==================== temp_controller
--- src/rtl/temp_ctrl_pkg.sv ---
// Shared thermostat definitions: panel status codes and the controller state encoding.
// Imported by temp_controller and by the display panel.
package temp_ctrl_pkg;

  localparam logic [1:0] ST_IDLE  = 2'b00;
  localparam logic [1:0] ST_HEAT  = 2'b01;
  localparam logic [1:0] ST_COOL  = 2'b10;
  localparam logic [1:0] ST_ERROR = 2'b11;

  typedef enum logic [1:0] {
    StIdle,
    StHeat,
    StCool,
    StError
  } state_e;

  function automatic logic [1:0] status_of(state_e s);
    logic [1:0] code;
    unique case (s)
      StIdle:  code = ST_IDLE;
      StHeat:  code = ST_HEAT;
      StCool:  code = ST_COOL;
      default: code = ST_ERROR;
    endcase
    return code;
  endfunction

endpackage

--- src/rtl/dwell_timer.sv ---
// Load/decrement-to-zero counter: load sets Count-1, then counts down and holds at zero.
// Used to enforce the minimum time spent in any thermostat state.
module dwell_timer #(
  parameter int unsigned Count = 4
) (
  input  logic clk,
  input  logic rst,
  input  logic load,
  output logic zero
);

  localparam int unsigned W = (Count > 1) ? $clog2(Count) : 1;
  localparam logic [W-1:0] LoadVal = W'(Count - 1);

  logic [W-1:0] cnt_q, cnt_d;

  always_comb begin
    cnt_d = cnt_q;
    if (load) begin
      cnt_d = LoadVal;
    end else if (cnt_q != '0) begin
      cnt_d = cnt_q - W'(1);
    end
  end

  always_ff @(posedge clk or posedge rst) begin
    if (rst) begin
      cnt_q <= '0;
    end else begin
      cnt_q <= cnt_d;
    end
  end

  assign zero = (cnt_q == '0);

endmodule

--- src/rtl/temp_controller.sv ---
// Greenhouse thermostat sequencer: hysteresis thresholds, minimum-dwell anti-short-cycle
// timer and a sensor watchdog that forces a latched error state.
module temp_controller
  import temp_ctrl_pkg::*;
#(
  parameter int unsigned TEMP_W         = 8,
  parameter int unsigned HYST           = 2,
  parameter int unsigned MIN_DWELL      = 50_000_000,
  parameter int unsigned SENSOR_TIMEOUT = 100_000_000
) (
  input  logic              clk,
  input  logic              reset,
  input  logic [TEMP_W-1:0] temp_in,
  input  logic              temp_valid,
  input  logic [TEMP_W-1:0] setpoint,
  input  logic              error_clear,
  output logic [1:0]        status,
  output logic              heater_on,
  output logic              cooler_on,
  output logic              dwell_active
);

  localparam int unsigned WdW = (SENSOR_TIMEOUT > 1) ? $clog2(SENSOR_TIMEOUT) : 1;
  localparam logic [WdW-1:0] WdMax = WdW'(SENSOR_TIMEOUT - 1);
  localparam logic [TEMP_W:0] HystExt = (TEMP_W + 1)'(HYST);
  localparam logic [TEMP_W:0] TempMax = {1'b0, {TEMP_W{1'b1}}};

  state_e            state_q, state_d;
  logic [TEMP_W-1:0] temp_reg_q, temp_reg_d;
  logic              have_sample_q, have_sample_d;
  logic [WdW-1:0]    wd_q, wd_d;
  logic [1:0]        status_q, status_d;
  logic              heater_q, heater_d;
  logic              cooler_q, cooler_d;

  logic [TEMP_W:0] temp_ext, sp_ext, sum, lo, hi;
  logic            dwell_zero;
  logic            dwell_load;
  logic            timeout;
  logic            go;

  // Thresholds in TEMP_W+1 bits so the saturation checks cannot wrap.
  always_comb begin
    temp_ext = {1'b0, temp_reg_q};
    sp_ext   = {1'b0, setpoint};
    sum      = sp_ext + HystExt;
    hi       = (sum > TempMax) ? TempMax : sum;
    lo       = (sp_ext >= HystExt) ? (sp_ext - HystExt) : '0;
  end

  always_comb begin
    temp_reg_d = temp_valid ? temp_in : temp_reg_q;
  end

  // Watchdog: a valid sample in the final count cycle wins over the timeout.
  always_comb begin
    wd_d = wd_q;
    if (temp_valid) begin
      wd_d = '0;
    end else if (wd_q != WdMax) begin
      wd_d = wd_q + WdW'(1);
    end
  end

  assign timeout = (wd_q == WdMax) && !temp_valid;

  always_ff @(posedge clk or posedge reset) begin
    if (reset) begin
      state_q <= StIdle;
    end else begin
      state_q <= state_d;
    end
  end

  always_comb begin
    state_d = state_q;
    go      = have_sample_q && dwell_zero;
    unique case (state_q)
      StIdle: begin
        if (go) begin
          if (temp_ext < lo) begin
            state_d = StHeat;
          end else if (temp_ext > hi) begin
            state_d = StCool;
          end
        end
      end
      StHeat: begin
        if (go && (temp_ext >= sp_ext)) begin
          state_d = StIdle;
        end
      end
      StCool: begin
        if (go && (temp_ext <= sp_ext)) begin
          state_d = StIdle;
        end
      end
      StError: begin
        if (error_clear && have_sample_q) begin
          state_d = StIdle;
        end
      end
      default: state_d = StIdle;
    endcase
    if (timeout) begin
      state_d = StError;
    end
  end

  // Outputs are decoded from the next state so they register on the same edge as the FSM.
  always_comb begin
    status_d = status_of(state_d);
    heater_d = (state_d == StHeat);
    cooler_d = (state_d == StCool);
  end

  // Entering ERROR forces a fresh sample before the operator may clear it.
  always_comb begin
    have_sample_d = have_sample_q;
    if ((state_d == StError) && (state_q != StError)) begin
      have_sample_d = 1'b0;
    end else if (temp_valid) begin
      have_sample_d = 1'b1;
    end
  end

  always_ff @(posedge clk or posedge reset) begin
    if (reset) begin
      temp_reg_q    <= '0;
      have_sample_q <= 1'b0;
      wd_q          <= '0;
      status_q      <= ST_IDLE;
      heater_q      <= 1'b0;
      cooler_q      <= 1'b0;
    end else begin
      temp_reg_q    <= temp_reg_d;
      have_sample_q <= have_sample_d;
      wd_q          <= wd_d;
      status_q      <= status_d;
      heater_q      <= heater_d;
      cooler_q      <= cooler_d;
    end
  end

  assign dwell_load = (state_d != state_q);

  dwell_timer #(
    .Count(MIN_DWELL)
  ) u_dwell (
    .clk (clk),
    .rst (reset),
    .load(dwell_load),
    .zero(dwell_zero)
  );

  assign status       = status_q;
  assign heater_on    = heater_q;
  assign cooler_on    = cooler_q;
  assign dwell_active = !dwell_zero;

endmodule

--- config.mk ---
export PLATFORM = sky130hd
export DESIGN_NAME = temp_controller
export DESIGN_NICKNAME = d
export VERILOG_FILES = /design/src/rtl/temp_ctrl_pkg.sv /design/src/rtl/dwell_timer.sv /design/src/rtl/temp_controller.sv
export SDC_FILE = /design/constraint.sdc
export NUM_CORES = 1
export LEC_CHECK = 0
export CORE_MARGIN = 2
export CORE_UTILIZATION = 45
export DETAILED_ROUTE_END_ITERATION = 10
export PLACE_DENSITY = 0.68
export SLEW_MARGIN = 20
export SYNTH_ARGS = -nofsm -noshare
export SYNTH_HDL_FRONTEND = slang
export SYNTH_HIERARCHICAL = 1
export SYNTH_SLANG_ARGS = --single-unit
--- constraint.sdc ---
create_clock -name clk -period 7.49 [get_ports clk]
set_input_delay 1.498 -clock clk [delete_from_list [all_inputs] [get_ports clk]]
set_output_delay 1.498 -clock clk [all_outputs]
set_load 0.01 [all_outputs]
==================== win_lose_judge
File: src/rtl/win_lose_judge.sv
// rtl/win_lose_judge.sv - factorization-game round referee; optional JUDGE_LOCKOUT_EN locks out a side after a wrong answer
module win_lose_judge #(
   parameter logic [23:0] TIMEOUT_CYC = 24'd5000000,
   parameter logic [7:0]  HOLD_CYC    = 8'd4
) (
   input  logic       CLK,
   input  logic       RST,
   input  logic       START,
   input  logic [7:0] NUMBER,
   input  logic       MY_VALID,
   input  logic [7:0] MY_F1,
   input  logic [7:0] MY_F2,
   input  logic       EN_VALID,
   input  logic [7:0] EN_F1,
   input  logic [7:0] EN_F2,
   output logic [1:0] JUDGE,
   output logic       BUSY,
   output logic       DONE
);

   typedef enum logic [1:0] {S_IDLE, S_WAIT, S_REPORT} state_t;

   state_t      state;
   logic [23:0] tmo_cnt;
   logic [7:0]  hold_cnt;
   logic [7:0]  number_q;
   logic [15:0] my_prod;
   logic [15:0] en_prod;
   logic        my_fit;
   logic        en_fit;
   logic        my_ok;
   logic        en_ok;
   logic        all_locked;
   logic [1:0]  verdict;

   // full 16-bit products so an overflowing pair can never alias onto an 8-bit number
   assign my_prod = {8'd0, MY_F1} * {8'd0, MY_F2};
   assign en_prod = {8'd0, EN_F1} * {8'd0, EN_F2};
   assign my_fit  = (MY_F1 >= 8'd2) && (MY_F2 >= 8'd2) && (my_prod == {8'd0, number_q});
   assign en_fit  = (EN_F1 >= 8'd2) && (EN_F2 >= 8'd2) && (en_prod == {8'd0, number_q});

`ifdef JUDGE_LOCKOUT_EN
   logic my_lock;
   logic en_lock;
   logic my_bad;
   logic en_bad;

   assign my_ok      = MY_VALID && !my_lock && my_fit;
   assign en_ok      = EN_VALID && !en_lock && en_fit;
   assign my_bad     = MY_VALID && !my_lock && !my_fit;
   assign en_bad     = EN_VALID && !en_lock && !en_fit;
   assign all_locked = (my_lock || my_bad) && (en_lock || en_bad);

   always_ff @(posedge CLK) begin
      if (RST) begin
         my_lock <= 1'b0;
         en_lock <= 1'b0;
      end else if (state == S_IDLE && START) begin
         my_lock <= 1'b0;
         en_lock <= 1'b0;
      end else if (state == S_WAIT) begin
         if (my_bad) my_lock <= 1'b1;
         if (en_bad) en_lock <= 1'b1;
      end
   end
`else
   assign my_ok      = MY_VALID && my_fit;
   assign en_ok      = EN_VALID && en_fit;
   assign all_locked = 1'b0;
`endif

   always_comb begin
      verdict = 2'b00;
      if (my_ok && en_ok)
         verdict = 2'b11;
      else if (my_ok)
         verdict = 2'b01;
      else if (en_ok)
         verdict = 2'b10;
      else if (all_locked || (tmo_cnt == TIMEOUT_CYC - 24'd1))
         verdict = 2'b11;
   end

   always_ff @(posedge CLK) begin
      if (RST) begin
         state    <= S_IDLE;
         JUDGE    <= 2'b00;
         BUSY     <= 1'b0;
         DONE     <= 1'b0;
         tmo_cnt  <= 24'd0;
         hold_cnt <= 8'd0;
         number_q <= 8'd0;
      end else begin
         DONE <= 1'b0;
         case (state)
            S_IDLE: begin
               if (START) begin
                  number_q <= NUMBER;
                  tmo_cnt  <= 24'd0;
                  BUSY     <= 1'b1;
                  state    <= S_WAIT;
               end
            end
            S_WAIT: begin
               if (verdict != 2'b00) begin
                  JUDGE    <= verdict;
                  DONE     <= 1'b1;
                  hold_cnt <= 8'd0;
                  state    <= S_REPORT;
               end else begin
                  tmo_cnt <= tmo_cnt + 24'd1;
               end
            end
            S_REPORT: begin
               if (hold_cnt == HOLD_CYC - 8'd1) begin
                  JUDGE <= 2'b00;
                  BUSY  <= 1'b0;
                  state <= S_IDLE;
               end else begin
                  hold_cnt <= hold_cnt + 8'd1;
               end
            end
            default: begin
               JUDGE <= 2'b00;
               BUSY  <= 1'b0;
               state <= S_IDLE;
            end
         endcase
      end
   end

endmodule

File: config.mk
export PLATFORM = sky130hd
export DESIGN_NAME = win_lose_judge
export DESIGN_NICKNAME = d
export VERILOG_FILES = /design/src/rtl/win_lose_judge.sv
export SDC_FILE = /design/constraint.sdc
export NUM_CORES = 1
export LEC_CHECK = 0
export CORE_MARGIN = 1
export CORE_UTILIZATION = 38
export CTS_CLUSTER_DIAMETER = 40
export CTS_CLUSTER_SIZE = 40
export DETAILED_ROUTE_END_ITERATION = 8
export HOLD_SLACK_MARGIN = 0.06
export PLACE_DENSITY = 0.57
export SYNTH_ARGS = -nofsm -noshare
export SYNTH_HDL_FRONTEND = slang
export SYNTH_SLANG_ARGS = --single-unit
File: constraint.sdc
create_clock -name CLK -period 9.7 [get_ports CLK]
set_input_delay 2.91 -clock CLK [delete_from_list [all_inputs] [get_ports CLK]]
set_output_delay 2.91 -clock CLK [all_outputs]
set_load 0.02 [all_outputs]
**win_lose_judge: track usage over the die**

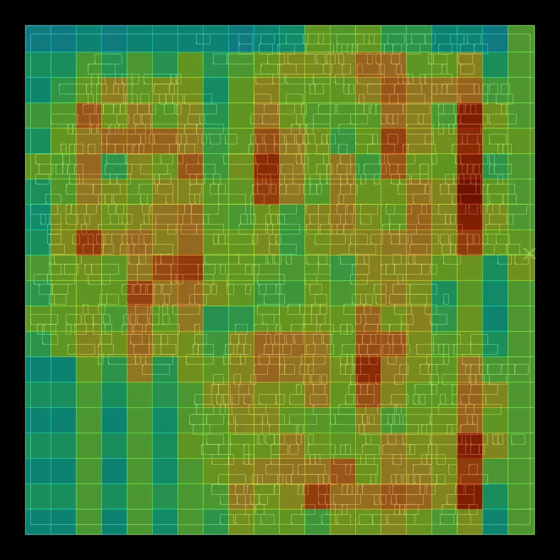
met1 track demand over resource in global routing: 26.7%
GR Util met2: 28.2%

==> out/qor.txt, win_lose_judge <==
combinational gate area: 5560 sq um
power dissipated in sequential cells: 0.196 mW
H-tree level count: 2
number of failing setup endpoints in the final timing report: 0
outcome: finished, violations left
Syn Area/Cell: 8.11 sq um
register area: 921 sq um
register clock-pin slew on the reported worst setup and hold paths: 70 ps
post-detailed-routing wire length: 16.5 mm
power dissipated by switching net loads: 0.612 mW
violated checks: design-rule violations
clock sink total: 46
final antenna diode count: 0
XOR Share, Synth: 3.54%
post-detailed-route DRC marker count: 2
**temp_controller: M2 wires**

Bar = 20 microns.
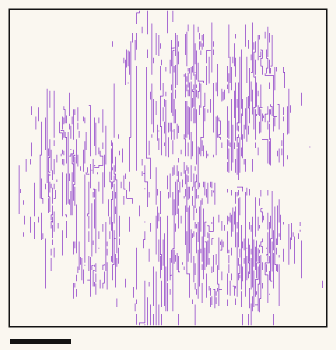
The wires run mostly vertical. The layer holds 47% of the routed length. The longest straight run is 34.3 microns. 447 nets have wire on it.

**temp_controller: the metal 1 layer**

Bar = 20 microns. Supply wires on this layer in gray.
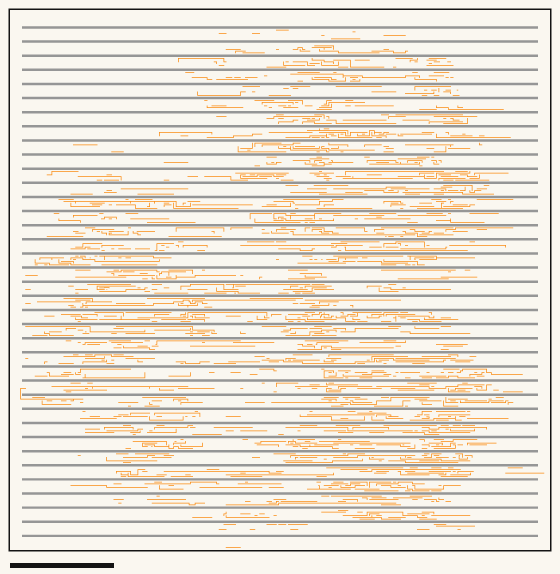
The wires run mostly horizontal. The layer carries 4470 microns of wire. The layer holds 49% of the routed length.
met1 track demand over resource in global routing: 24.0%
post-detailed-routing wire length: 9.14 mm
via count: 3481

==> out/qor.txt, temp_controller <==
outcome: complete, no violations
XOR Share, Synth: 8.76%
final antenna diode count: 0
fraction of power consumed by combinational cells: 19.7%
fin crit period: 6120 ps
Flops: 67
multiplexer fraction of the synthesized cell area: 2.67%
Syn Inst Count: 473
top-level port count: 25
combinational gate area: 2690 sq um
Core Footprint: 9730 sq um
number of vias per cell: 5.45
Met3 Routed Length: 253 microns
headroom to the max-slew limit: 37.2%
Syn Area/Cell: 9.51 sq um
most frequently used flop master after synthesis: sky130_fd_sc_hd__dfrtp_1
area delta synth->final: 14.8%
CP top delay family: buffers and inverters
power dissipated by switching net loads: 0.288 mW
die span in y: 104 microns
dominant cells by area after synthesis: sky130_fd_sc_hd__dfrtp_1 (37%), sky130_fd_sc_hd__ha_1 (7.8%), sky130_fd_sc_hd__nor2_1 (5.1%)
GR Util met2: 28.9%
r2r setup slk: 3150 ps

==> notes/layouts.md <==
Pictures saved along the way, in no particular order.

Metal 3.
(a)
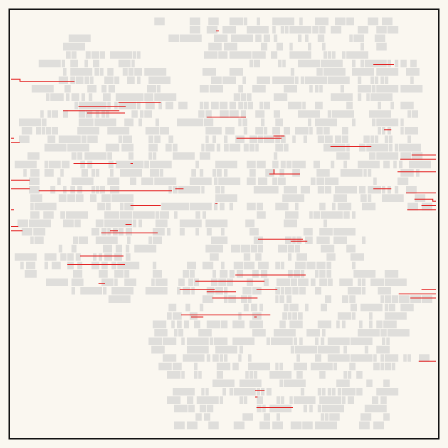
(b)
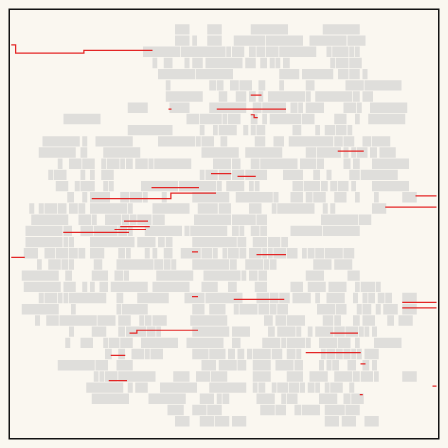
(a): win_lose_judge
(b): temp_controller

Key to (a):
The longest straight run is 42.8 microns. 48 nets have wire on it.


==================== seg7_scan_ctrl
**seg7_scan_ctrl: the metal 1 layer**

Bar = 50 microns. Supply wires on this layer in gray.
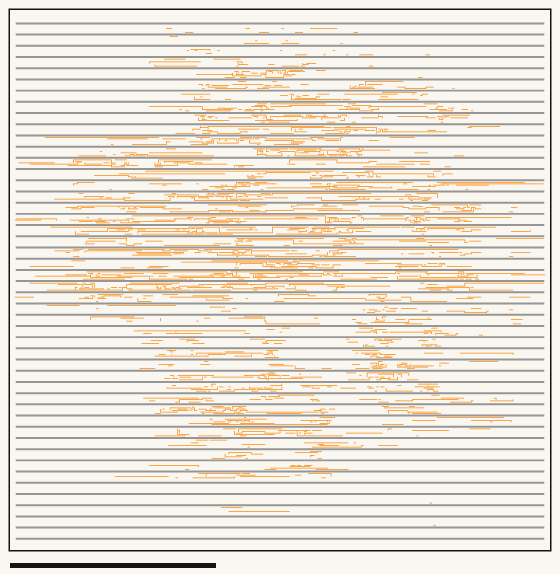

`src/rtl/seg7_pkg.sv`:
```
// Glyph codes, segment patterns and the code-to-segment lookup shared by the scan controller.
package seg7_pkg;

    localparam logic [3:0] GLYPH_E     = 4'd10;
    localparam logic [3:0] GLYPH_DASH  = 4'd11;
    localparam logic [3:0] GLYPH_BLANK = 4'd15;

    // Segment order {a,b,c,d,e,f,g}, active high
    localparam logic [6:0] SEG_0    = 7'b1111110;
    localparam logic [6:0] SEG_1    = 7'b0110000;
    localparam logic [6:0] SEG_2    = 7'b1101101;
    localparam logic [6:0] SEG_3    = 7'b1111001;
    localparam logic [6:0] SEG_4    = 7'b0110011;
    localparam logic [6:0] SEG_5    = 7'b1011011;
    localparam logic [6:0] SEG_6    = 7'b1011111;
    localparam logic [6:0] SEG_7    = 7'b1110000;
    localparam logic [6:0] SEG_8    = 7'b1111111;
    localparam logic [6:0] SEG_9    = 7'b1111011;
    localparam logic [6:0] SEG_E    = 7'b1001111;
    localparam logic [6:0] SEG_DASH = 7'b0000001;
    localparam logic [6:0] SEG_OFF  = 7'b0000000;

    typedef enum logic {
        ST_BLANK = 1'b0,
        ST_SHOW  = 1'b1
    } slot_state_e;

    function automatic logic [6:0] glyph_to_seg(input logic [3:0] code);
        case (code)
            4'd0:       return SEG_0;
            4'd1:       return SEG_1;
            4'd2:       return SEG_2;
            4'd3:       return SEG_3;
            4'd4:       return SEG_4;
            4'd5:       return SEG_5;
            4'd6:       return SEG_6;
            4'd7:       return SEG_7;
            4'd8:       return SEG_8;
            4'd9:       return SEG_9;
            GLYPH_E:    return SEG_E;
            GLYPH_DASH: return SEG_DASH;
            default:    return SEG_OFF;
        endcase
    endfunction

endpackage

```
`src/rtl/seg7_glyph_decode.sv`:
```
// Combinational glyph decode: code + dp -> {a..g,dp}; blank_i forces everything dark, dp included.
module seg7_glyph_decode
    import seg7_pkg::*;
(
    input  logic [3:0] code_i,
    input  logic       dp_i,
    input  logic       blank_i,
    output logic [7:0] seg_o
);

    assign seg_o = blank_i ? 8'h00 : {glyph_to_seg(code_i), dp_i};

endmodule

```
`src/rtl/seg7_scan_ctrl.sv`:
```
// Multiplexed 7-segment scanner: per-frame snapshot, dead-time blanking, leading-zero suppression, dp, blink.
// Outputs registered (one cycle behind counter state); blink logic only when SEG7_BLINK_EN is defined.
module seg7_scan_ctrl
    import seg7_pkg::*;
#(
    parameter int DIGITS       = 8,
    parameter int REFRESH_DIV  = 25000,
    parameter int BLANK_CYCLES = 64,
    parameter int BLINK_FRAMES = 64
) (
    input  logic                  clk,
    input  logic                  rst_n,
    input  logic                  valid,
    input  logic [4*DIGITS-1:0]   digit_data,
    input  logic [DIGITS-1:0]     dp_mask,
    input  logic [DIGITS-1:0]     blink_mask,
    input  logic                  lz_suppress,
    output logic [7:0]            seg,
    output logic [DIGITS-1:0]     an,
    output logic                  frame_tick
);

    localparam int CNT_W = (REFRESH_DIV > 1) ? $clog2(REFRESH_DIV) : 1;
    localparam int SEL_W = (DIGITS > 1) ? $clog2(DIGITS) : 1;
    localparam slot_state_e ST_RST = (BLANK_CYCLES > 0) ? ST_BLANK : ST_SHOW;

    if (BLANK_CYCLES < 0 || BLANK_CYCLES >= REFRESH_DIV) begin : g_bad_blank
        $error("seg7_scan_ctrl: BLANK_CYCLES must lie in 0..REFRESH_DIV-1");
    end
    if (DIGITS < 1 || DIGITS > 8) begin : g_bad_digits
        $error("seg7_scan_ctrl: DIGITS must lie in 1..8");
    end
    if (BLINK_FRAMES < 1) begin : g_bad_blink
        $error("seg7_scan_ctrl: BLINK_FRAMES must be at least 1");
    end

    logic [CNT_W-1:0]    cnt_q, cnt_d;
    logic [SEL_W-1:0]    sel_q, sel_d;
    logic                slot_end, frame_end, frame_start;
    logic [4*DIGITS-1:0] snap_dat_q, snap_dat_d;
    logic [DIGITS-1:0]   snap_dp_q, snap_dp_d;
    logic                snap_lz_q, snap_lz_d;
    logic                blink_off, lz_off, zero_from_sel;
    logic [3:0]          cur_code;
    logic [7:0]          glyph_seg;
    slot_state_e         state_q, state_d;
    logic [7:0]          seg_q, seg_d;
    logic [DIGITS-1:0]   an_q, an_d;
    logic                frame_tick_q;

    assign slot_end    = (cnt_q == CNT_W'(REFRESH_DIV - 1));
    assign frame_end   = slot_end && (sel_q == SEL_W'(DIGITS - 1));
    assign frame_start = (cnt_q == '0) && (sel_q == '0);

    always_comb begin
        cnt_d = slot_end ? '0 : cnt_q + CNT_W'(1);
        sel_d = sel_q;
        if (slot_end) begin
            sel_d = frame_end ? '0 : sel_q + SEL_W'(1);
        end
    end

    // Decode from the next-state snapshot so the first slot of a frame already sees the fresh data.
    assign snap_dat_d = frame_start ? digit_data  : snap_dat_q;
    assign snap_dp_d  = frame_start ? dp_mask     : snap_dp_q;
    assign snap_lz_d  = frame_start ? lz_suppress : snap_lz_q;

    always_ff @(posedge clk or negedge rst_n) begin
        if (!rst_n) begin
            cnt_q      <= '0;
            sel_q      <= '0;
            snap_dat_q <= '0;
            snap_dp_q  <= '0;
            snap_lz_q  <= 1'b0;
        end else begin
            cnt_q      <= cnt_d;
            sel_q      <= sel_d;
            snap_dat_q <= snap_dat_d;
            snap_dp_q  <= snap_dp_d;
            snap_lz_q  <= snap_lz_d;
        end
    end

`ifdef SEG7_BLINK_EN
    localparam int FRM_W = (BLINK_FRAMES > 1) ? $clog2(BLINK_FRAMES) : 1;

    logic [FRM_W-1:0]  frm_q;
    logic              blink_ph_q;
    logic [DIGITS-1:0] snap_blk_q, snap_blk_d;

    assign snap_blk_d = frame_start ? blink_mask : snap_blk_q;
    assign blink_off  = blink_ph_q && snap_blk_d[sel_q];

    always_ff @(posedge clk or negedge rst_n) begin
        if (!rst_n) begin
            frm_q      <= '0;
            blink_ph_q <= 1'b0;
            snap_blk_q <= '0;
        end else begin
            snap_blk_q <= snap_blk_d;
            if (frame_end) begin
                if (frm_q == FRM_W'(BLINK_FRAMES - 1)) begin
                    frm_q      <= '0;
                    blink_ph_q <= ~blink_ph_q;
                end else begin
                    frm_q <= frm_q + FRM_W'(1);
                end
            end
        end
    end
`else
    logic unused_blink;
    assign unused_blink = ^blink_mask;
    assign blink_off    = 1'b0;
`endif

    // A digit is a leading zero when it and every digit above it hold code 0; digit 0 always shows.
    always_comb begin
        zero_from_sel = 1'b1;
        for (int j = 0; j < DIGITS; j++) begin
            if (j >= int'(sel_q) && snap_dat_d[4*j +: 4] != 4'd0) begin
                zero_from_sel = 1'b0;
            end
        end
        lz_off = snap_lz_d && (sel_q != '0) && zero_from_sel;
    end

    assign cur_code = snap_dat_d[{sel_q, 2'b00} +: 4];

    seg7_glyph_decode u_decode (
        .code_i  (cur_code),
        .dp_i    (snap_dp_d[sel_q]),
        .blank_i (lz_off || blink_off),
        .seg_o   (glyph_seg)
    );

    always_ff @(posedge clk or negedge rst_n) begin
        if (!rst_n) begin
            state_q <= ST_RST;
        end else begin
            state_q <= state_d;
        end
    end

    always_comb begin
        state_d = (cnt_d < CNT_W'(BLANK_CYCLES)) ? ST_BLANK : ST_SHOW;
    end

    always_comb begin
        seg_d = 8'h00;
        an_d  = '1;
        if (valid && state_q == ST_SHOW) begin
            seg_d        = glyph_seg;
            an_d[sel_q]  = 1'b0;
        end
    end

    always_ff @(posedge clk or negedge rst_n) begin
        if (!rst_n) begin
            seg_q        <= 8'h00;
            an_q         <= '1;
            frame_tick_q <= 1'b0;
        end else begin
            seg_q        <= seg_d;
            an_q         <= an_d;
            frame_tick_q <= frame_start;
        end
    end

    assign seg        = seg_q;
    assign an         = an_q;
    assign frame_tick = frame_tick_q;

endmodule

```
`config.mk`:
```
export PLATFORM = sky130hd
export DESIGN_NAME = seg7_scan_ctrl
export DESIGN_NICKNAME = d
export VERILOG_FILES = /design/src/rtl/seg7_pkg.sv /design/src/rtl/seg7_glyph_decode.sv /design/src/rtl/seg7_scan_ctrl.sv
export SDC_FILE = /design/constraint.sdc
export NUM_CORES = 1
export LEC_CHECK = 0
export ABC_AREA = 0
export CAP_MARGIN = 25
export CORE_UTILIZATION = 25
export CTS_BUF_LIST = sky130_fd_sc_hd__clkbuf_4 sky130_fd_sc_hd__clkbuf_8 sky130_fd_sc_hd__clkbuf_16
export CTS_CLUSTER_SIZE = 16
export DETAILED_ROUTE_END_ITERATION = 7
export PLACE_DENSITY = 0.5
export SYNTH_ARGS = -nofsm -noshare
export SYNTH_HDL_FRONTEND = slang
export SYNTH_HIERARCHICAL = 1
export SYNTH_SLANG_ARGS = --single-unit
```
`constraint.sdc`:
```
create_clock -name clk -period 4.7 [get_ports clk]
set_input_delay 0.94 -clock clk [delete_from_list [all_inputs] [get_ports clk]]
set_output_delay 0.94 -clock clk [all_outputs]
set_load 0.005 [all_outputs]
```
==================== clint_mc_flat
===== config.mk =====
export PLATFORM = sky130hd
export DESIGN_NAME = clint_mc_flat
export DESIGN_NICKNAME = d
export VERILOG_FILES = /design/src/rtl/clint_mc_pkg.sv /design/src/rtl/clint_mc_if.sv /design/src/rtl/clint_mc_irq_pend_arb.sv /design/src/rtl/clint_mc.sv /design/src/flat_wrapper.sv
export SDC_FILE = /design/constraint.sdc
export NUM_CORES = 1
export LEC_CHECK = 0
export CAP_MARGIN = 20
export CELL_PAD_IN_SITES_DETAIL_PLACEMENT = 0
export CELL_PAD_IN_SITES_GLOBAL_PLACEMENT = 1
export CORE_UTILIZATION = 31
export CTS_CLUSTER_SIZE = 12
export DETAILED_ROUTE_END_ITERATION = 7
export GPL_ROUTABILITY_DRIVEN = 0
export GPL_TIMING_DRIVEN = 0
export PLACE_DENSITY = 0.82
export SKIP_LAST_GASP = 1
export SLEW_MARGIN = 25
export SYNTH_ARGS = -nofsm -noshare
export SYNTH_HDL_FRONTEND = slang
export SYNTH_HIERARCHICAL = 1
export SYNTH_SLANG_ARGS = --single-unit

===== constraint.sdc =====
create_clock -name clk -period 5.95 [get_ports clk]
set_input_delay 0.595 -clock clk [delete_from_list [all_inputs] [get_ports clk]]
set_output_delay 0.595 -clock clk [all_outputs]
set_load 0.01 [all_outputs]

===== src/rtl/clint_mc_pkg.sv =====
// Shared definitions for the multi-source local interrupt controller:
// FSM encodings, CSR addresses, instruction words and mstatus bit positions.
package clint_mc_pkg;

    typedef enum logic [2:0] {
        S_IDLE      = 3'd0,
        S_MEPC      = 3'd1,
        S_MSTATUS   = 3'd2,
        S_MCAUSE    = 3'd3,
        S_JUMP      = 3'd4,
        S_MRET_ST   = 3'd5,
        S_MRET_JUMP = 3'd6
    } state_t;

    localparam logic [11:0] CSR_MSTATUS = 12'h300;
    localparam logic [11:0] CSR_MTVEC   = 12'h305;
    localparam logic [11:0] CSR_MEPC    = 12'h341;
    localparam logic [11:0] CSR_MCAUSE  = 12'h342;

    localparam logic [31:0] INST_ECALL  = 32'h0000_0073;
    localparam logic [31:0] INST_EBREAK = 32'h0010_0073;
    localparam logic [31:0] INST_MRET   = 32'h3020_0073;

    localparam int MSTATUS_MIE  = 3;
    localparam int MSTATUS_MPIE = 7;

    localparam int CAUSE_ECALL  = 11;
    localparam int CAUSE_EBREAK = 3;

    // Source index width; a single source still needs one bit.
    function automatic int idx_w(input int n);
        return (n > 1) ? $clog2(n) : 1;
    endfunction

endpackage


===== src/rtl/clint_mc_if.sv =====
// Bundle of everything the controller exchanges with the pipeline:
// interrupt lines, writeback info, CSR reads, CSR write port and redirect.
interface clint_mc_if #(
    parameter int XLEN    = 32,
    parameter int NUM_IRQ = 8,
    parameter int CSR_AW  = 12
);
    logic [NUM_IRQ-1:0] irq_i;
    logic [NUM_IRQ-1:0] irq_mask_i;
    logic               wb_valid_i;
    logic [XLEN-1:0]    wb_inst_i;
    logic [XLEN-1:0]    wb_inst_addr_i;
    logic [XLEN-1:0]    next_pc_i;
    logic [XLEN-1:0]    csr_mtvec_i;
    logic [XLEN-1:0]    csr_mepc_i;
    logic [XLEN-1:0]    csr_mstatus_i;
    logic               csr_we_o;
    logic [CSR_AW-1:0]  csr_waddr_o;
    logic [XLEN-1:0]    csr_wdata_o;
    logic               hold_o;
    logic               int_assert_o;
    logic [XLEN-1:0]    int_addr_o;
    logic [NUM_IRQ-1:0] irq_ack_o;

    modport master (
        output irq_i, irq_mask_i, wb_valid_i, wb_inst_i, wb_inst_addr_i, next_pc_i,
               csr_mtvec_i, csr_mepc_i, csr_mstatus_i,
        input  csr_we_o, csr_waddr_o, csr_wdata_o, hold_o, int_assert_o, int_addr_o, irq_ack_o
    );

    modport slave (
        input  irq_i, irq_mask_i, wb_valid_i, wb_inst_i, wb_inst_addr_i, next_pc_i,
               csr_mtvec_i, csr_mepc_i, csr_mstatus_i,
        output csr_we_o, csr_waddr_o, csr_wdata_o, hold_o, int_assert_o, int_addr_o, irq_ack_o
    );
endinterface


===== src/rtl/clint_mc_irq_pend_arb.sv =====
// Per-source pending state and fixed-priority pick: edge sources latch a
// rising edge until the trap for them is entered, level sources follow the
// line directly; the lowest eligible index wins.
module irq_pend_arb #(
    parameter int                 NUM_IRQ  = 8,
    parameter logic [NUM_IRQ-1:0] IRQ_EDGE = '0,
    parameter int                 IDX_W    = 3
) (
    input  logic               clk,
    input  logic               rst,
    input  logic [NUM_IRQ-1:0] irq,
    input  logic [NUM_IRQ-1:0] mask,
    input  logic               mie,
    input  logic               clr,
    input  logic [IDX_W-1:0]   clr_idx,
    output logic               vld,
    output logic [IDX_W-1:0]   idx
);
    logic [NUM_IRQ-1:0] irq_d;
    logic [NUM_IRQ-1:0] pend_q;
    logic [NUM_IRQ-1:0] pend;
    logic [NUM_IRQ-1:0] elig;
    logic [NUM_IRQ-1:0] clr_vec;

    assign clr_vec = NUM_IRQ'(clr) << clr_idx;
    assign pend    = (IRQ_EDGE & pend_q) | (~IRQ_EDGE & irq);
    assign elig    = pend & mask & {NUM_IRQ{mie}};

    // Edge history and sticky pending bits; a new edge beats a same-cycle clear.
    always_ff @(posedge clk) begin
        if (rst) begin
            irq_d  <= '0;
            pend_q <= '0;
        end else begin
            irq_d  <= irq;
            pend_q <= IRQ_EDGE & ((irq & ~irq_d) | (pend_q & ~clr_vec));
        end
    end

    // Lowest-index priority encoder over the eligible sources.
    always_comb begin
        vld = |elig;
        idx = '0;
        for (int i = NUM_IRQ - 1; i >= 0; i--) begin
            if (elig[i]) idx = IDX_W'(i);
        end
    end

endmodule


===== src/rtl/clint_mc.sv =====
// Multi-source local interrupt controller: picks among sync exceptions, mret
// and masked external interrupts, writes mepc/mstatus/mcause one per cycle
// and then redirects the pipeline.
module clint_mc
    import clint_mc_pkg::*;
#(
    parameter int                 XLEN          = 32,
    parameter int                 NUM_IRQ       = 8,
    parameter logic [NUM_IRQ-1:0] IRQ_EDGE      = '0,
    parameter int                 IRQ_CODE_BASE = 16,
    parameter int                 CSR_AW        = 12
) (
    input  logic      clk,
    input  logic      rst,
    clint_mc_if.slave bus
);
    localparam int IDX_W = idx_w(NUM_IRQ);

    state_t             state_q, state_d;
    logic               arb_vld;
    logic [IDX_W-1:0]   arb_idx;
    logic               is_sync, is_ebreak, is_mret;
    logic               take, take_async;
    logic               pend_clr;

    logic [XLEN-1:0]    cause_q, mepc_q, mstatus_q, mtvec_q;
    logic [IDX_W-1:0]   idx_q;
    logic               async_q;

    logic               csr_we;
    logic [CSR_AW-1:0]  csr_waddr;
    logic [XLEN-1:0]    csr_wdata;
    logic               int_assert;
    logic [XLEN-1:0]    int_addr;
    logic [NUM_IRQ-1:0] irq_ack;
    logic [XLEN-1:0]    ms_wdata;
    logic [XLEN-1:0]    tvec_base;

    assign is_ebreak  = bus.wb_inst_i == XLEN'(INST_EBREAK);
    assign is_sync    = bus.wb_valid_i & ((bus.wb_inst_i == XLEN'(INST_ECALL)) | is_ebreak);
    assign is_mret    = bus.wb_valid_i & (bus.wb_inst_i == XLEN'(INST_MRET));
    assign take_async = ~is_sync & ~is_mret & arb_vld;
    assign pend_clr   = (state_q == S_MEPC) & async_q;
    assign tvec_base  = {mtvec_q[XLEN-1:2], 2'b00};

    irq_pend_arb #(
        .NUM_IRQ  (NUM_IRQ),
        .IRQ_EDGE (IRQ_EDGE),
        .IDX_W    (IDX_W)
    ) u_arb (
        .clk      (clk),
        .rst      (rst),
        .irq      (bus.irq_i),
        .mask     (bus.irq_mask_i),
        .mie      (bus.csr_mstatus_i[MSTATUS_MIE]),
        .clr      (pend_clr),
        .clr_idx  (idx_q),
        .vld      (arb_vld),
        .idx      (arb_idx)
    );

    // State register; reset aborts any sequence in flight.
    always_ff @(posedge clk) begin
        if (rst) state_q <= S_IDLE;
        else     state_q <= state_d;
    end

    // Next state: decisions only in IDLE, sync > mret > async.
    always_comb begin
        state_d = S_IDLE;
        take    = 1'b0;
        case (state_q)
            S_IDLE: begin
                if (!rst && (is_sync || take_async)) begin
                    state_d = S_MEPC;
                    take    = 1'b1;
                end else if (!rst && is_mret) begin
                    state_d = S_MRET_ST;
                    take    = 1'b1;
                end
            end
            S_MEPC:      state_d = S_MSTATUS;
            S_MSTATUS:   state_d = S_MCAUSE;
            S_MCAUSE:    state_d = S_JUMP;
            S_MRET_ST:   state_d = S_MRET_JUMP;
            default:     state_d = S_IDLE;
        endcase
    end

    // Snapshot of everything the sequence needs, taken in the decision cycle.
    always_ff @(posedge clk) begin
        if (rst) begin
            cause_q   <= '0;
            mepc_q    <= '0;
            mstatus_q <= '0;
            mtvec_q   <= '0;
            idx_q     <= '0;
            async_q   <= 1'b0;
        end else if (take) begin
            mstatus_q <= bus.csr_mstatus_i;
            mtvec_q   <= bus.csr_mtvec_i;
            idx_q     <= arb_idx;
            async_q   <= take_async;
            if (take_async) begin
                cause_q <= {1'b1, (XLEN-1)'(IRQ_CODE_BASE) + (XLEN-1)'(arb_idx)};
                mepc_q  <= bus.next_pc_i;
            end else begin
                cause_q <= is_ebreak ? XLEN'(CAUSE_EBREAK) : XLEN'(CAUSE_ECALL);
                mepc_q  <= bus.wb_inst_addr_i;
            end
        end
    end

    // Output decode from the registered state and snapshot.
    always_comb begin
        csr_we     = 1'b0;
        csr_waddr  = '0;
        csr_wdata  = '0;
        int_assert = 1'b0;
        int_addr   = '0;
        irq_ack    = '0;
        ms_wdata   = mstatus_q;
        case (state_q)
            S_MEPC: begin
                csr_we    = 1'b1;
                csr_waddr = CSR_AW'(CSR_MEPC);
                csr_wdata = mepc_q;
                if (async_q) irq_ack = NUM_IRQ'(1) << idx_q;
            end
            S_MSTATUS: begin
                ms_wdata[MSTATUS_MPIE] = mstatus_q[MSTATUS_MIE];
                ms_wdata[MSTATUS_MIE]  = 1'b0;
                csr_we    = 1'b1;
                csr_waddr = CSR_AW'(CSR_MSTATUS);
                csr_wdata = ms_wdata;
            end
            S_MCAUSE: begin
                csr_we    = 1'b1;
                csr_waddr = CSR_AW'(CSR_MCAUSE);
                csr_wdata = cause_q;
            end
            S_JUMP: begin
                int_assert = 1'b1;
                // Vectored mode only for interrupts; modes 2/3 behave as direct.
                if (async_q && mtvec_q[1:0] == 2'b01)
                    int_addr = tvec_base + {cause_q[XLEN-3:0], 2'b00};
                else
                    int_addr = tvec_base;
            end
            S_MRET_ST: begin
                ms_wdata[MSTATUS_MIE]  = mstatus_q[MSTATUS_MPIE];
                ms_wdata[MSTATUS_MPIE] = 1'b1;
                csr_we    = 1'b1;
                csr_waddr = CSR_AW'(CSR_MSTATUS);
                csr_wdata = ms_wdata;
            end
            S_MRET_JUMP: begin
                int_assert = 1'b1;
                int_addr   = bus.csr_mepc_i;
            end
            default: ;
        endcase
    end

    assign bus.csr_we_o     = csr_we;
    assign bus.csr_waddr_o  = csr_waddr;
    assign bus.csr_wdata_o  = csr_wdata;
    assign bus.int_assert_o = int_assert;
    assign bus.int_addr_o   = int_addr;
    assign bus.irq_ack_o    = irq_ack;
    assign bus.hold_o       = (state_q != S_IDLE) | take;

endmodule


===== src/flat_wrapper.sv =====
// flat-port wrapper written by rule: the top's interface ports become plain ports
module clint_mc_flat import clint_mc_pkg::*;
#(
    parameter int                 XLEN          = 32,
    parameter int                 NUM_IRQ       = 8,
    parameter logic [NUM_IRQ-1:0] IRQ_EDGE      = '0,
    parameter int                 IRQ_CODE_BASE = 16,
    parameter int                 CSR_AW        = 12
)
  (clk, rst, bus_irq_i, bus_irq_mask_i, bus_wb_valid_i, bus_wb_inst_i, bus_wb_inst_addr_i, bus_next_pc_i, bus_csr_mtvec_i, bus_csr_mepc_i, bus_csr_mstatus_i, bus_csr_we_o, bus_csr_waddr_o, bus_csr_wdata_o, bus_hold_o, bus_int_assert_o, bus_int_addr_o, bus_irq_ack_o);
  clint_mc_if #(.XLEN(XLEN), .NUM_IRQ(NUM_IRQ), .CSR_AW(CSR_AW)) bus_i ();
  input  logic clk;
  input  logic rst;
  input wire logic [$bits(bus_i.irq_i)-1:0] bus_irq_i;
  input wire logic [$bits(bus_i.irq_mask_i)-1:0] bus_irq_mask_i;
  input wire logic [$bits(bus_i.wb_valid_i)-1:0] bus_wb_valid_i;
  input wire logic [$bits(bus_i.wb_inst_i)-1:0] bus_wb_inst_i;
  input wire logic [$bits(bus_i.wb_inst_addr_i)-1:0] bus_wb_inst_addr_i;
  input wire logic [$bits(bus_i.next_pc_i)-1:0] bus_next_pc_i;
  input wire logic [$bits(bus_i.csr_mtvec_i)-1:0] bus_csr_mtvec_i;
  input wire logic [$bits(bus_i.csr_mepc_i)-1:0] bus_csr_mepc_i;
  input wire logic [$bits(bus_i.csr_mstatus_i)-1:0] bus_csr_mstatus_i;
  output wire logic [$bits(bus_i.csr_we_o)-1:0] bus_csr_we_o;
  output wire logic [$bits(bus_i.csr_waddr_o)-1:0] bus_csr_waddr_o;
  output wire logic [$bits(bus_i.csr_wdata_o)-1:0] bus_csr_wdata_o;
  output wire logic [$bits(bus_i.hold_o)-1:0] bus_hold_o;
  output wire logic [$bits(bus_i.int_assert_o)-1:0] bus_int_assert_o;
  output wire logic [$bits(bus_i.int_addr_o)-1:0] bus_int_addr_o;
  output wire logic [$bits(bus_i.irq_ack_o)-1:0] bus_irq_ack_o;
  assign bus_i.irq_i = bus_irq_i;
  assign bus_i.irq_mask_i = bus_irq_mask_i;
  assign bus_i.wb_valid_i = bus_wb_valid_i;
  assign bus_i.wb_inst_i = bus_wb_inst_i;
  assign bus_i.wb_inst_addr_i = bus_wb_inst_addr_i;
  assign bus_i.next_pc_i = bus_next_pc_i;
  assign bus_i.csr_mtvec_i = bus_csr_mtvec_i;
  assign bus_i.csr_mepc_i = bus_csr_mepc_i;
  assign bus_i.csr_mstatus_i = bus_csr_mstatus_i;
  assign bus_csr_we_o = bus_i.csr_we_o;
  assign bus_csr_waddr_o = bus_i.csr_waddr_o;
  assign bus_csr_wdata_o = bus_i.csr_wdata_o;
  assign bus_hold_o = bus_i.hold_o;
  assign bus_int_assert_o = bus_i.int_assert_o;
  assign bus_int_addr_o = bus_i.int_addr_o;
  assign bus_irq_ack_o = bus_i.irq_ack_o;
  clint_mc #(.XLEN(XLEN), .NUM_IRQ(NUM_IRQ), .IRQ_EDGE(IRQ_EDGE), .IRQ_CODE_BASE(IRQ_CODE_BASE), .CSR_AW(CSR_AW)) u_core (.clk(clk), .rst(rst), .bus(bus_i));
endmodule

==================== alu_result_fifo
**src/rtl/alu_result_fifo.sv**
```systemverilog
// alu_result_fifo: first-word-fall-through FIFO for ALU results.
// Each entry holds {overflow, carry, result[7:0]}.
// Optional build macro RESULT_PARITY_EN adds a stored parity bit per entry.
// The parity bit is exposed on the out_parity port.
// Full and empty flags are derived from the occupancy counter, so pointers
// need no extra wrap bit.
module alu_result_fifo #(
  parameter int DEPTH = 4
) (
  input  logic                     clk,
  input  logic                     rst_n,
  input  logic                     ena,
  input  logic                     in_valid,
  output logic                     in_ready,
  input  logic [7:0]               in_result,
  input  logic                     in_carry,
  input  logic                     in_overflow,
  output logic                     out_valid,
  input  logic                     out_ready,
  output logic [7:0]               out_result,
  output logic                     out_carry,
  output logic                     out_overflow,
  input  logic                     flush,
  output logic [$clog2(DEPTH):0]   count,
`ifdef RESULT_PARITY_EN
  output logic                     out_parity,
`endif
  output logic                     drop_err
);

  localparam int AW = $clog2(DEPTH);
  localparam int CW = AW + 1;
`ifdef RESULT_PARITY_EN
  localparam int EW = 11;
`else
  localparam int EW = 10;
`endif

`ifdef RESULT_PARITY_EN
  // Even-parity bit over a 10-bit payload.
  function automatic logic parity10(input logic [9:0] d);
    return ^d;
  endfunction
`endif

  logic [EW-1:0] mem_r [DEPTH];
  logic [AW-1:0] wr_ptr_r;
  logic [AW-1:0] rd_ptr_r;
  logic [CW-1:0] count_r;
  logic          drop_err_r;

  logic          full_s;
  logic          empty_s;
  logic          push_s;
  logic          pop_s;
  logic [EW-1:0] entry_s;
  logic [EW-1:0] head_s;

  assign full_s  = (count_r == CW'(DEPTH));
  assign empty_s = (count_r == {CW{1'b0}});

  // A full FIFO refuses pushes even when a pop happens in the same cycle.
  assign push_s  = ena && in_valid && !full_s && !flush;
  assign pop_s   = ena && !empty_s && out_ready && !flush;

`ifdef RESULT_PARITY_EN
  assign entry_s = {parity10({in_overflow, in_carry, in_result}),
                    in_overflow, in_carry, in_result};
`else
  assign entry_s = {in_overflow, in_carry, in_result};
`endif

  assign head_s       = mem_r[rd_ptr_r];
  assign in_ready     = !full_s;
  assign out_valid    = !empty_s;
  assign out_result   = head_s[7:0];
  assign out_carry    = head_s[8];
  assign out_overflow = head_s[9];
`ifdef RESULT_PARITY_EN
  assign out_parity   = head_s[10];
`endif
  assign count        = count_r;
  assign drop_err     = drop_err_r;

  // Entry storage: written on push, deliberately not reset.
  always_ff @(posedge clk) begin
    if (push_s) begin
      mem_r[wr_ptr_r] <= entry_s;
    end
  end

  // Pointers, occupancy and sticky drop flag; flush overrides push and pop.
  always_ff @(posedge clk or negedge rst_n) begin
    if (!rst_n) begin
      wr_ptr_r   <= {AW{1'b0}};
      rd_ptr_r   <= {AW{1'b0}};
      count_r    <= {CW{1'b0}};
      drop_err_r <= 1'b0;
    end else if (ena) begin
      if (flush) begin
        wr_ptr_r   <= {AW{1'b0}};
        rd_ptr_r   <= {AW{1'b0}};
        count_r    <= {CW{1'b0}};
        drop_err_r <= 1'b0;
      end else begin
        if (push_s) begin
          wr_ptr_r <= wr_ptr_r + AW'(1);
        end
        if (pop_s) begin
          rd_ptr_r <= rd_ptr_r + AW'(1);
        end
        case ({push_s, pop_s})
          2'b10:   count_r <= count_r + CW'(1);
          2'b01:   count_r <= count_r - CW'(1);
          default: count_r <= count_r;
        endcase
        if (in_valid && full_s) begin
          drop_err_r <= 1'b1;
        end
      end
    end
  end

endmodule

```
**config.mk**
```make
export PLATFORM = sky130hd
export DESIGN_NAME = alu_result_fifo
export DESIGN_NICKNAME = d
export VERILOG_FILES = /design/src/rtl/alu_result_fifo.sv
export SDC_FILE = /design/constraint.sdc
export NUM_CORES = 1
export LEC_CHECK = 0
export CAP_MARGIN = 20
export CORE_UTILIZATION = 56
export CTS_CLUSTER_SIZE = 30
export DETAILED_ROUTE_END_ITERATION = 7
export PLACE_DENSITY = 0.94
export SLEW_MARGIN = 5
export SYNTH_ARGS = -nofsm -noshare
export SYNTH_HDL_FRONTEND = slang
export SYNTH_SLANG_ARGS = --single-unit
```
**constraint.sdc**
```tcl
create_clock -name clk -period 2.9 [get_ports clk]
set_input_delay 0.435 -clock clk [delete_from_list [all_inputs] [get_ports clk]]
set_output_delay 0.435 -clock clk [all_outputs]
set_load 0.01 [all_outputs]
```
==================== window_fetch
[src/rtl/window_fetch.sv]
// 3x3 sliding-window fetcher: scans the interior of a 64x64 frame and emits one window per centre pixel.
// Optional WINDOW_REUSE_EN: keep the two previous columns and fetch only the new right-hand column.
module window_fetch (
   input  logic                  Clock,
   input  logic                  Resetn,
   input  logic                  Start,
   input  logic                  WriteEn,
   output logic                  MEM_rd,
   output logic [5:0]            MEM_row,
   output logic [5:0]            MEM_col,
   input  logic [7:0]            MEM_data,
   output logic                  F_Enable,
   output logic                  F_MemWrite,
   output logic [5:0]            F_row,
   output logic [5:0]            F_col,
   output logic [2:0][2:0][7:0]  WOUT,
   output logic                  Busy,
   output logic                  Done
);

`ifdef WINDOW_REUSE_EN
   localparam bit REUSE = 1'b1;
`else
   localparam bit REUSE = 1'b0;
`endif

   typedef enum logic [2:0] {IDLE, FETCH, WAIT, EMIT, FIN} state_t;

   state_t     state, state_next;
   logic [1:0] rd_i, rd_j;
   logic [1:0] pend_i, pend_j;
   logic       pend_vld;
   logic       last_rd, last_win, row_end, partial;

   // A partial load only reads column 2; since rd_j then sits at 2, one test covers both load types.
   assign last_rd  = (rd_i == 2'd2) && (rd_j == 2'd2);
   assign last_win = (F_row == 6'd62) && (F_col == 6'd62);
   assign row_end  = (F_col == 6'd62);
   assign partial  = REUSE && (F_col != 6'd1);

   always_ff @(posedge Clock or negedge Resetn) begin
      if (!Resetn) state <= IDLE;
      else         state <= state_next;
   end

   always_comb begin
      state_next = state;
      case (state)
         IDLE:    if (Start) state_next = FETCH;
         FETCH:   if (last_rd) state_next = WAIT;
         WAIT:    state_next = EMIT;
         EMIT:    state_next = last_win ? FIN : FETCH;
         FIN:     state_next = IDLE;
         default: state_next = IDLE;
      endcase
   end

   always_comb begin
      MEM_rd   = (state == FETCH);
      MEM_row  = 6'd0;
      MEM_col  = 6'd0;
      if (MEM_rd) begin
         MEM_row = F_row + {4'd0, rd_i} - 6'd1;
         MEM_col = F_col + {4'd0, rd_j} - 6'd1;
      end
      F_Enable = (state == EMIT);
      Busy     = (state == FETCH) || (state == WAIT) || (state == EMIT);
      Done     = (state == FIN);
   end

   // Read data arrives one cycle late, so the slot of each read is carried alongside a valid flag.
   always_ff @(posedge Clock or negedge Resetn) begin
      if (!Resetn) begin
         F_row      <= 6'd0;
         F_col      <= 6'd0;
         F_MemWrite <= 1'b0;
         rd_i       <= 2'd0;
         rd_j       <= 2'd0;
         pend_vld   <= 1'b0;
         pend_i     <= 2'd0;
         pend_j     <= 2'd0;
         WOUT       <= '0;
      end else begin
         pend_vld <= (state == FETCH);
         pend_i   <= rd_i;
         pend_j   <= rd_j;
         case (state)
            IDLE: begin
               if (Start) begin
                  F_row      <= 6'd1;
                  F_col      <= 6'd1;
                  F_MemWrite <= WriteEn;
                  rd_i       <= 2'd0;
                  rd_j       <= 2'd0;
               end
            end
            FETCH: begin
               if (rd_j == 2'd2) begin
                  rd_i <= rd_i + 2'd1;
                  rd_j <= partial ? 2'd2 : 2'd0;
               end else begin
                  rd_j <= rd_j + 2'd1;
               end
            end
            EMIT: begin
               if (!last_win) begin
                  rd_i <= 2'd0;
                  if (row_end) begin
                     F_row <= F_row + 6'd1;
                     F_col <= 6'd1;
                     rd_j  <= 2'd0;
                  end else begin
                     F_col <= F_col + 6'd1;
                     rd_j  <= REUSE ? 2'd2 : 2'd0;
                     if (REUSE) begin
                        for (int i = 0; i < 3; i++) begin
                           WOUT[i][0] <= WOUT[i][1];
                           WOUT[i][1] <= WOUT[i][2];
                        end
                     end
                  end
               end
            end
            default: ;
         endcase
         if (pend_vld) WOUT[pend_i][pend_j] <= MEM_data;
      end
   end

endmodule

[config.mk]
export PLATFORM = sky130hd
export DESIGN_NAME = window_fetch
export DESIGN_NICKNAME = d
export VERILOG_FILES = /design/src/rtl/window_fetch.sv
export SDC_FILE = /design/constraint.sdc
export NUM_CORES = 1
export LEC_CHECK = 0
export ABC_CLOCK_PERIOD_IN_PS = 3400
export CAP_MARGIN = 30
export CORE_ASPECT_RATIO = 0.7
export CORE_UTILIZATION = 49
export DETAILED_ROUTE_END_ITERATION = 10
export GPL_TIMING_DRIVEN = 0
export PLACE_DENSITY = 0.88
export SETUP_SLACK_MARGIN = 0.2
export SLEW_MARGIN = 20
export SYNTH_ARGS = -nofsm -noshare
export SYNTH_HDL_FRONTEND = slang
export SYNTH_SLANG_ARGS = --single-unit
export TNS_END_PERCENT = 50
[constraint.sdc]
create_clock -name Clock -period 3.4 [get_ports Clock]
set_clock_uncertainty 0.2 [all_clocks]
set_input_delay 0.68 -clock Clock [delete_from_list [all_inputs] [get_ports Clock]]
set_output_delay 0.68 -clock Clock [all_outputs]
set_load 0.005 [all_outputs]

## Gallery

Metal 3.
image #1
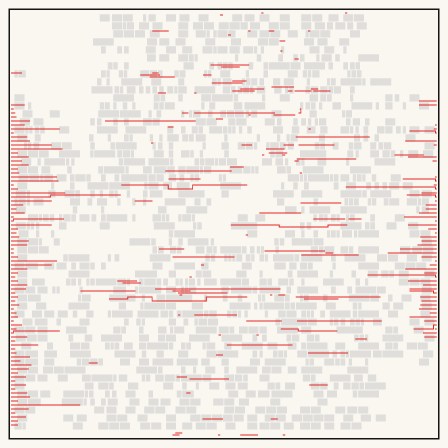
image #2
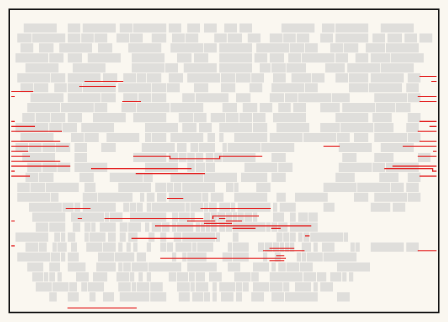
image #3
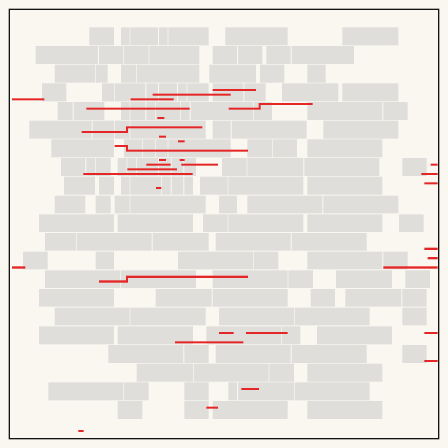
image #4
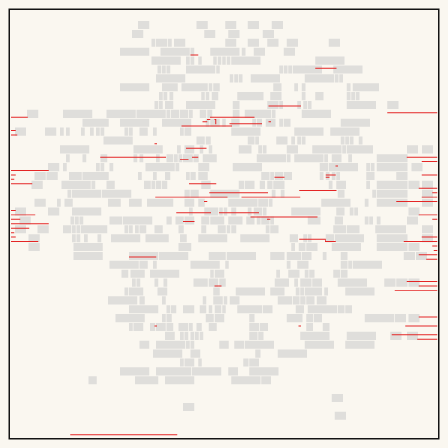
| picture | from |
|---|---|
| image #3 | alu_result_fifo |
| image #1 | clint_mc_flat |
| image #4 | seg7_scan_ctrl |
| image #2 | window_fetch |

Key to image #3:
The wires run mostly horizontal. The layer holds 4.9% of the routed length. The longest straight run is 17.5 microns. The layer carries 189 microns of wire.

**window_fetch: track usage over the die**

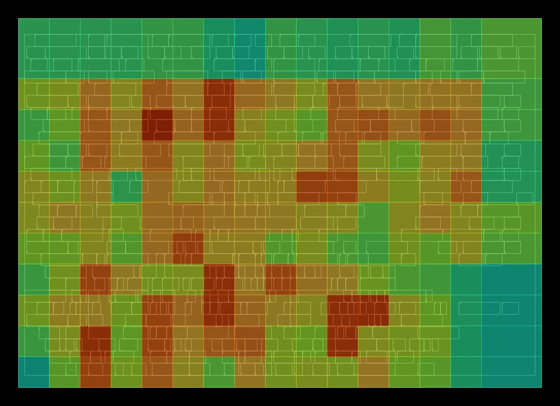
met1 track demand over resource in global routing: 34.6%
share of the core filled with cells in the final layout: 71.2%
global-route usage over all layers: 24.7%

**window_fetch: the metal 1 layer**

Bar = 20 microns. Supply wires on this layer in gray.
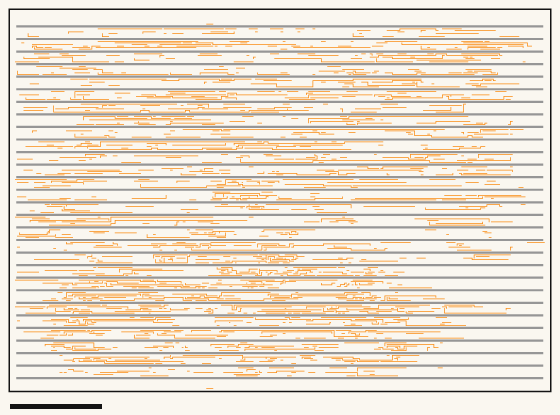
477 nets have wire on it. The wires run mostly horizontal. The layer holds 46% of the routed length. The layer carries 5240 microns of wire.

==> out/qor.txt, window_fetch <==
CP top delay family: adder cells
# clk buffers: 10
register area: 2430 sq um
RSZ-0062 raised after global routing: yes
Syn Nets: 392
number of maximum-capacitance constraint violations: 0
Combinational Power: 3.27 mW
highest achievable clock rate: 308 MHz
clock network latency to the later pin of the worst-skew pair: 330 ps
Layout Cell Area excl Fill: 6190 sq um
number of filler instances in the final layout: 636
power in the clock group: 0.987 mW
Buffers on Ports: 112
critical path startpoint: rd_j[1]$_DFFE_PN0P_
FF-to-FF Start: F_col[2]$_DFFE_PN0P_
detailed-placement wirelength estimate: 8.24 mm
H-tree level count: 3
power density normalized to cell area: 1030 nW/um^2
maximum ir drop on the vdd rail: 639 uV
Leading power group: combinational logic
fraction of layout cells with a size suffix above 1: 25.4%
gr busiest metal: met2
register share of total power: 32.8%
setup ws final: 155 ps
number of enable flip-flop cells: 0
arrival time of the worst setup path: 2370 ps
clock buffer count from CTS: 9
outcome: complete, no violations
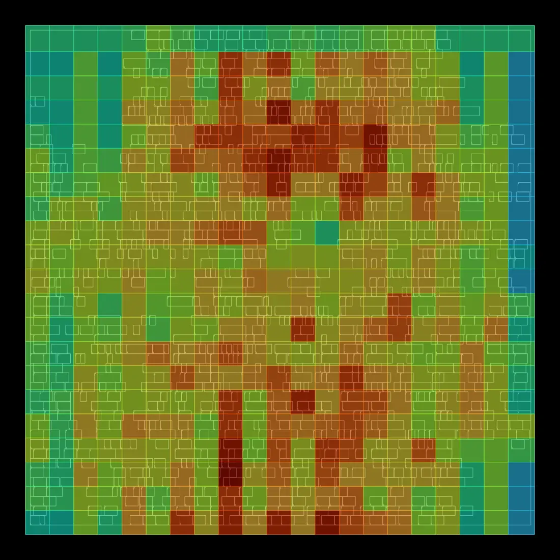
**Above:** clint_mc_flat (track usage over the die).
gr busiest metal: met2
share of the core filled with cells in the final layout: 49.1%

==> out/qor.txt, clint_mc_flat <==
max incr delay on CP: 590 ps
well tap count: 270
via count: 7526
fin crit period: 4270 ps
combinational gate area: 3830 sq um
Placed Cells incl. Taps: 1385
post-detailed-route DRC marker count: 0
switching part of the total power: 32.8%
average wire length per cell after detail routing: 18.3 microns
Critical Path End: bus_int_addr_o[24]
total number of placement rows: 52
number of cell instances on the worst register-to-register path: 7
Worst Hold End: u_core/mstatus_q[20]$_SDFFE_PP0P_
register area: 2140 sq um
outcome: complete, no violations
Post-synth regs: 107
number of hold buffers added after CTS: 0
Synth top cells by count: sky130_fd_sc_hd__nand2_1 (117), sky130_fd_sc_hd__dfxtp_1 (107), sky130_fd_sc_hd__nand3_1 (100)
CP top delay family: AND-OR/OR-AND gates
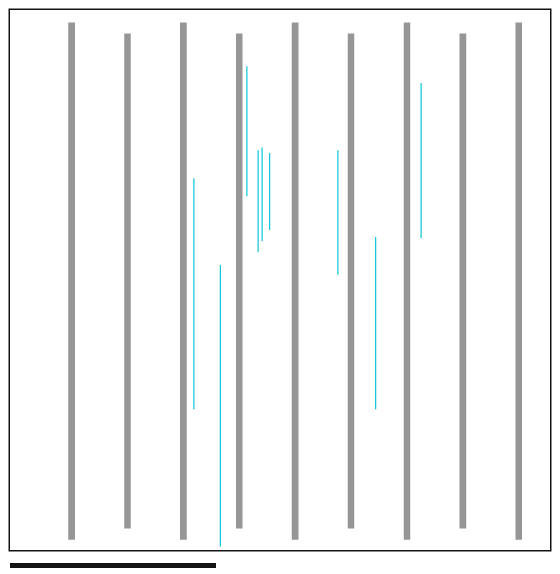
**Above:** seg7_scan_ctrl (metal 4).
Bar = 50 microns. Supply wires on this layer in gray.
The layer carries 329 microns of wire. The layer holds 3.0% of the routed length. 7 nets have wire on it. The wires run mostly vertical. The longest straight run is 68.0 microns.

About 'the metal 1 layer' of seg7_scan_ctrl:
The layer carries 5160 microns of wire. The longest straight run is 46.9 microns.
met1 track demand over resource in global routing: 18.7%
via count: 3380
post-detailed-routing wire length: 10.8 mm

==> out/qor.txt, seg7_scan_ctrl <==
clock sink total: 77
number of vias per cell: 4.72
outcome: complete, no violations
drt initial violations: 263
placer congestion estimate: 0.817
r2r setup slk: 560 ps
fraction of standard cell area in multi-input logic: 38.9%
leakage power figure: 2.30 nW
die span in y: 131 microns
biggest registers after layout: snap_dat_q x32, cnt_q x15
layout inverter count without the clock tree: 10
number of filler instances in the final layout: 1659
dominant cells by area after synthesis: sky130_fd_sc_hd__dfrtp_1 (41%), sky130_fd_sc_hd__nand2_1 (11%), sky130_fd_sc_hd__dfstp_2 (5.0%)
most frequently placed logic cells in the final layout: sky130_fd_sc_hd__nand2_1 (126), sky130_fd_sc_hd__dfrtp_1 (69), sky130_fd_sc_hd__clkdlybuf4s50_1 (59)
length of routed met2 wiring: 4.86 mm
wire length on met1: 5.16 mm
fin crit period: 4140 ps
register clock-pin slew on the reported worst setup and hold paths: 60 ps
number of cells in the yosys synthesis report: 437
**alu_result_fifo: the metal 1 layer**

Bar = 20 microns. Supply wires on this layer in gray.
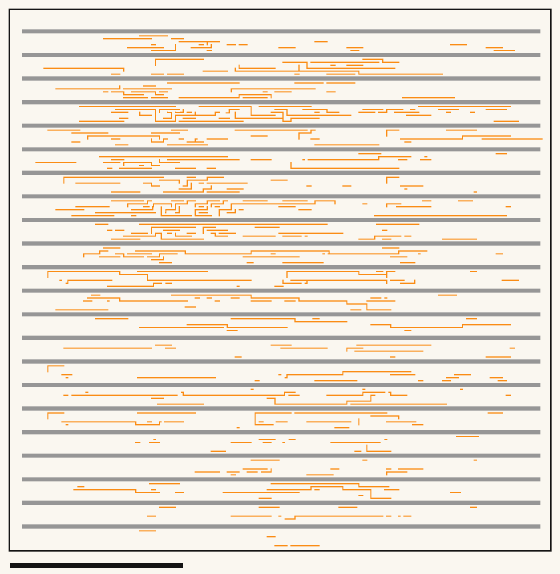
147 nets have wire on it. The wires run mostly horizontal.
via count: 1150
met1 track demand over resource in global routing: 24.3%
post-detailed-routing wire length: 3.87 mm

**alu_result_fifo: track usage over the die**

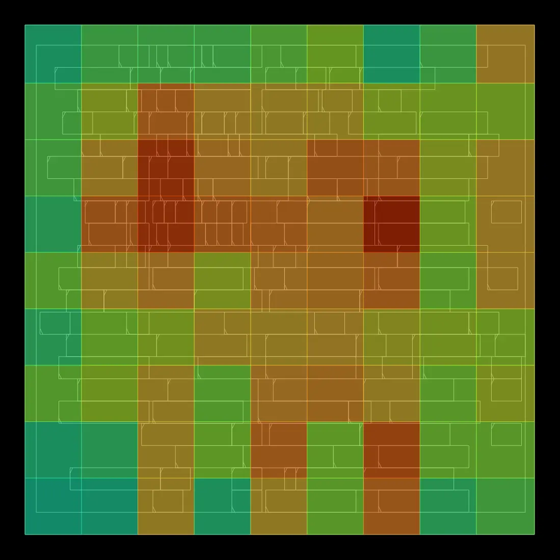
global-route usage over all layers: 22.5%
GR Util met2: 40.9%

==> out/qor.txt, alu_result_fifo <==
number of vias per cell: 5.96
dominant cells by area after synthesis: sky130_fd_sc_hd__edfxtp_1 (59%), sky130_fd_sc_hd__mux4_2 (11%), sky130_fd_sc_hd__dfrtp_1 (9.8%)
share of synthesized cell area in full adder, half adder and majority cells: 3.44%
H-tree level count: 2
average wire length per cell after detail routing: 20.1 microns
share of the core filled with cells in the final layout: 72.7%
maximum net fanout on the critical path: 10
multi-input gate count: 54
Top-area cell share: 59.0%
XOR Share, Synth: 0.430%
CP top delay family: buffers and inverters
number of enable flip-flop cells: 40
post-synthesis simple-gate area fraction: 5.47%
fraction of power consumed by combinational cells: 31.6%
# clk buffers: 6
most frequently placed logic cells in the final layout: sky130_fd_sc_hd__edfxtp_1 (40), sky130_fd_sc_hd__clkdlybuf4s50_1 (31), sky130_fd_sc_hd__mux4_2 (10)
fraction of layout cells with a size suffix above 1: 18.4%
arrival time of the worst setup path: 2110 ps
Dominant combinational family: multiplexers
critical path startpoint: rd_ptr_r[0]$_DFFE_PN0P_
outcome: complete, no violations

==================== traffic_signal_controller_timed
**traffic_signal_controller_timed: metal 3**

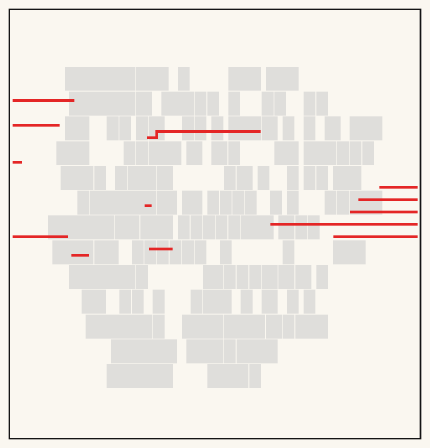

===== src/rtl/traffic_signal_controller_timed.sv =====
// Two-road highway/country signal controller with programmable phase timing,
// min/max green policy, latched pedestrian walk and emergency highway pre-emption.
module traffic_signal_controller_timed #(
  parameter int CNT_W             = 4,
  parameter int MIN_GREEN         = 4,
  parameter int MAX_COUNTRY_GREEN = 8,
  parameter int YELLOW_CYCLES     = 3,
  parameter int Y2R_DELAY         = 2,
  parameter int R2G_DELAY         = 2,
  parameter int WALK_CYCLES       = 5
) (
  input  logic       clk,
  input  logic       reset,
  input  logic       x,
  input  logic       ped_req,
  input  logic       emergency,
  output logic [1:0] hwy,
  output logic [1:0] country,
  output logic       walk,
  output logic [2:0] state_o
);

  typedef enum logic [2:0] {
    S0 = 3'd0,  // HWY_GREEN
    S1 = 3'd1,  // HWY_YELLOW
    S2 = 3'd2,  // ALL_RED_A
    S3 = 3'd3,  // COUNTRY_GREEN
    S4 = 3'd4,  // COUNTRY_YELLOW
    S5 = 3'd5,  // ALL_RED_B
    S6 = 3'd6   // PED_WALK
  } state_t;

  localparam logic [1:0] RED = 2'd0;
  localparam logic [1:0] YEL = 2'd1;
  localparam logic [1:0] GRN = 2'd2;

  // Terminal timer values: a phase held D cycles leaves when timer == D-1.
  localparam logic [CNT_W-1:0] MIN_T  = CNT_W'(MIN_GREEN - 1);
  localparam logic [CNT_W-1:0] MAXC_T = CNT_W'(MAX_COUNTRY_GREEN - 1);
  localparam logic [CNT_W-1:0] YEL_T  = CNT_W'(YELLOW_CYCLES - 1);
  localparam logic [CNT_W-1:0] Y2R_T  = CNT_W'(Y2R_DELAY - 1);
  localparam logic [CNT_W-1:0] R2G_T  = CNT_W'(R2G_DELAY - 1);
  localparam logic [CNT_W-1:0] WALK_T = CNT_W'(WALK_CYCLES - 1);

  state_t           state, state_nxt;
  logic [CNT_W-1:0] timer;
  logic             ped_pending;

  always_ff @(posedge clk) begin
    if (!reset) begin
      state       <= S0;
      timer       <= '0;
      ped_pending <= 1'b0;
    end else begin
      state <= state_nxt;
      if (state_nxt != state)
        timer <= '0;
      else if (timer != '1)
        timer <= timer + 1'b1;
      // Entering the walk phase consumes the request, even if pressed again now.
      if (state_nxt == S6 && state != S6)
        ped_pending <= 1'b0;
      else if (ped_req && state != S6)
        ped_pending <= 1'b1;
    end
  end

  always_comb begin
    state_nxt = state;
    unique case (state)
      S0: if (timer >= MIN_T && (x || ped_pending) && !emergency) state_nxt = S1;
      S1: if (timer == YEL_T) state_nxt = S2;
      S2: begin
        if (timer == Y2R_T) begin
          if (emergency)        state_nxt = S0;
          else if (ped_pending) state_nxt = S6;
          else if (x)           state_nxt = S3;
          else                  state_nxt = S0;
        end
      end
      S3: if (emergency || (!x && timer >= MIN_T) || timer == MAXC_T) state_nxt = S4;
      S4: if (timer == YEL_T) state_nxt = S5;
      S5: if (timer == R2G_T) state_nxt = S0;
      S6: if (timer == WALK_T) state_nxt = S5;
      default: state_nxt = S0;
    endcase
  end

  always_comb begin
    hwy     = RED;
    country = RED;
    walk    = 1'b0;
    state_o = state;
    unique case (state)
      S0: hwy     = GRN;
      S1: hwy     = YEL;
      S3: country = GRN;
      S4: country = YEL;
      S6: walk    = 1'b1;
      default: ;
    endcase
  end

endmodule


===== config.mk =====
export PLATFORM = sky130hd
export DESIGN_NAME = traffic_signal_controller_timed
export DESIGN_NICKNAME = d
export VERILOG_FILES = /design/src/rtl/traffic_signal_controller_timed.sv
export SDC_FILE = /design/constraint.sdc
export NUM_CORES = 1
export LEC_CHECK = 0
export ABC_AREA = 1
export CAP_MARGIN = 20
export CORE_AREA = 4 4 41 43
export DETAILED_ROUTE_END_ITERATION = 10
export DIE_AREA = 0 0 45 47
export PLACE_DENSITY = 0.76
export SLEW_MARGIN = 20
export SYNTH_ARGS = -nofsm -noshare
export SYNTH_HDL_FRONTEND = slang
export SYNTH_SLANG_ARGS = --single-unit

===== constraint.sdc =====
create_clock -name clk -period 2.4 [get_ports clk]
set_input_delay 0.72 -clock clk [delete_from_list [all_inputs] [get_ports clk]]
set_output_delay 0.72 -clock clk [all_outputs]
set_load 0.02 [all_outputs]

==================== rle_frame_capture
`src/rtl/rle_frame_capture.sv`:
```
`default_nettype none
// ============================================================================
// Module      : rle_frame_capture
// Description : Receive end of the picture-printer serial pixel link.
//               Samples the 1-bit pixel stream with h_sync/v_sync and
//               re-encodes each frame into alternating-colour run lengths.
//               Runs are queued in a first-word-fall-through FIFO with a
//               valid/ready consumer interface. Frame width, start colour
//               and per-frame segment count are reported alongside.
// Ports       :
//   clk, reset            clock and synchronous active-high reset
//   i_capture_en          arm capture (low = idle, open run discarded)
//   i_clear_flags         pulse clearing the sticky error flags
//   i_pix_in              serial pixel
//   i_h_sync_in           first pixel of a line
//   i_v_sync_in           first pixel of a frame
//   o_seg_data/first/last FIFO head: run length and frame position tags
//   o_seg_valid           FIFO head valid
//   i_seg_ready           consumer accepts head when valid & ready
//   o_frame_start_px      colour of first run of last started frame
//   o_frame_width         cycles between consecutive h_syncs (sat. 255)
//   o_frame_segs          segments in last completed frame
//   o_frame_done          one-cycle pulse when a frame closes
//   o_fifo_overflow       sticky: segment dropped because FIFO full
//   o_run_saturated       sticky: a run exceeded MAX_RUN
// Revision    : 1.0  initial release
// ============================================================================
module rle_frame_capture #(
    parameter int MAX_RUN    = 255,
    parameter int FIFO_DEPTH = 16,
    parameter int SEG_CNT_W  = 10
) (
    input  logic                 clk,
    input  logic                 reset,
    input  logic                 i_capture_en,
    input  logic                 i_clear_flags,
    input  logic                 i_pix_in,
    input  logic                 i_h_sync_in,
    input  logic                 i_v_sync_in,
    output logic [7:0]           o_seg_data,
    output logic                 o_seg_first,
    output logic                 o_seg_last,
    output logic                 o_seg_valid,
    input  logic                 i_seg_ready,
    output logic                 o_frame_start_px,
    output logic [7:0]           o_frame_width,
    output logic [SEG_CNT_W-1:0] o_frame_segs,
    output logic                 o_frame_done,
    output logic                 o_fifo_overflow,
    output logic                 o_run_saturated
);

    localparam int               c_ADDR_W  = $clog2(FIFO_DEPTH);
    localparam int               c_ENTRY_W = 10;
    localparam logic [c_ADDR_W:0] c_FIFO_FULL = (c_ADDR_W + 1)'(FIFO_DEPTH);
    localparam logic [7:0]       c_MAX_RUN = 8'(MAX_RUN);

    localparam logic [1:0] c_ST_IDLE    = 2'd0;
    localparam logic [1:0] c_ST_WAIT_VS = 2'd1;
    localparam logic [1:0] c_ST_RUN     = 2'd2;

    logic [1:0] r_state;
    logic [1:0] w_next_state;

    // FSM-decoded per-cycle actions
    logic w_in_run;       // RUN and still armed this cycle
    logic w_enter;        // first v_sync seen while waiting
    logic w_close_frame;  // v_sync inside RUN closes the frame
    logic w_change;       // colour change inside a frame
    logic w_extend;       // same colour, run grows
    logic w_restart;      // (re)start a frame with the current pixel
    logic w_active;       // cycle belongs to an armed capture

    // run encoder state
    logic [7:0]           r_run_len;
    logic                 r_run_px;
    logic                 r_first_pending;
    logic [SEG_CNT_W-1:0] r_seg_cnt;
    logic [SEG_CNT_W-1:0] w_seg_cnt_inc;
    logic                 w_sat_event;

    // frame reporting
    logic                 r_frame_start_px;
    logic [SEG_CNT_W-1:0] r_frame_segs;
    logic                 r_frame_done;
    logic [7:0]           r_frame_width;
    logic [7:0]           r_w_cnt;
    logic                 r_hs_seen;

    // FIFO
    logic [c_ENTRY_W-1:0] r_mem [FIFO_DEPTH];
    logic [c_ADDR_W-1:0]  r_wr_ptr;
    logic [c_ADDR_W-1:0]  r_rd_ptr;
    logic [c_ADDR_W:0]    r_count;
    logic                 w_push;
    logic [c_ENTRY_W-1:0] w_push_data;
    logic                 w_pop;
    logic                 w_full;
    logic                 w_push_ok;
    logic                 w_drop;
    logic [c_ENTRY_W-1:0] w_head;

    // sticky flags
    logic r_fifo_overflow;
    logic r_run_saturated;

    // ------------------------------------------------------------------
    // FSM: state register
    // ------------------------------------------------------------------
    always_ff @(posedge clk) begin
        if (reset) begin
            r_state <= c_ST_IDLE;
        end else begin
            r_state <= w_next_state;
        end
    end

    // ------------------------------------------------------------------
    // FSM: next-state logic
    // ------------------------------------------------------------------
    always_comb begin
        w_next_state = r_state;
        case (r_state)
            c_ST_IDLE: begin
                if (i_capture_en) begin
                    w_next_state = c_ST_WAIT_VS;
                end
            end
            c_ST_WAIT_VS: begin
                if (!i_capture_en) begin
                    w_next_state = c_ST_IDLE;
                end else if (i_v_sync_in) begin
                    w_next_state = c_ST_RUN;
                end
            end
            c_ST_RUN: begin
                if (!i_capture_en) begin
                    w_next_state = c_ST_IDLE;
                end
            end
            default: w_next_state = c_ST_IDLE;
        endcase
    end

    // ------------------------------------------------------------------
    // FSM: output decode
    // ------------------------------------------------------------------
    always_comb begin
        w_in_run      = (r_state == c_ST_RUN) && i_capture_en;
        w_enter       = (r_state == c_ST_WAIT_VS) && i_capture_en && i_v_sync_in;
        w_close_frame = w_in_run && i_v_sync_in;
        w_change      = w_in_run && !i_v_sync_in && (i_pix_in != r_run_px);
        w_extend      = w_in_run && !i_v_sync_in && (i_pix_in == r_run_px);
        w_restart     = w_enter || w_close_frame;
        // The frame-entry pixel is part of the capture, so an h_sync
        // coinciding with the first v_sync starts the width count.
        w_active      = w_in_run || w_enter;
    end

    // ------------------------------------------------------------------
    // Run encoder
    // ------------------------------------------------------------------
    assign w_seg_cnt_inc = (&r_seg_cnt) ? r_seg_cnt : r_seg_cnt + 1'b1;
    assign w_sat_event   = w_extend && (r_run_len == c_MAX_RUN);

    always_ff @(posedge clk) begin
        if (reset) begin
            r_run_len        <= 8'd0;
            r_run_px         <= 1'b0;
            r_first_pending  <= 1'b0;
            r_seg_cnt        <= '0;
            r_frame_start_px <= 1'b0;
        end else if (w_restart) begin
            r_run_len        <= 8'd1;
            r_run_px         <= i_pix_in;
            r_first_pending  <= 1'b1;
            r_seg_cnt        <= '0;
            r_frame_start_px <= i_pix_in;
        end else if (w_change) begin
            r_run_len       <= 8'd1;
            r_run_px        <= i_pix_in;
            r_first_pending <= 1'b0;
            r_seg_cnt       <= w_seg_cnt_inc;
        end else if (w_extend && !w_sat_event) begin
            r_run_len <= r_run_len + 8'd1;
        end
    end

    always_ff @(posedge clk) begin
        if (reset) begin
            r_frame_segs <= '0;
            r_frame_done <= 1'b0;
        end else begin
            r_frame_done <= w_close_frame;
            if (w_close_frame) begin
                r_frame_segs <= w_seg_cnt_inc;
            end
        end
    end

    // ------------------------------------------------------------------
    // Line width: cycles between consecutive h_syncs while capturing.
    // The count is only trusted after an h_sync seen in the same armed
    // stretch, so leaving the capture invalidates it.
    // ------------------------------------------------------------------
    always_ff @(posedge clk) begin
        if (reset) begin
            r_frame_width <= 8'd0;
            r_w_cnt       <= 8'd0;
            r_hs_seen     <= 1'b0;
        end else if (w_active && i_h_sync_in) begin
            if (r_hs_seen) begin
                r_frame_width <= r_w_cnt;
            end
            r_w_cnt   <= 8'd1;
            r_hs_seen <= 1'b1;
        end else if (w_active) begin
            r_w_cnt <= (r_w_cnt == 8'hFF) ? r_w_cnt : r_w_cnt + 8'd1;
        end else begin
            r_hs_seen <= 1'b0;
        end
    end

    // ------------------------------------------------------------------
    // Segment FIFO (first-word fall-through)
    // ------------------------------------------------------------------
    assign w_push      = w_close_frame || w_change;
    assign w_push_data = {r_first_pending, w_close_frame, r_run_len};
    assign w_pop       = (r_count != '0) && i_seg_ready;
    assign w_full      = (r_count == c_FIFO_FULL);
    // A pop in the same cycle frees the slot, so a full FIFO still accepts.
    assign w_push_ok   = w_push && (!w_full || w_pop);
    assign w_drop      = w_push && w_full && !w_pop;

    always_ff @(posedge clk) begin
        if (w_push_ok) begin
            r_mem[r_wr_ptr] <= w_push_data;
        end
    end

    always_ff @(posedge clk) begin
        if (reset) begin
            r_wr_ptr <= '0;
            r_rd_ptr <= '0;
            r_count  <= '0;
        end else begin
            if (w_push_ok) begin
                r_wr_ptr <= r_wr_ptr + 1'b1;
            end
            if (w_pop) begin
                r_rd_ptr <= r_rd_ptr + 1'b1;
            end
            case ({w_push_ok, w_pop})
                2'b10:   r_count <= r_count + 1'b1;
                2'b01:   r_count <= r_count - 1'b1;
                default: r_count <= r_count;
            endcase
        end
    end

    // ------------------------------------------------------------------
    // Sticky flags: a set condition beats a simultaneous clear
    // ------------------------------------------------------------------
    always_ff @(posedge clk) begin
        if (reset) begin
            r_fifo_overflow <= 1'b0;
            r_run_saturated <= 1'b0;
        end else begin
            r_fifo_overflow <= w_drop || (r_fifo_overflow && !i_clear_flags);
            r_run_saturated <= w_sat_event || (r_run_saturated && !i_clear_flags);
        end
    end

    // ------------------------------------------------------------------
    // Outputs: head fields are forced to zero while the FIFO is empty so
    // stale storage never shows on the bus.
    // ------------------------------------------------------------------
    assign w_head           = r_mem[r_rd_ptr];
    assign o_seg_valid      = (r_count != '0);
    assign o_seg_data       = o_seg_valid ? w_head[7:0] : 8'd0;
    assign o_seg_last       = o_seg_valid && w_head[8];
    assign o_seg_first      = o_seg_valid && w_head[9];
    assign o_frame_start_px = r_frame_start_px;
    assign o_frame_width    = r_frame_width;
    assign o_frame_segs     = r_frame_segs;
    assign o_frame_done     = r_frame_done;
    assign o_fifo_overflow  = r_fifo_overflow;
    assign o_run_saturated  = r_run_saturated;

endmodule
`default_nettype wire

```
`config.mk`:
```
export PLATFORM = sky130hd
export DESIGN_NAME = rle_frame_capture
export DESIGN_NICKNAME = d
export VERILOG_FILES = /design/src/rtl/rle_frame_capture.sv
export SDC_FILE = /design/constraint.sdc
export NUM_CORES = 1
export LEC_CHECK = 0
export CAP_MARGIN = 20
export CORE_MARGIN = 4
export CORE_UTILIZATION = 55
export CTS_CLUSTER_SIZE = 30
export DETAILED_ROUTE_END_ITERATION = 7
export PLACE_DENSITY = 0.8
export SETUP_SLACK_MARGIN = 0.1
export SLEW_MARGIN = 30
export SYNTH_ARGS = -nofsm -noshare
export SYNTH_HDL_FRONTEND = slang
export SYNTH_SLANG_ARGS = --single-unit
```
`constraint.sdc`:
```
create_clock -name clk -period 3.4 [get_ports clk]
set_clock_uncertainty 0.1 [all_clocks]
set_input_delay 1.02 -clock clk [delete_from_list [all_inputs] [get_ports clk]]
set_output_delay 1.02 -clock clk [all_outputs]
set_load 0.005 [all_outputs]
```

## Gallery

M2 wires.
panel A
Bar = 10 microns.
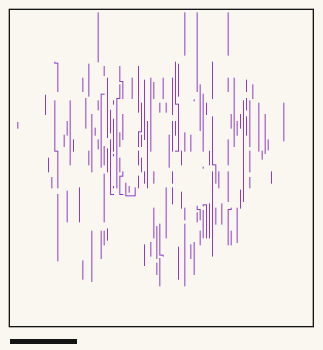
panel B
Bar = 50 microns.
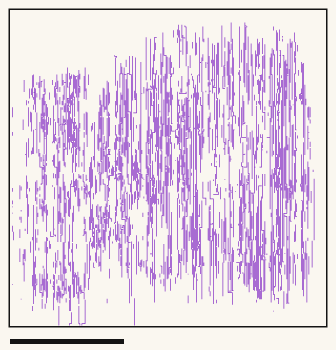
For rle_frame_capture, see panel B.
For traffic_signal_controller_timed, see panel A.
- largest die: panel B

**rle_frame_capture: metal 3**

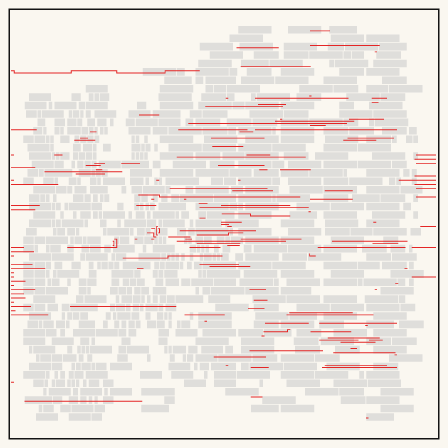
The longest straight run is 51.1 microns. The wires run mostly horizontal. The layer carries 1630 microns of wire. 96 nets have wire on it.

==> out/qor.txt, rle_frame_capture <==
tool warning count: 31
Leading power group: sequential cells
count of nets left with antenna violations after detail routing: 0
number of maximum-capacitance constraint violations: 0
total number of placement rows: 47
register clock-pin slew on the reported worst setup and hold paths: 60 ps
number of vias per cell: 5.94
post-detailed-routing wire length: 21.1 mm
ratio of final minimum period to clock period: 108%
outcome: finished, violations left
power dissipated by switching net loads: 1.78 mW
clock sink total: 230
DR pass1 iterations: 5
number of failing setup endpoints in the final timing report: 10
highest achievable clock rate: 271 MHz
violated checks: negative setup slack
wire length on met1: 8.19 mm
Syn Nets: 645
setup ws final: -287 ps
Combinational Power: 1.67 mW
**traffic_signal_controller_timed: the metal 1 layer**

Bar = 10 microns. Supply wires on this layer in gray.
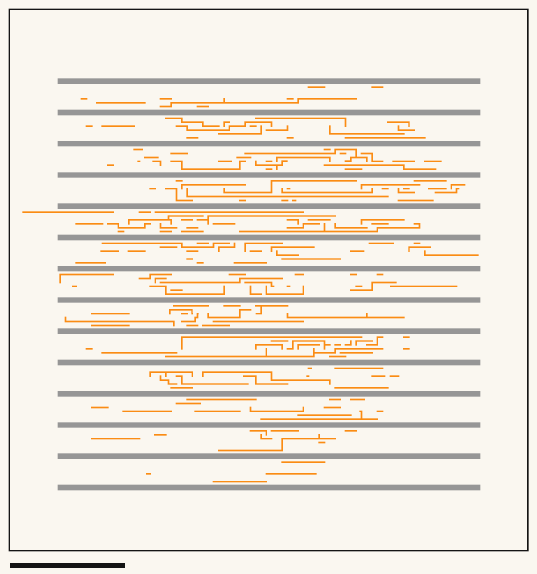
The longest straight run is 17.5 microns. The wires run mostly horizontal. 117 nets have wire on it. The layer carries 646 microns of wire. The layer holds 49% of the routed length.
met1 track demand over resource in global routing: 19.2%
via count: 663
post-detailed-routing wire length: 1.32 mm

**traffic_signal_controller_timed: routed clock nets over the placement**

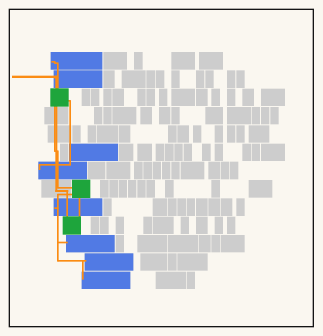
Key: orange = clock wires [length 94.2 microns]; green = cells driving clock nets [count 3]; blue = flip-flops [count 8]
There are 4 routed clock nets.

Notes on 'metal 3' of traffic_signal_controller_timed above:
The layer carries 76.8 microns of wire. The longest straight run is 15.9 microns. The layer holds 5.8% of the routed length. 11 nets have wire on it. The wires run mostly horizontal.

==> out/qor.txt, traffic_signal_controller_timed <==
detailed-placement wirelength estimate: 1.15 mm
power in the clock group: 0.0939 mW
total number of placement rows: 13
number of filler instances in the final layout: 127
number of warnings printed during yosys synthesis: 0
Flops: 8
number of failing setup endpoints in the final timing report: 0
sequential area share after synthesis: 24.6%
vias in the first global route: 610
Post-synth regs: 8
transition time at the pin with the least slew margin: 279 ps
first-pass GRT wire length: 2.35 mm
Layout Cell Area excl Fill: 816 sq um
cell-internal power: 0.278 mW
pin count of the biggest net entering global routing: 9
Combinational Power: 0.170 mW
Dominant combinational family: simple AND/OR/NAND/NOR gates
multi-input gate count: 75
cell type with the largest total area: sky130_fd_sc_hd__dfxtp_1
GR Util met2: 24.3%
TritonCTS clock tree: done
outcome: complete, no violations
Yosys chip area: 652 sq um
fraction of layout cells with a size suffix above 1: 13.8%
number of buffers inserted to repair setup after CTS: 0

==================== fetch_queue
## config.mk

```make
export PLATFORM = sky130hd
export DESIGN_NAME = fetch_queue
export DESIGN_NICKNAME = d
export VERILOG_FILES = /design/src/rtl/fetch_queue_pkg.sv /design/src/rtl/fetch_queue_mem.sv /design/src/rtl/fetch_queue.sv
export SDC_FILE = /design/constraint.sdc
export NUM_CORES = 1
export LEC_CHECK = 0
export CORE_MARGIN = 4
export CORE_UTILIZATION = 35
export CTS_CLUSTER_SIZE = 10
export DETAILED_ROUTE_END_ITERATION = 10
export GPL_ROUTABILITY_DRIVEN = 0
export SYNTH_ARGS = -nofsm -noshare
export SYNTH_HDL_FRONTEND = slang
export SYNTH_HIERARCHICAL = 1
export SYNTH_SLANG_ARGS = --single-unit
export TNS_END_PERCENT = 50
```

## constraint.sdc

```tcl
create_clock -name clk -period 4.55 [get_ports clk]
set_clock_uncertainty 0.05 [all_clocks]
set_input_delay 0.455 -clock clk [delete_from_list [all_inputs] [get_ports clk]]
set_output_delay 0.455 -clock clk [all_outputs]
set_load 0.005 [all_outputs]
```

## src/rtl/fetch_queue_pkg.sv

```systemverilog
`default_nettype none
// +----------------------------------------------------------------------------+
// | Module      : fetch_queue_pkg                                              |
// | Description : Shared fetch-path types and default sizing.                  |
// | Revision    : 1.0                                                          |
// +----------------------------------------------------------------------------+
package fetch_queue_pkg;

    localparam int FQ_PC_W  = 8;
    localparam int FQ_DEPTH = 4;

    typedef logic [FQ_PC_W-1:0] ProgramCounter;
    typedef logic [31:0]        Instruction;

endpackage
`default_nettype wire

```

## src/rtl/fetch_queue_mem.sv

```systemverilog
`default_nettype none
// +----------------------------------------------------------------------------+
// | Module      : fetch_queue_mem                                              |
// | Description : Prefetch storage, one sync write port, one async read port.  |
// | Revision    : 1.0                                                          |
// +----------------------------------------------------------------------------+
module fetch_queue_mem #(
    parameter int DEPTH = 4,
    parameter int WIDTH = 40
) (
    input  logic                     clk,
    input  logic                     we,
    input  logic [$clog2(DEPTH)-1:0] waddr,
    input  logic [WIDTH-1:0]         wdata,
    input  logic [$clog2(DEPTH)-1:0] raddr,
    output logic [WIDTH-1:0]         rdata
);

    // Contents are deliberately unreset; the queue occupancy masks stale data.
    logic [WIDTH-1:0] r_mem [DEPTH];

    always_ff @(posedge clk) begin
        if (we) begin
            r_mem[waddr] <= wdata;
        end
    end

    assign rdata = r_mem[raddr];

endmodule
`default_nettype wire

```

## src/rtl/fetch_queue.sv

```systemverilog
`default_nettype none
// +----------------------------------------------------------------------------+
// | Module      : fetch_queue                                                  |
// | Description : Instruction prefetch queue between a comb ROM and decode.    |
// |               Optional decode bypass under FETCH_QUEUE_BYPASS_EN.          |
// | Revision    : 1.0                                                          |
// +----------------------------------------------------------------------------+
module fetch_queue
    import fetch_queue_pkg::*;
#(
    parameter int DEPTH = FQ_DEPTH,
    parameter int PC_W  = FQ_PC_W
) (
    input  logic                       clk,
    input  logic                       rst,
    output logic [PC_W-1:0]            rom_addr,
    input  Instruction                 rom_instr,
    input  logic                       redirect,
    input  logic [PC_W-1:0]            redirect_pc,
    output logic                       out_valid,
    output Instruction                 out_instr,
    output logic [PC_W-1:0]            out_pc,
    output logic [PC_W-1:0]            out_npc,
    input  logic                       dec_ready,
    output logic [$clog2(DEPTH):0]     count
);

    localparam int                c_AW   = $clog2(DEPTH);
    localparam int                c_CW   = c_AW + 1;
    localparam int                c_EW   = PC_W + 32;
    localparam logic [c_CW-1:0]   c_FULL = c_CW'(DEPTH);

    logic [PC_W-1:0] r_fpc;
    logic [c_AW-1:0] r_wr_ptr;
    logic [c_AW-1:0] r_rd_ptr;
    logic [c_CW-1:0] r_count;
    logic [PC_W-1:0] r_hold_pc;
    Instruction      r_hold_instr;

    logic [c_EW-1:0] w_rd_data;
    logic            w_have_head;
    logic            w_bypass;
    logic            w_pop;
    logic            w_pop_q;
    logic            w_push;
    logic            w_fpc_adv;

    assign w_have_head = (r_count != '0);

`ifdef FETCH_QUEUE_BYPASS_EN
    assign w_bypass = ~rst & ~w_have_head & ~redirect;
`else
    assign w_bypass = 1'b0;
`endif

    // When nothing is presented, the last presented head stays on the outputs.
    always_comb begin
        out_valid = (w_have_head & ~redirect) | w_bypass;
        out_pc    = r_hold_pc;
        out_instr = r_hold_instr;
        if (w_have_head) begin
            out_pc    = w_rd_data[c_EW-1 -: PC_W];
            out_instr = w_rd_data[31:0];
        end else if (w_bypass) begin
            out_pc    = r_fpc;
            out_instr = rom_instr;
        end
    end

    assign out_npc   = out_pc + PC_W'(1);
    assign rom_addr  = r_fpc;
    assign count     = r_count;

    assign w_pop     = out_valid & dec_ready & ~redirect;
    assign w_pop_q   = w_pop & w_have_head;
    // A bypassed instruction taken by decode never occupies an entry.
    assign w_push    = ~redirect & ((r_count < c_FULL) | w_pop) & ~(w_bypass & dec_ready);
    assign w_fpc_adv = w_push | (w_bypass & dec_ready);

    always_ff @(posedge clk or posedge rst) begin
        if (rst) begin
            r_fpc    <= '0;
            r_wr_ptr <= '0;
            r_rd_ptr <= '0;
            r_count  <= '0;
        end else if (redirect) begin
            r_fpc    <= redirect_pc;
            r_wr_ptr <= '0;
            r_rd_ptr <= '0;
            r_count  <= '0;
        end else begin
            if (w_fpc_adv) begin
                r_fpc <= r_fpc + PC_W'(1);
            end
            if (w_push) begin
                r_wr_ptr <= r_wr_ptr + c_AW'(1);
            end
            if (w_pop_q) begin
                r_rd_ptr <= r_rd_ptr + c_AW'(1);
            end
            case ({w_push, w_pop_q})
                2'b10:   r_count <= r_count + c_CW'(1);
                2'b01:   r_count <= r_count - c_CW'(1);
                default: r_count <= r_count;
            endcase
        end
    end

    always_ff @(posedge clk or posedge rst) begin
        if (rst) begin
            r_hold_pc    <= '0;
            r_hold_instr <= '0;
        end else if (w_have_head | w_bypass) begin
            r_hold_pc    <= out_pc;
            r_hold_instr <= out_instr;
        end
    end

    fetch_queue_mem #(
        .DEPTH (DEPTH),
        .WIDTH (c_EW)
    ) u_mem (
        .clk   (clk),
        .we    (w_push),
        .waddr (r_wr_ptr),
        .wdata ({r_fpc, rom_instr}),
        .raddr (r_rd_ptr),
        .rdata (w_rd_data)
    );

endmodule
`default_nettype wire

```

==================== iccm_port_arbiter
[config.mk]
export PLATFORM = sky130hd
export DESIGN_NAME = iccm_port_arbiter
export DESIGN_NICKNAME = d
export VERILOG_FILES = /design/src/rtl/iccm_port_arbiter.sv
export SDC_FILE = /design/constraint.sdc
export NUM_CORES = 1
export LEC_CHECK = 0
export CAP_MARGIN = 20
export CORE_MARGIN = 3
export CORE_UTILIZATION = 34
export DETAILED_ROUTE_END_ITERATION = 16
export MAX_ROUTING_LAYER = met4
export PLACE_DENSITY = 0.78
export SKIP_LAST_GASP = 1
export SYNTH_ARGS = -nofsm -noshare
export SYNTH_HDL_FRONTEND = slang
export SYNTH_SLANG_ARGS = --single-unit
[constraint.sdc]
create_clock -name clk -period 1.87 [get_ports clk]
set_input_delay 0.2805 -clock clk [delete_from_list [all_inputs] [get_ports clk]]
set_output_delay 0.2805 -clock clk [all_outputs]
set_load 0.01 [all_outputs]
[src/rtl/iccm_port_arbiter.sv]
// ICCM port arbiter: fetch / loader req-gnt arbitration with starvation
// protection, plus exclusive BIST ownership of the ccm_controller port.
module iccm_port_arbiter #(
    parameter int ADDR_WIDTH   = 11,
    parameter int DATA_WIDTH   = 32,
    parameter int STARVE_LIMIT = 4
) (
    input  logic                  clk,
    input  logic                  rst_n,
    input  logic                  f_req,
    input  logic [ADDR_WIDTH-1:0] f_addr,
    output logic                  f_gnt,
    output logic                  f_rd_valid,
    input  logic                  l_req,
    input  logic                  l_we,
    input  logic [ADDR_WIDTH-1:0] l_addr,
    input  logic [DATA_WIDTH-1:0] l_wdata,
    output logic                  l_gnt,
    output logic                  l_rd_valid,
    input  logic                  bist_en,
    output logic                  bist_active,
    input  logic                  bist_rd,
    input  logic                  bist_wr,
    input  logic [ADDR_WIDTH-1:0] bist_raddr,
    input  logic [ADDR_WIDTH-1:0] bist_waddr,
    input  logic [DATA_WIDTH-1:0] bist_wdata,
    output logic                  bist_rd_valid,
    output logic [DATA_WIDTH-1:0] rd_data,
    output logic                  c_rd,
    output logic                  c_wr,
    output logic [ADDR_WIDTH-1:0] c_raddr,
    output logic [ADDR_WIDTH-1:0] c_waddr,
    output logic [DATA_WIDTH-1:0] c_wr_data,
    input  logic [DATA_WIDTH-1:0] c_rd_data,
    input  logic                  c_rd_valid
);

    typedef enum logic [1:0] {IDLE, RD_WAIT, DRAIN, BIST} state_t;
    typedef enum logic [1:0] {OWN_NONE, OWN_FETCH, OWN_LOAD} owner_t;

    state_t                state;
    owner_t                owner;
    logic [3:0]            starve_cnt;
    logic                  c_rd_r;
    logic                  c_wr_r;
    logic [ADDR_WIDTH-1:0] c_raddr_r;
    logic [ADDR_WIDTH-1:0] c_waddr_r;
    logic [DATA_WIDTH-1:0] c_wdata_r;

    logic starved;
    logic gnt_busy;
    logic pick_l;
    logic pick_f;
    logic rd_wait;

    assign starved  = starve_cnt >= 4'(STARVE_LIMIT);
    assign gnt_busy = f_gnt | l_gnt;
    assign pick_l   = l_req && !(f_req && starved);
    assign pick_f   = f_req && !pick_l;
    assign rd_wait  = (state == RD_WAIT) || (state == DRAIN);

    always_ff @(posedge clk or negedge rst_n) begin
        if (!rst_n) begin
            state       <= IDLE;
            owner       <= OWN_NONE;
            starve_cnt  <= '0;
            f_gnt       <= 1'b0;
            l_gnt       <= 1'b0;
            bist_active <= 1'b0;
            c_rd_r      <= 1'b0;
            c_wr_r      <= 1'b0;
            c_raddr_r   <= '0;
            c_waddr_r   <= '0;
            c_wdata_r   <= '0;
        end else begin
            f_gnt  <= 1'b0;
            l_gnt  <= 1'b0;
            c_rd_r <= 1'b0;
            c_wr_r <= 1'b0;
            if (f_gnt)
                starve_cnt <= '0;
            else if (f_req && starve_cnt != 4'hF)
                starve_cnt <= starve_cnt + 4'd1;

            unique case (state)
                IDLE: begin
                    if (bist_en) begin
                        state       <= BIST;
                        bist_active <= 1'b1;
                    end else if (!gnt_busy) begin
                        if (pick_l) begin
                            l_gnt <= 1'b1;
                            if (l_we) begin
                                c_wr_r    <= 1'b1;
                                c_waddr_r <= l_addr;
                                c_wdata_r <= l_wdata;
                            end else begin
                                c_rd_r    <= 1'b1;
                                c_raddr_r <= l_addr;
                                owner     <= OWN_LOAD;
                                state     <= RD_WAIT;
                            end
                        end else if (pick_f) begin
                            f_gnt     <= 1'b1;
                            c_rd_r    <= 1'b1;
                            c_raddr_r <= f_addr;
                            owner     <= OWN_FETCH;
                            state     <= RD_WAIT;
                        end
                    end
                end
                RD_WAIT, DRAIN: begin
                    if (c_rd_valid) begin
                        owner <= OWN_NONE;
                        if (bist_en) begin
                            state       <= BIST;
                            bist_active <= 1'b1;
                        end else begin
                            state <= IDLE;
                        end
                    end else if (bist_en) begin
                        state <= DRAIN;
                    end
                end
                BIST: begin
                    if (!bist_en) begin
                        state       <= IDLE;
                        bist_active <= 1'b0;
                    end
                end
                default: state <= IDLE;
            endcase
        end
    end

    // BIST drives the controller directly while it owns the port
    assign c_rd      = bist_active ? bist_rd    : c_rd_r;
    assign c_wr      = bist_active ? bist_wr    : c_wr_r;
    assign c_raddr   = bist_active ? bist_raddr : c_raddr_r;
    assign c_waddr   = bist_active ? bist_waddr : c_waddr_r;
    assign c_wr_data = bist_active ? bist_wdata : c_wdata_r;

    assign rd_data       = c_rd_data;
    assign f_rd_valid    = c_rd_valid && rd_wait && (owner == OWN_FETCH);
    assign l_rd_valid    = c_rd_valid && rd_wait && (owner == OWN_LOAD);
    assign bist_rd_valid = c_rd_valid && bist_active;

endmodule

==================== instr_seq_ctrl_flat
[src/rtl/instr_seq_ctrl_if.sv]
// instr_seq_ctrl_if: handshake/strobe bundle between the sequencer and the CPU datapath
interface instr_seq_ctrl_if #(
  parameter int INSTR_W = 16,
  parameter int ADDR_W  = 8,
  parameter int CNT_W   = 16
);
  logic               start_i;
  logic [INSTR_W-1:0] instr_i;
  logic               zero_i;
  logic               mem_ready_i;
  logic               en_pc_o;
  logic [1:0]         pc_ctrl_o;
  logic [ADDR_W-1:0]  offset_addr_o;
  logic               en_ir_o;
  logic               en_alu_o;
  logic [2:0]         alu_op_o;
  logic               en_reg_o;
  logic               mem_rd_o;
  logic               mem_wr_o;
  logic               busy_o;
  logic               halted_o;
  logic [CNT_W-1:0]   retired_o;
  modport master (
    input  start_i, instr_i, zero_i, mem_ready_i,
    output en_pc_o, pc_ctrl_o, offset_addr_o, en_ir_o, en_alu_o, alu_op_o,
           en_reg_o, mem_rd_o, mem_wr_o, busy_o, halted_o, retired_o
  );
  modport slave (
    output start_i, instr_i, zero_i, mem_ready_i,
    input  en_pc_o, pc_ctrl_o, offset_addr_o, en_ir_o, en_alu_o, alu_op_o,
           en_reg_o, mem_rd_o, mem_wr_o, busy_o, halted_o, retired_o
  );
endinterface

[src/rtl/instr_seq_ctrl.sv]
// instr_seq_ctrl: multi-cycle FETCH/DECODE/EXEC/MEM/WB sequencer with Moore strobes
module instr_seq_ctrl #(
  parameter int INSTR_W = 16,
  parameter int ADDR_W  = 8,
  parameter int CNT_W   = 16
) (
  input logic              clk,
  input logic              rst_n,
  instr_seq_ctrl_if.master bus
);
  localparam logic [2:0] S_IDLE   = 3'd0;
  localparam logic [2:0] S_FETCH  = 3'd1;
  localparam logic [2:0] S_DECODE = 3'd2;
  localparam logic [2:0] S_EXEC   = 3'd3;
  localparam logic [2:0] S_MEM    = 3'd4;
  localparam logic [2:0] S_WB     = 3'd5;
  localparam logic [2:0] S_HALT   = 3'd6;
  logic [2:0]         state_q, state_d;
  logic [INSTR_W-1:0] ir_q;
  logic               zero_q;
  logic [CNT_W-1:0]   retired_q;
  logic [3:0]         op;
  logic               is_alu, is_ld, is_st, is_halt, taken, st_fetch, st_exec, st_mem, retire;
  logic               unused_ir_bits;
  assign op             = ir_q[INSTR_W-1 -: 4];
  assign unused_ir_bits = ^ir_q[INSTR_W-5:ADDR_W];
  assign is_alu   = (op != 4'h0) && !op[3];
  assign is_ld    = op == 4'h8;
  assign is_st    = op == 4'h9;
  assign is_halt  = op == 4'hF;
  assign taken    = (op == 4'hA) || ((op == 4'hB) && zero_q);
  assign st_fetch = state_q == S_FETCH;
  assign st_exec  = state_q == S_EXEC;
  assign st_mem   = state_q == S_MEM;
  // an instruction retires when leaving its last state, whichever that is for its class
  assign retire = (st_exec && !is_alu && !is_ld && !is_st) ||
                  (st_mem && bus.mem_ready_i && is_st) || (state_q == S_WB);
  always_comb begin
    state_d = S_IDLE;
    case (state_q)
      S_IDLE:   state_d = bus.start_i ? S_FETCH : S_IDLE;
      S_FETCH:  state_d = S_DECODE;
      S_DECODE: state_d = S_EXEC;
      S_EXEC:   state_d = is_alu ? S_WB : (is_ld || is_st) ? S_MEM : is_halt ? S_HALT : S_FETCH;
      S_MEM:    state_d = !bus.mem_ready_i ? S_MEM : is_ld ? S_WB : S_FETCH;
      S_WB:     state_d = S_FETCH;
      S_HALT:   state_d = S_HALT;
      default:  state_d = S_IDLE;
    endcase
  end
  always_ff @(posedge clk or negedge rst_n) begin
    if (!rst_n) begin
      state_q   <= S_IDLE;
      ir_q      <= '0;
      zero_q    <= 1'b0;
      retired_q <= '0;
    end else begin
      state_q <= state_d;
      if (st_fetch) ir_q <= bus.instr_i;
      if (state_q == S_DECODE) zero_q <= bus.zero_i;
      if (retire) retired_q <= retired_q + 1'b1;
    end
  end
  assign bus.en_pc_o       = st_fetch || (st_exec && taken);
  assign bus.pc_ctrl_o     = st_fetch ? 2'b01 : (st_exec && taken) ? 2'b10 : 2'b00;
  assign bus.offset_addr_o = (st_exec && taken) ? ir_q[ADDR_W-1:0] : '0;
  assign bus.en_ir_o       = st_fetch;
  assign bus.en_alu_o      = st_exec && (is_alu || is_ld || is_st);
  assign bus.alu_op_o      = bus.en_alu_o ? op[2:0] : 3'b000;
  assign bus.en_reg_o      = state_q == S_WB;
  assign bus.mem_rd_o      = st_mem && is_ld;
  assign bus.mem_wr_o      = st_mem && is_st;
  assign bus.busy_o        = (state_q != S_IDLE) && (state_q != S_HALT);
  assign bus.halted_o      = state_q == S_HALT;
  assign bus.retired_o     = retired_q;
endmodule

[src/flat_wrapper.sv]
// flat-port wrapper written by rule: the top's interface ports become plain ports
module instr_seq_ctrl_flat 
#(
  parameter int INSTR_W = 16,
  parameter int ADDR_W  = 8,
  parameter int CNT_W   = 16
)
  (clk, rst_n, bus_start_i, bus_instr_i, bus_zero_i, bus_mem_ready_i, bus_en_pc_o, bus_pc_ctrl_o, bus_offset_addr_o, bus_en_ir_o, bus_en_alu_o, bus_alu_op_o, bus_en_reg_o, bus_mem_rd_o, bus_mem_wr_o, bus_busy_o, bus_halted_o, bus_retired_o);
  instr_seq_ctrl_if #(.INSTR_W(INSTR_W), .ADDR_W(ADDR_W), .CNT_W(CNT_W)) bus_i ();
  input logic clk;
  input logic rst_n;
  input wire logic [$bits(bus_i.start_i)-1:0] bus_start_i;
  input wire logic [$bits(bus_i.instr_i)-1:0] bus_instr_i;
  input wire logic [$bits(bus_i.zero_i)-1:0] bus_zero_i;
  input wire logic [$bits(bus_i.mem_ready_i)-1:0] bus_mem_ready_i;
  output wire logic [$bits(bus_i.en_pc_o)-1:0] bus_en_pc_o;
  output wire logic [$bits(bus_i.pc_ctrl_o)-1:0] bus_pc_ctrl_o;
  output wire logic [$bits(bus_i.offset_addr_o)-1:0] bus_offset_addr_o;
  output wire logic [$bits(bus_i.en_ir_o)-1:0] bus_en_ir_o;
  output wire logic [$bits(bus_i.en_alu_o)-1:0] bus_en_alu_o;
  output wire logic [$bits(bus_i.alu_op_o)-1:0] bus_alu_op_o;
  output wire logic [$bits(bus_i.en_reg_o)-1:0] bus_en_reg_o;
  output wire logic [$bits(bus_i.mem_rd_o)-1:0] bus_mem_rd_o;
  output wire logic [$bits(bus_i.mem_wr_o)-1:0] bus_mem_wr_o;
  output wire logic [$bits(bus_i.busy_o)-1:0] bus_busy_o;
  output wire logic [$bits(bus_i.halted_o)-1:0] bus_halted_o;
  output wire logic [$bits(bus_i.retired_o)-1:0] bus_retired_o;
  assign bus_i.start_i = bus_start_i;
  assign bus_i.instr_i = bus_instr_i;
  assign bus_i.zero_i = bus_zero_i;
  assign bus_i.mem_ready_i = bus_mem_ready_i;
  assign bus_en_pc_o = bus_i.en_pc_o;
  assign bus_pc_ctrl_o = bus_i.pc_ctrl_o;
  assign bus_offset_addr_o = bus_i.offset_addr_o;
  assign bus_en_ir_o = bus_i.en_ir_o;
  assign bus_en_alu_o = bus_i.en_alu_o;
  assign bus_alu_op_o = bus_i.alu_op_o;
  assign bus_en_reg_o = bus_i.en_reg_o;
  assign bus_mem_rd_o = bus_i.mem_rd_o;
  assign bus_mem_wr_o = bus_i.mem_wr_o;
  assign bus_busy_o = bus_i.busy_o;
  assign bus_halted_o = bus_i.halted_o;
  assign bus_retired_o = bus_i.retired_o;
  instr_seq_ctrl #(.INSTR_W(INSTR_W), .ADDR_W(ADDR_W), .CNT_W(CNT_W)) u_core (.clk(clk), .rst_n(rst_n), .bus(bus_i));
endmodule
[config.mk]
export PLATFORM = sky130hd
export DESIGN_NAME = instr_seq_ctrl_flat
export DESIGN_NICKNAME = d
export VERILOG_FILES = /design/src/rtl/instr_seq_ctrl_if.sv /design/src/rtl/instr_seq_ctrl.sv /design/src/flat_wrapper.sv
export SDC_FILE = /design/constraint.sdc
export NUM_CORES = 1
export LEC_CHECK = 0
export ABC_AREA = 1
export CAP_MARGIN = 40
export CORE_MARGIN = 4
export CORE_UTILIZATION = 45
export DETAILED_ROUTE_END_ITERATION = 10
export DONT_BUFFER_PORTS = 1
export SLEW_MARGIN = 25
export SYNTH_ARGS = -nofsm -noshare
export SYNTH_HDL_FRONTEND = slang
export SYNTH_SLANG_ARGS = --single-unit
[constraint.sdc]
create_clock -name clk -period 1.4 [get_ports clk]
set_input_delay 0.21 -clock clk [delete_from_list [all_inputs] [get_ports clk]]
set_output_delay 0.21 -clock clk [all_outputs]
set_load 0.05 [all_outputs]
**fetch_queue: M2 wires**

Bar = 50 microns.
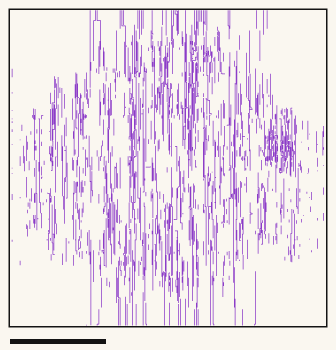
The layer holds 52% of the routed length. The wires run mostly vertical. The longest straight run is 75.8 microns. The layer carries 9120 microns of wire. 618 nets have wire on it.
via count: 4700
GR Util met2: 23.5%
post-detailed-routing wire length: 17.4 mm

==> out/qor.txt, fetch_queue <==
number of buffers inserted to repair setup after CTS: 0
cells traversed along the worst timing path: mux4_2 > nand2_1 > nand2_1 > ha_1 > nand3_1 > xnor2_1 > nand2_1 > o21ai_1 > clkdlybuf4s50_1
number of hold buffers added after CTS: 0
fraction of layout cells with a size suffix above 1: 12.9%
leakage power figure: 3.94 nW
async set-reset flop share out of synthesis: 25.6%
share of the core filled with cells in the final layout: 44.5%
sum of buffers and inverters on the critical path: 1
Dominant combinational family: multiplexers
# clk buffers: 45
Signal buffers: 111
Met3 Routed Length: 672 microns
fraction of standard cell area in multi-input logic: 20.6%
number of failing setup endpoints in the final timing report: 0
sequential area share after synthesis: 72.3%
largest cell class by area: registers
number of flip-flops in the largest register: 160
layout inverter count without the clock tree: 4
count of nets after finishing: 705
Buffers on Ports: 103
dominant cells by area after synthesis: sky130_fd_sc_hd__edfxtp_1 (56%), sky130_fd_sc_hd__dfrtp_1 (16%), sky130_fd_sc_hd__mux4_2 (11%)
logic depth of the worst setup path including buffers: 9
drt initial violations: 369
area of the chip: 27000 sq um
combinational gate area: 2180 sq um
outcome: complete, no violations
**iccm_port_arbiter: metal 4**

Bar = 20 microns. Supply wires on this layer in gray.
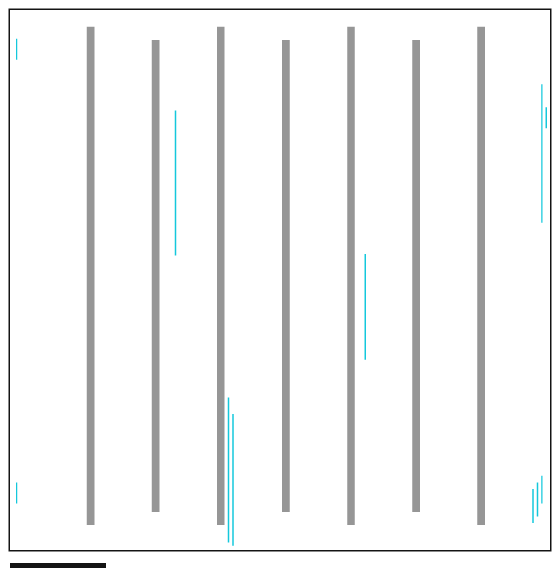
The longest straight run is 29.9 microns. The layer holds 1.6% of the routed length. The wires run mostly vertical. 11 nets have wire on it.
post-detailed-routing wire length: 10.8 mm
via count: 2923

==> out/qor.txt, iccm_port_arbiter <==
outcome: finished, violations left
violated checks: negative setup slack
detailed-placement wirelength estimate: 7.69 mm
power dissipated by switching net loads: 2.52 mW
Dominant combinational family: multiplexers
number of failing setup endpoints in the final timing report: 32
Slowest-stage cell, CP: sky130_fd_sc_hd__dfrtp_2
area of the mapped netlist: 3860 sq um
cells traversed along the worst timing path: buf_12 > buf_4 > clkbuf_16 > mux2_2 > dlymetal6s2s_1
most frequently placed logic cells in the final layout: sky130_fd_sc_hd__clkdlybuf4s50_1 (118), sky130_fd_sc_hd__dfrtp_1 (66), sky130_fd_sc_hd__mux2_2 (61)
fin crit period: 1950 ps
Critical Path End: c_raddr[0]
drt initial violations: 61
Syn Inst Count: 293
dominant cells by area after synthesis: sky130_fd_sc_hd__dfrtp_1 (43%), sky130_fd_sc_hd__mux2_2 (18%), sky130_fd_sc_hd__mux2_4 (15%)
count of nets left with antenna violations after detail routing: 0
cell type with the largest total area: sky130_fd_sc_hd__dfrtp_1
setup ws final: -76.4 ps
RSZ-0062 raised after global routing: yes
met1 track demand over resource in global routing: 19.2%
Worst Skew: 4.11 ps
number of pins exceeding their max-slew limit in the final report: 0
number of cell instances on the worst register-to-register path: 7
share of cell area taken by flip-flops and latches: 27.0%
post-detailed-route DRC marker count: 0
**instr_seq_ctrl_flat: the metal 1 layer**

Bar = 20 microns. Supply wires on this layer in gray.
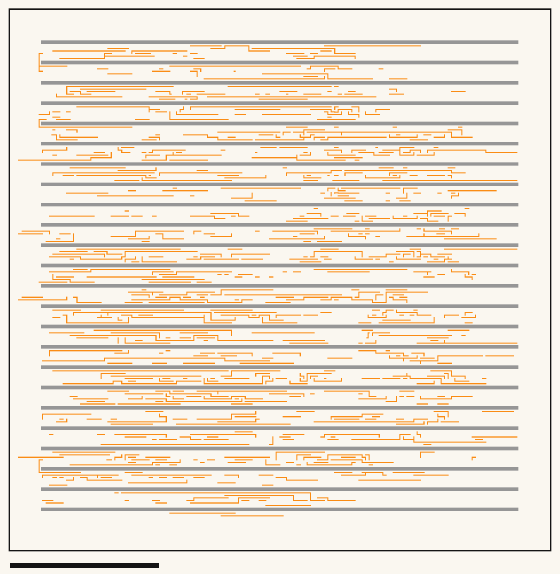
The longest straight run is 25.3 microns. 320 nets have wire on it.
post-detailed-routing wire length: 6.65 mm
via count: 2106
met1 track demand over resource in global routing: 24.8%

**instr_seq_ctrl_flat: M2 wires**

Bar = 20 microns.
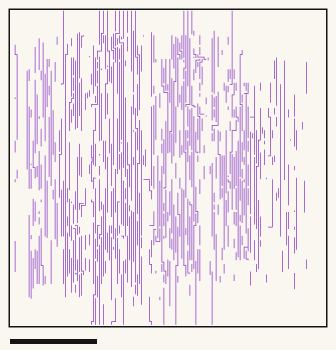
The wires run mostly vertical. The longest straight run is 55.5 microns. The layer carries 3530 microns of wire. 318 nets have wire on it.
GR Util met2: 39.8%

==> out/qor.txt, instr_seq_ctrl_flat <==
nature of the critical path endpoint: primary output
outcome: finished, violations left
fin crit period: 1820 ps
transition time at the pin with the least slew margin: 381 ps
TritonCTS clock tree: done
number of buffers inserted to repair setup after CTS: 18
clock network latency to the later pin of the worst-skew pair: 290 ps
Core Footprint: 4000 sq um
number of vias per cell: 5.33
number of flip-flops in the largest register: 16
depth of the worst hold-timing path: 2
violated checks: negative setup slack
post-detailed-route DRC marker count: 0
clock buffer count from CTS: 5
number of failing setup endpoints in the final timing report: 46
setup ws final: -420 ps
Dominant combinational family: simple AND/OR/NAND/NOR gates
register area: 812 sq um


## Gallery

The metal 1 layer.
picture 1
Bar = 50 microns. Supply wires on this layer in gray.
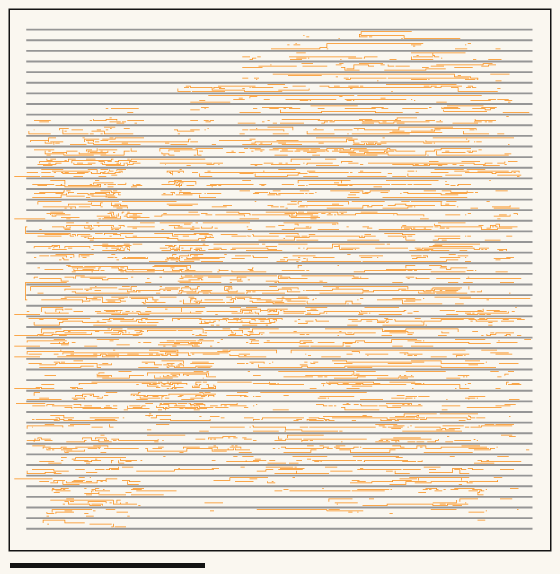
picture 2
Bar = 50 microns. Supply wires on this layer in gray.
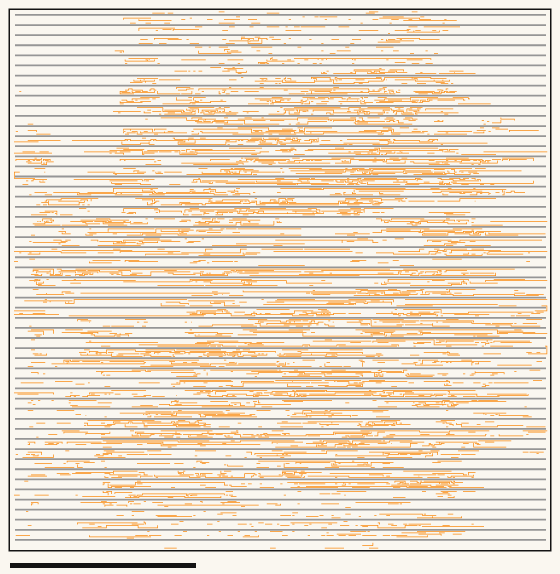
picture 3
Bar = 20 microns. Supply wires on this layer in gray.
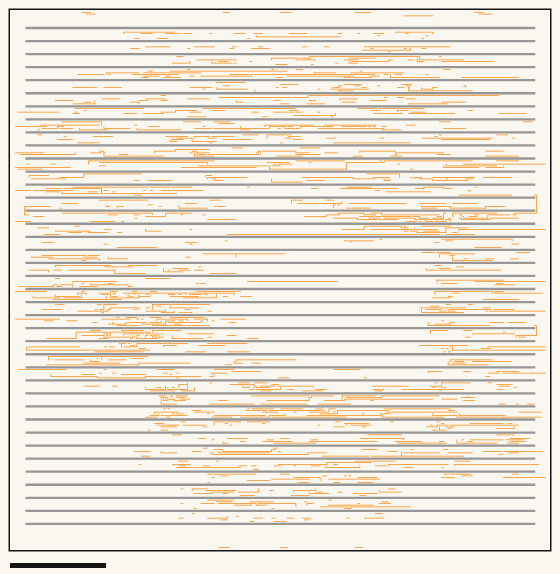
picture 4
Bar = 50 microns. Supply wires on this layer in gray.
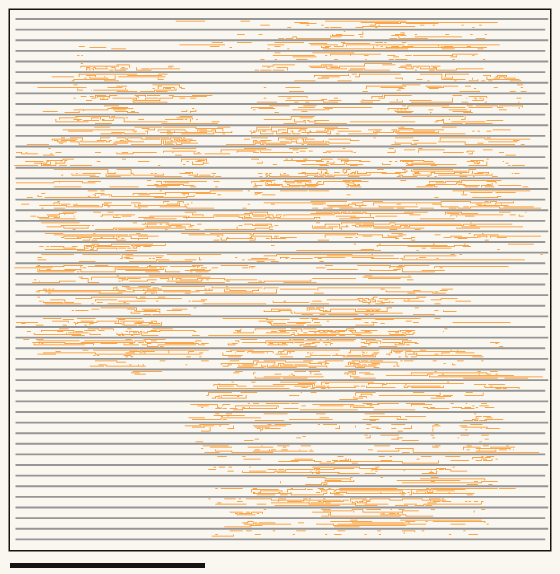
picture 5
Bar = 50 microns. Supply wires on this layer in gray.
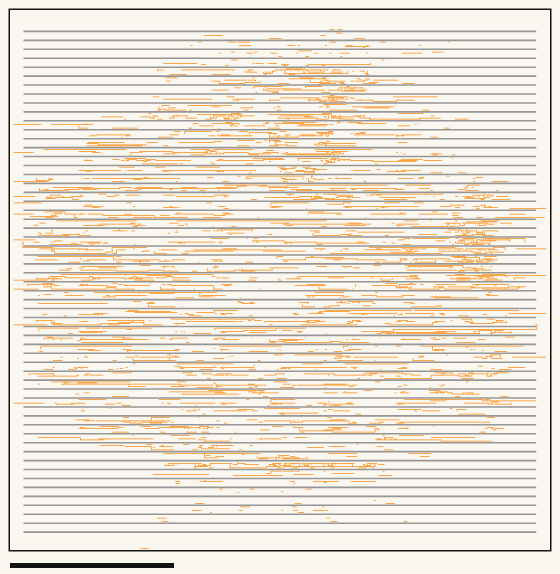
| picture | from |
|---|---|
| picture 3 | iccm_port_arbiter |
| picture 2 | clint_mc_flat |
| picture 1 | rle_frame_capture |
| picture 5 | fetch_queue |
| picture 4 | win_lose_judge |
- largest die: picture 5
- smallest die: picture 3


==> screenshots <==
Metal 4.
Plate I
Bar = 50 microns. Supply wires on this layer in gray.
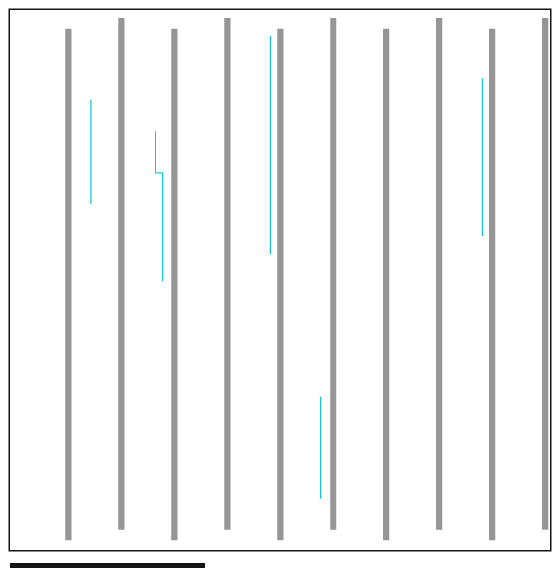
Plate II
Bar = 50 microns. Supply wires on this layer in gray.
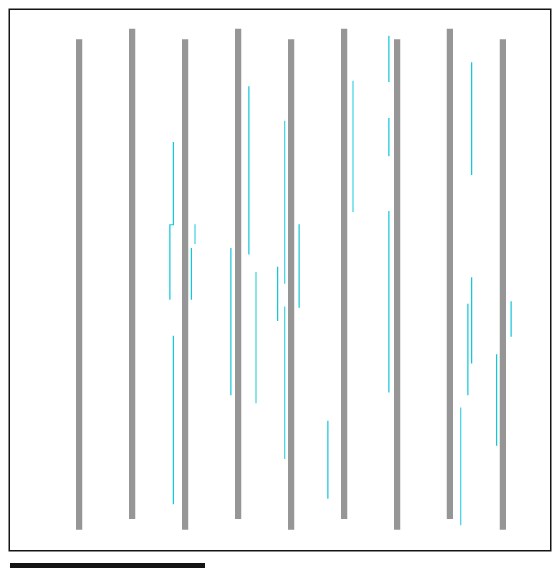
Plate III
Bar = 20 microns. Supply wires on this layer in gray.
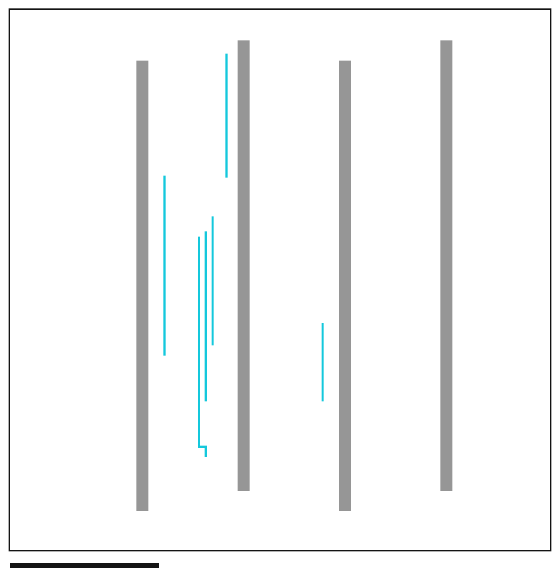
Plate IV
Bar = 50 microns. Supply wires on this layer in gray.
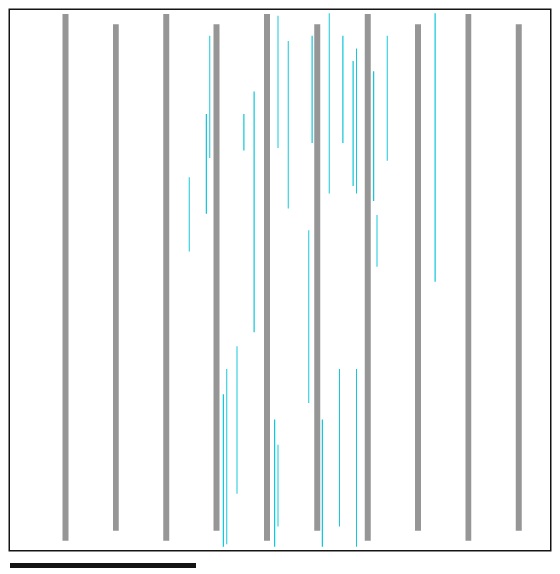
Plate V
Bar = 50 microns. Supply wires on this layer in gray.
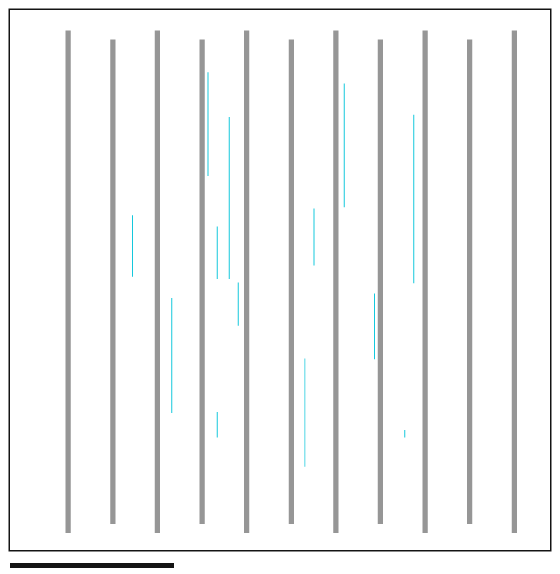
Of these, smallest die: Plate III
Of these, largest die: Plate V
Plate I is win_lose_judge.
Plate II is rle_frame_capture.
Plate V is fetch_queue.
Plate IV is clint_mc_flat.
Plate III is instr_seq_ctrl_flat.

Power figures rest on the tool's default switching activity, not on a simulated workload.
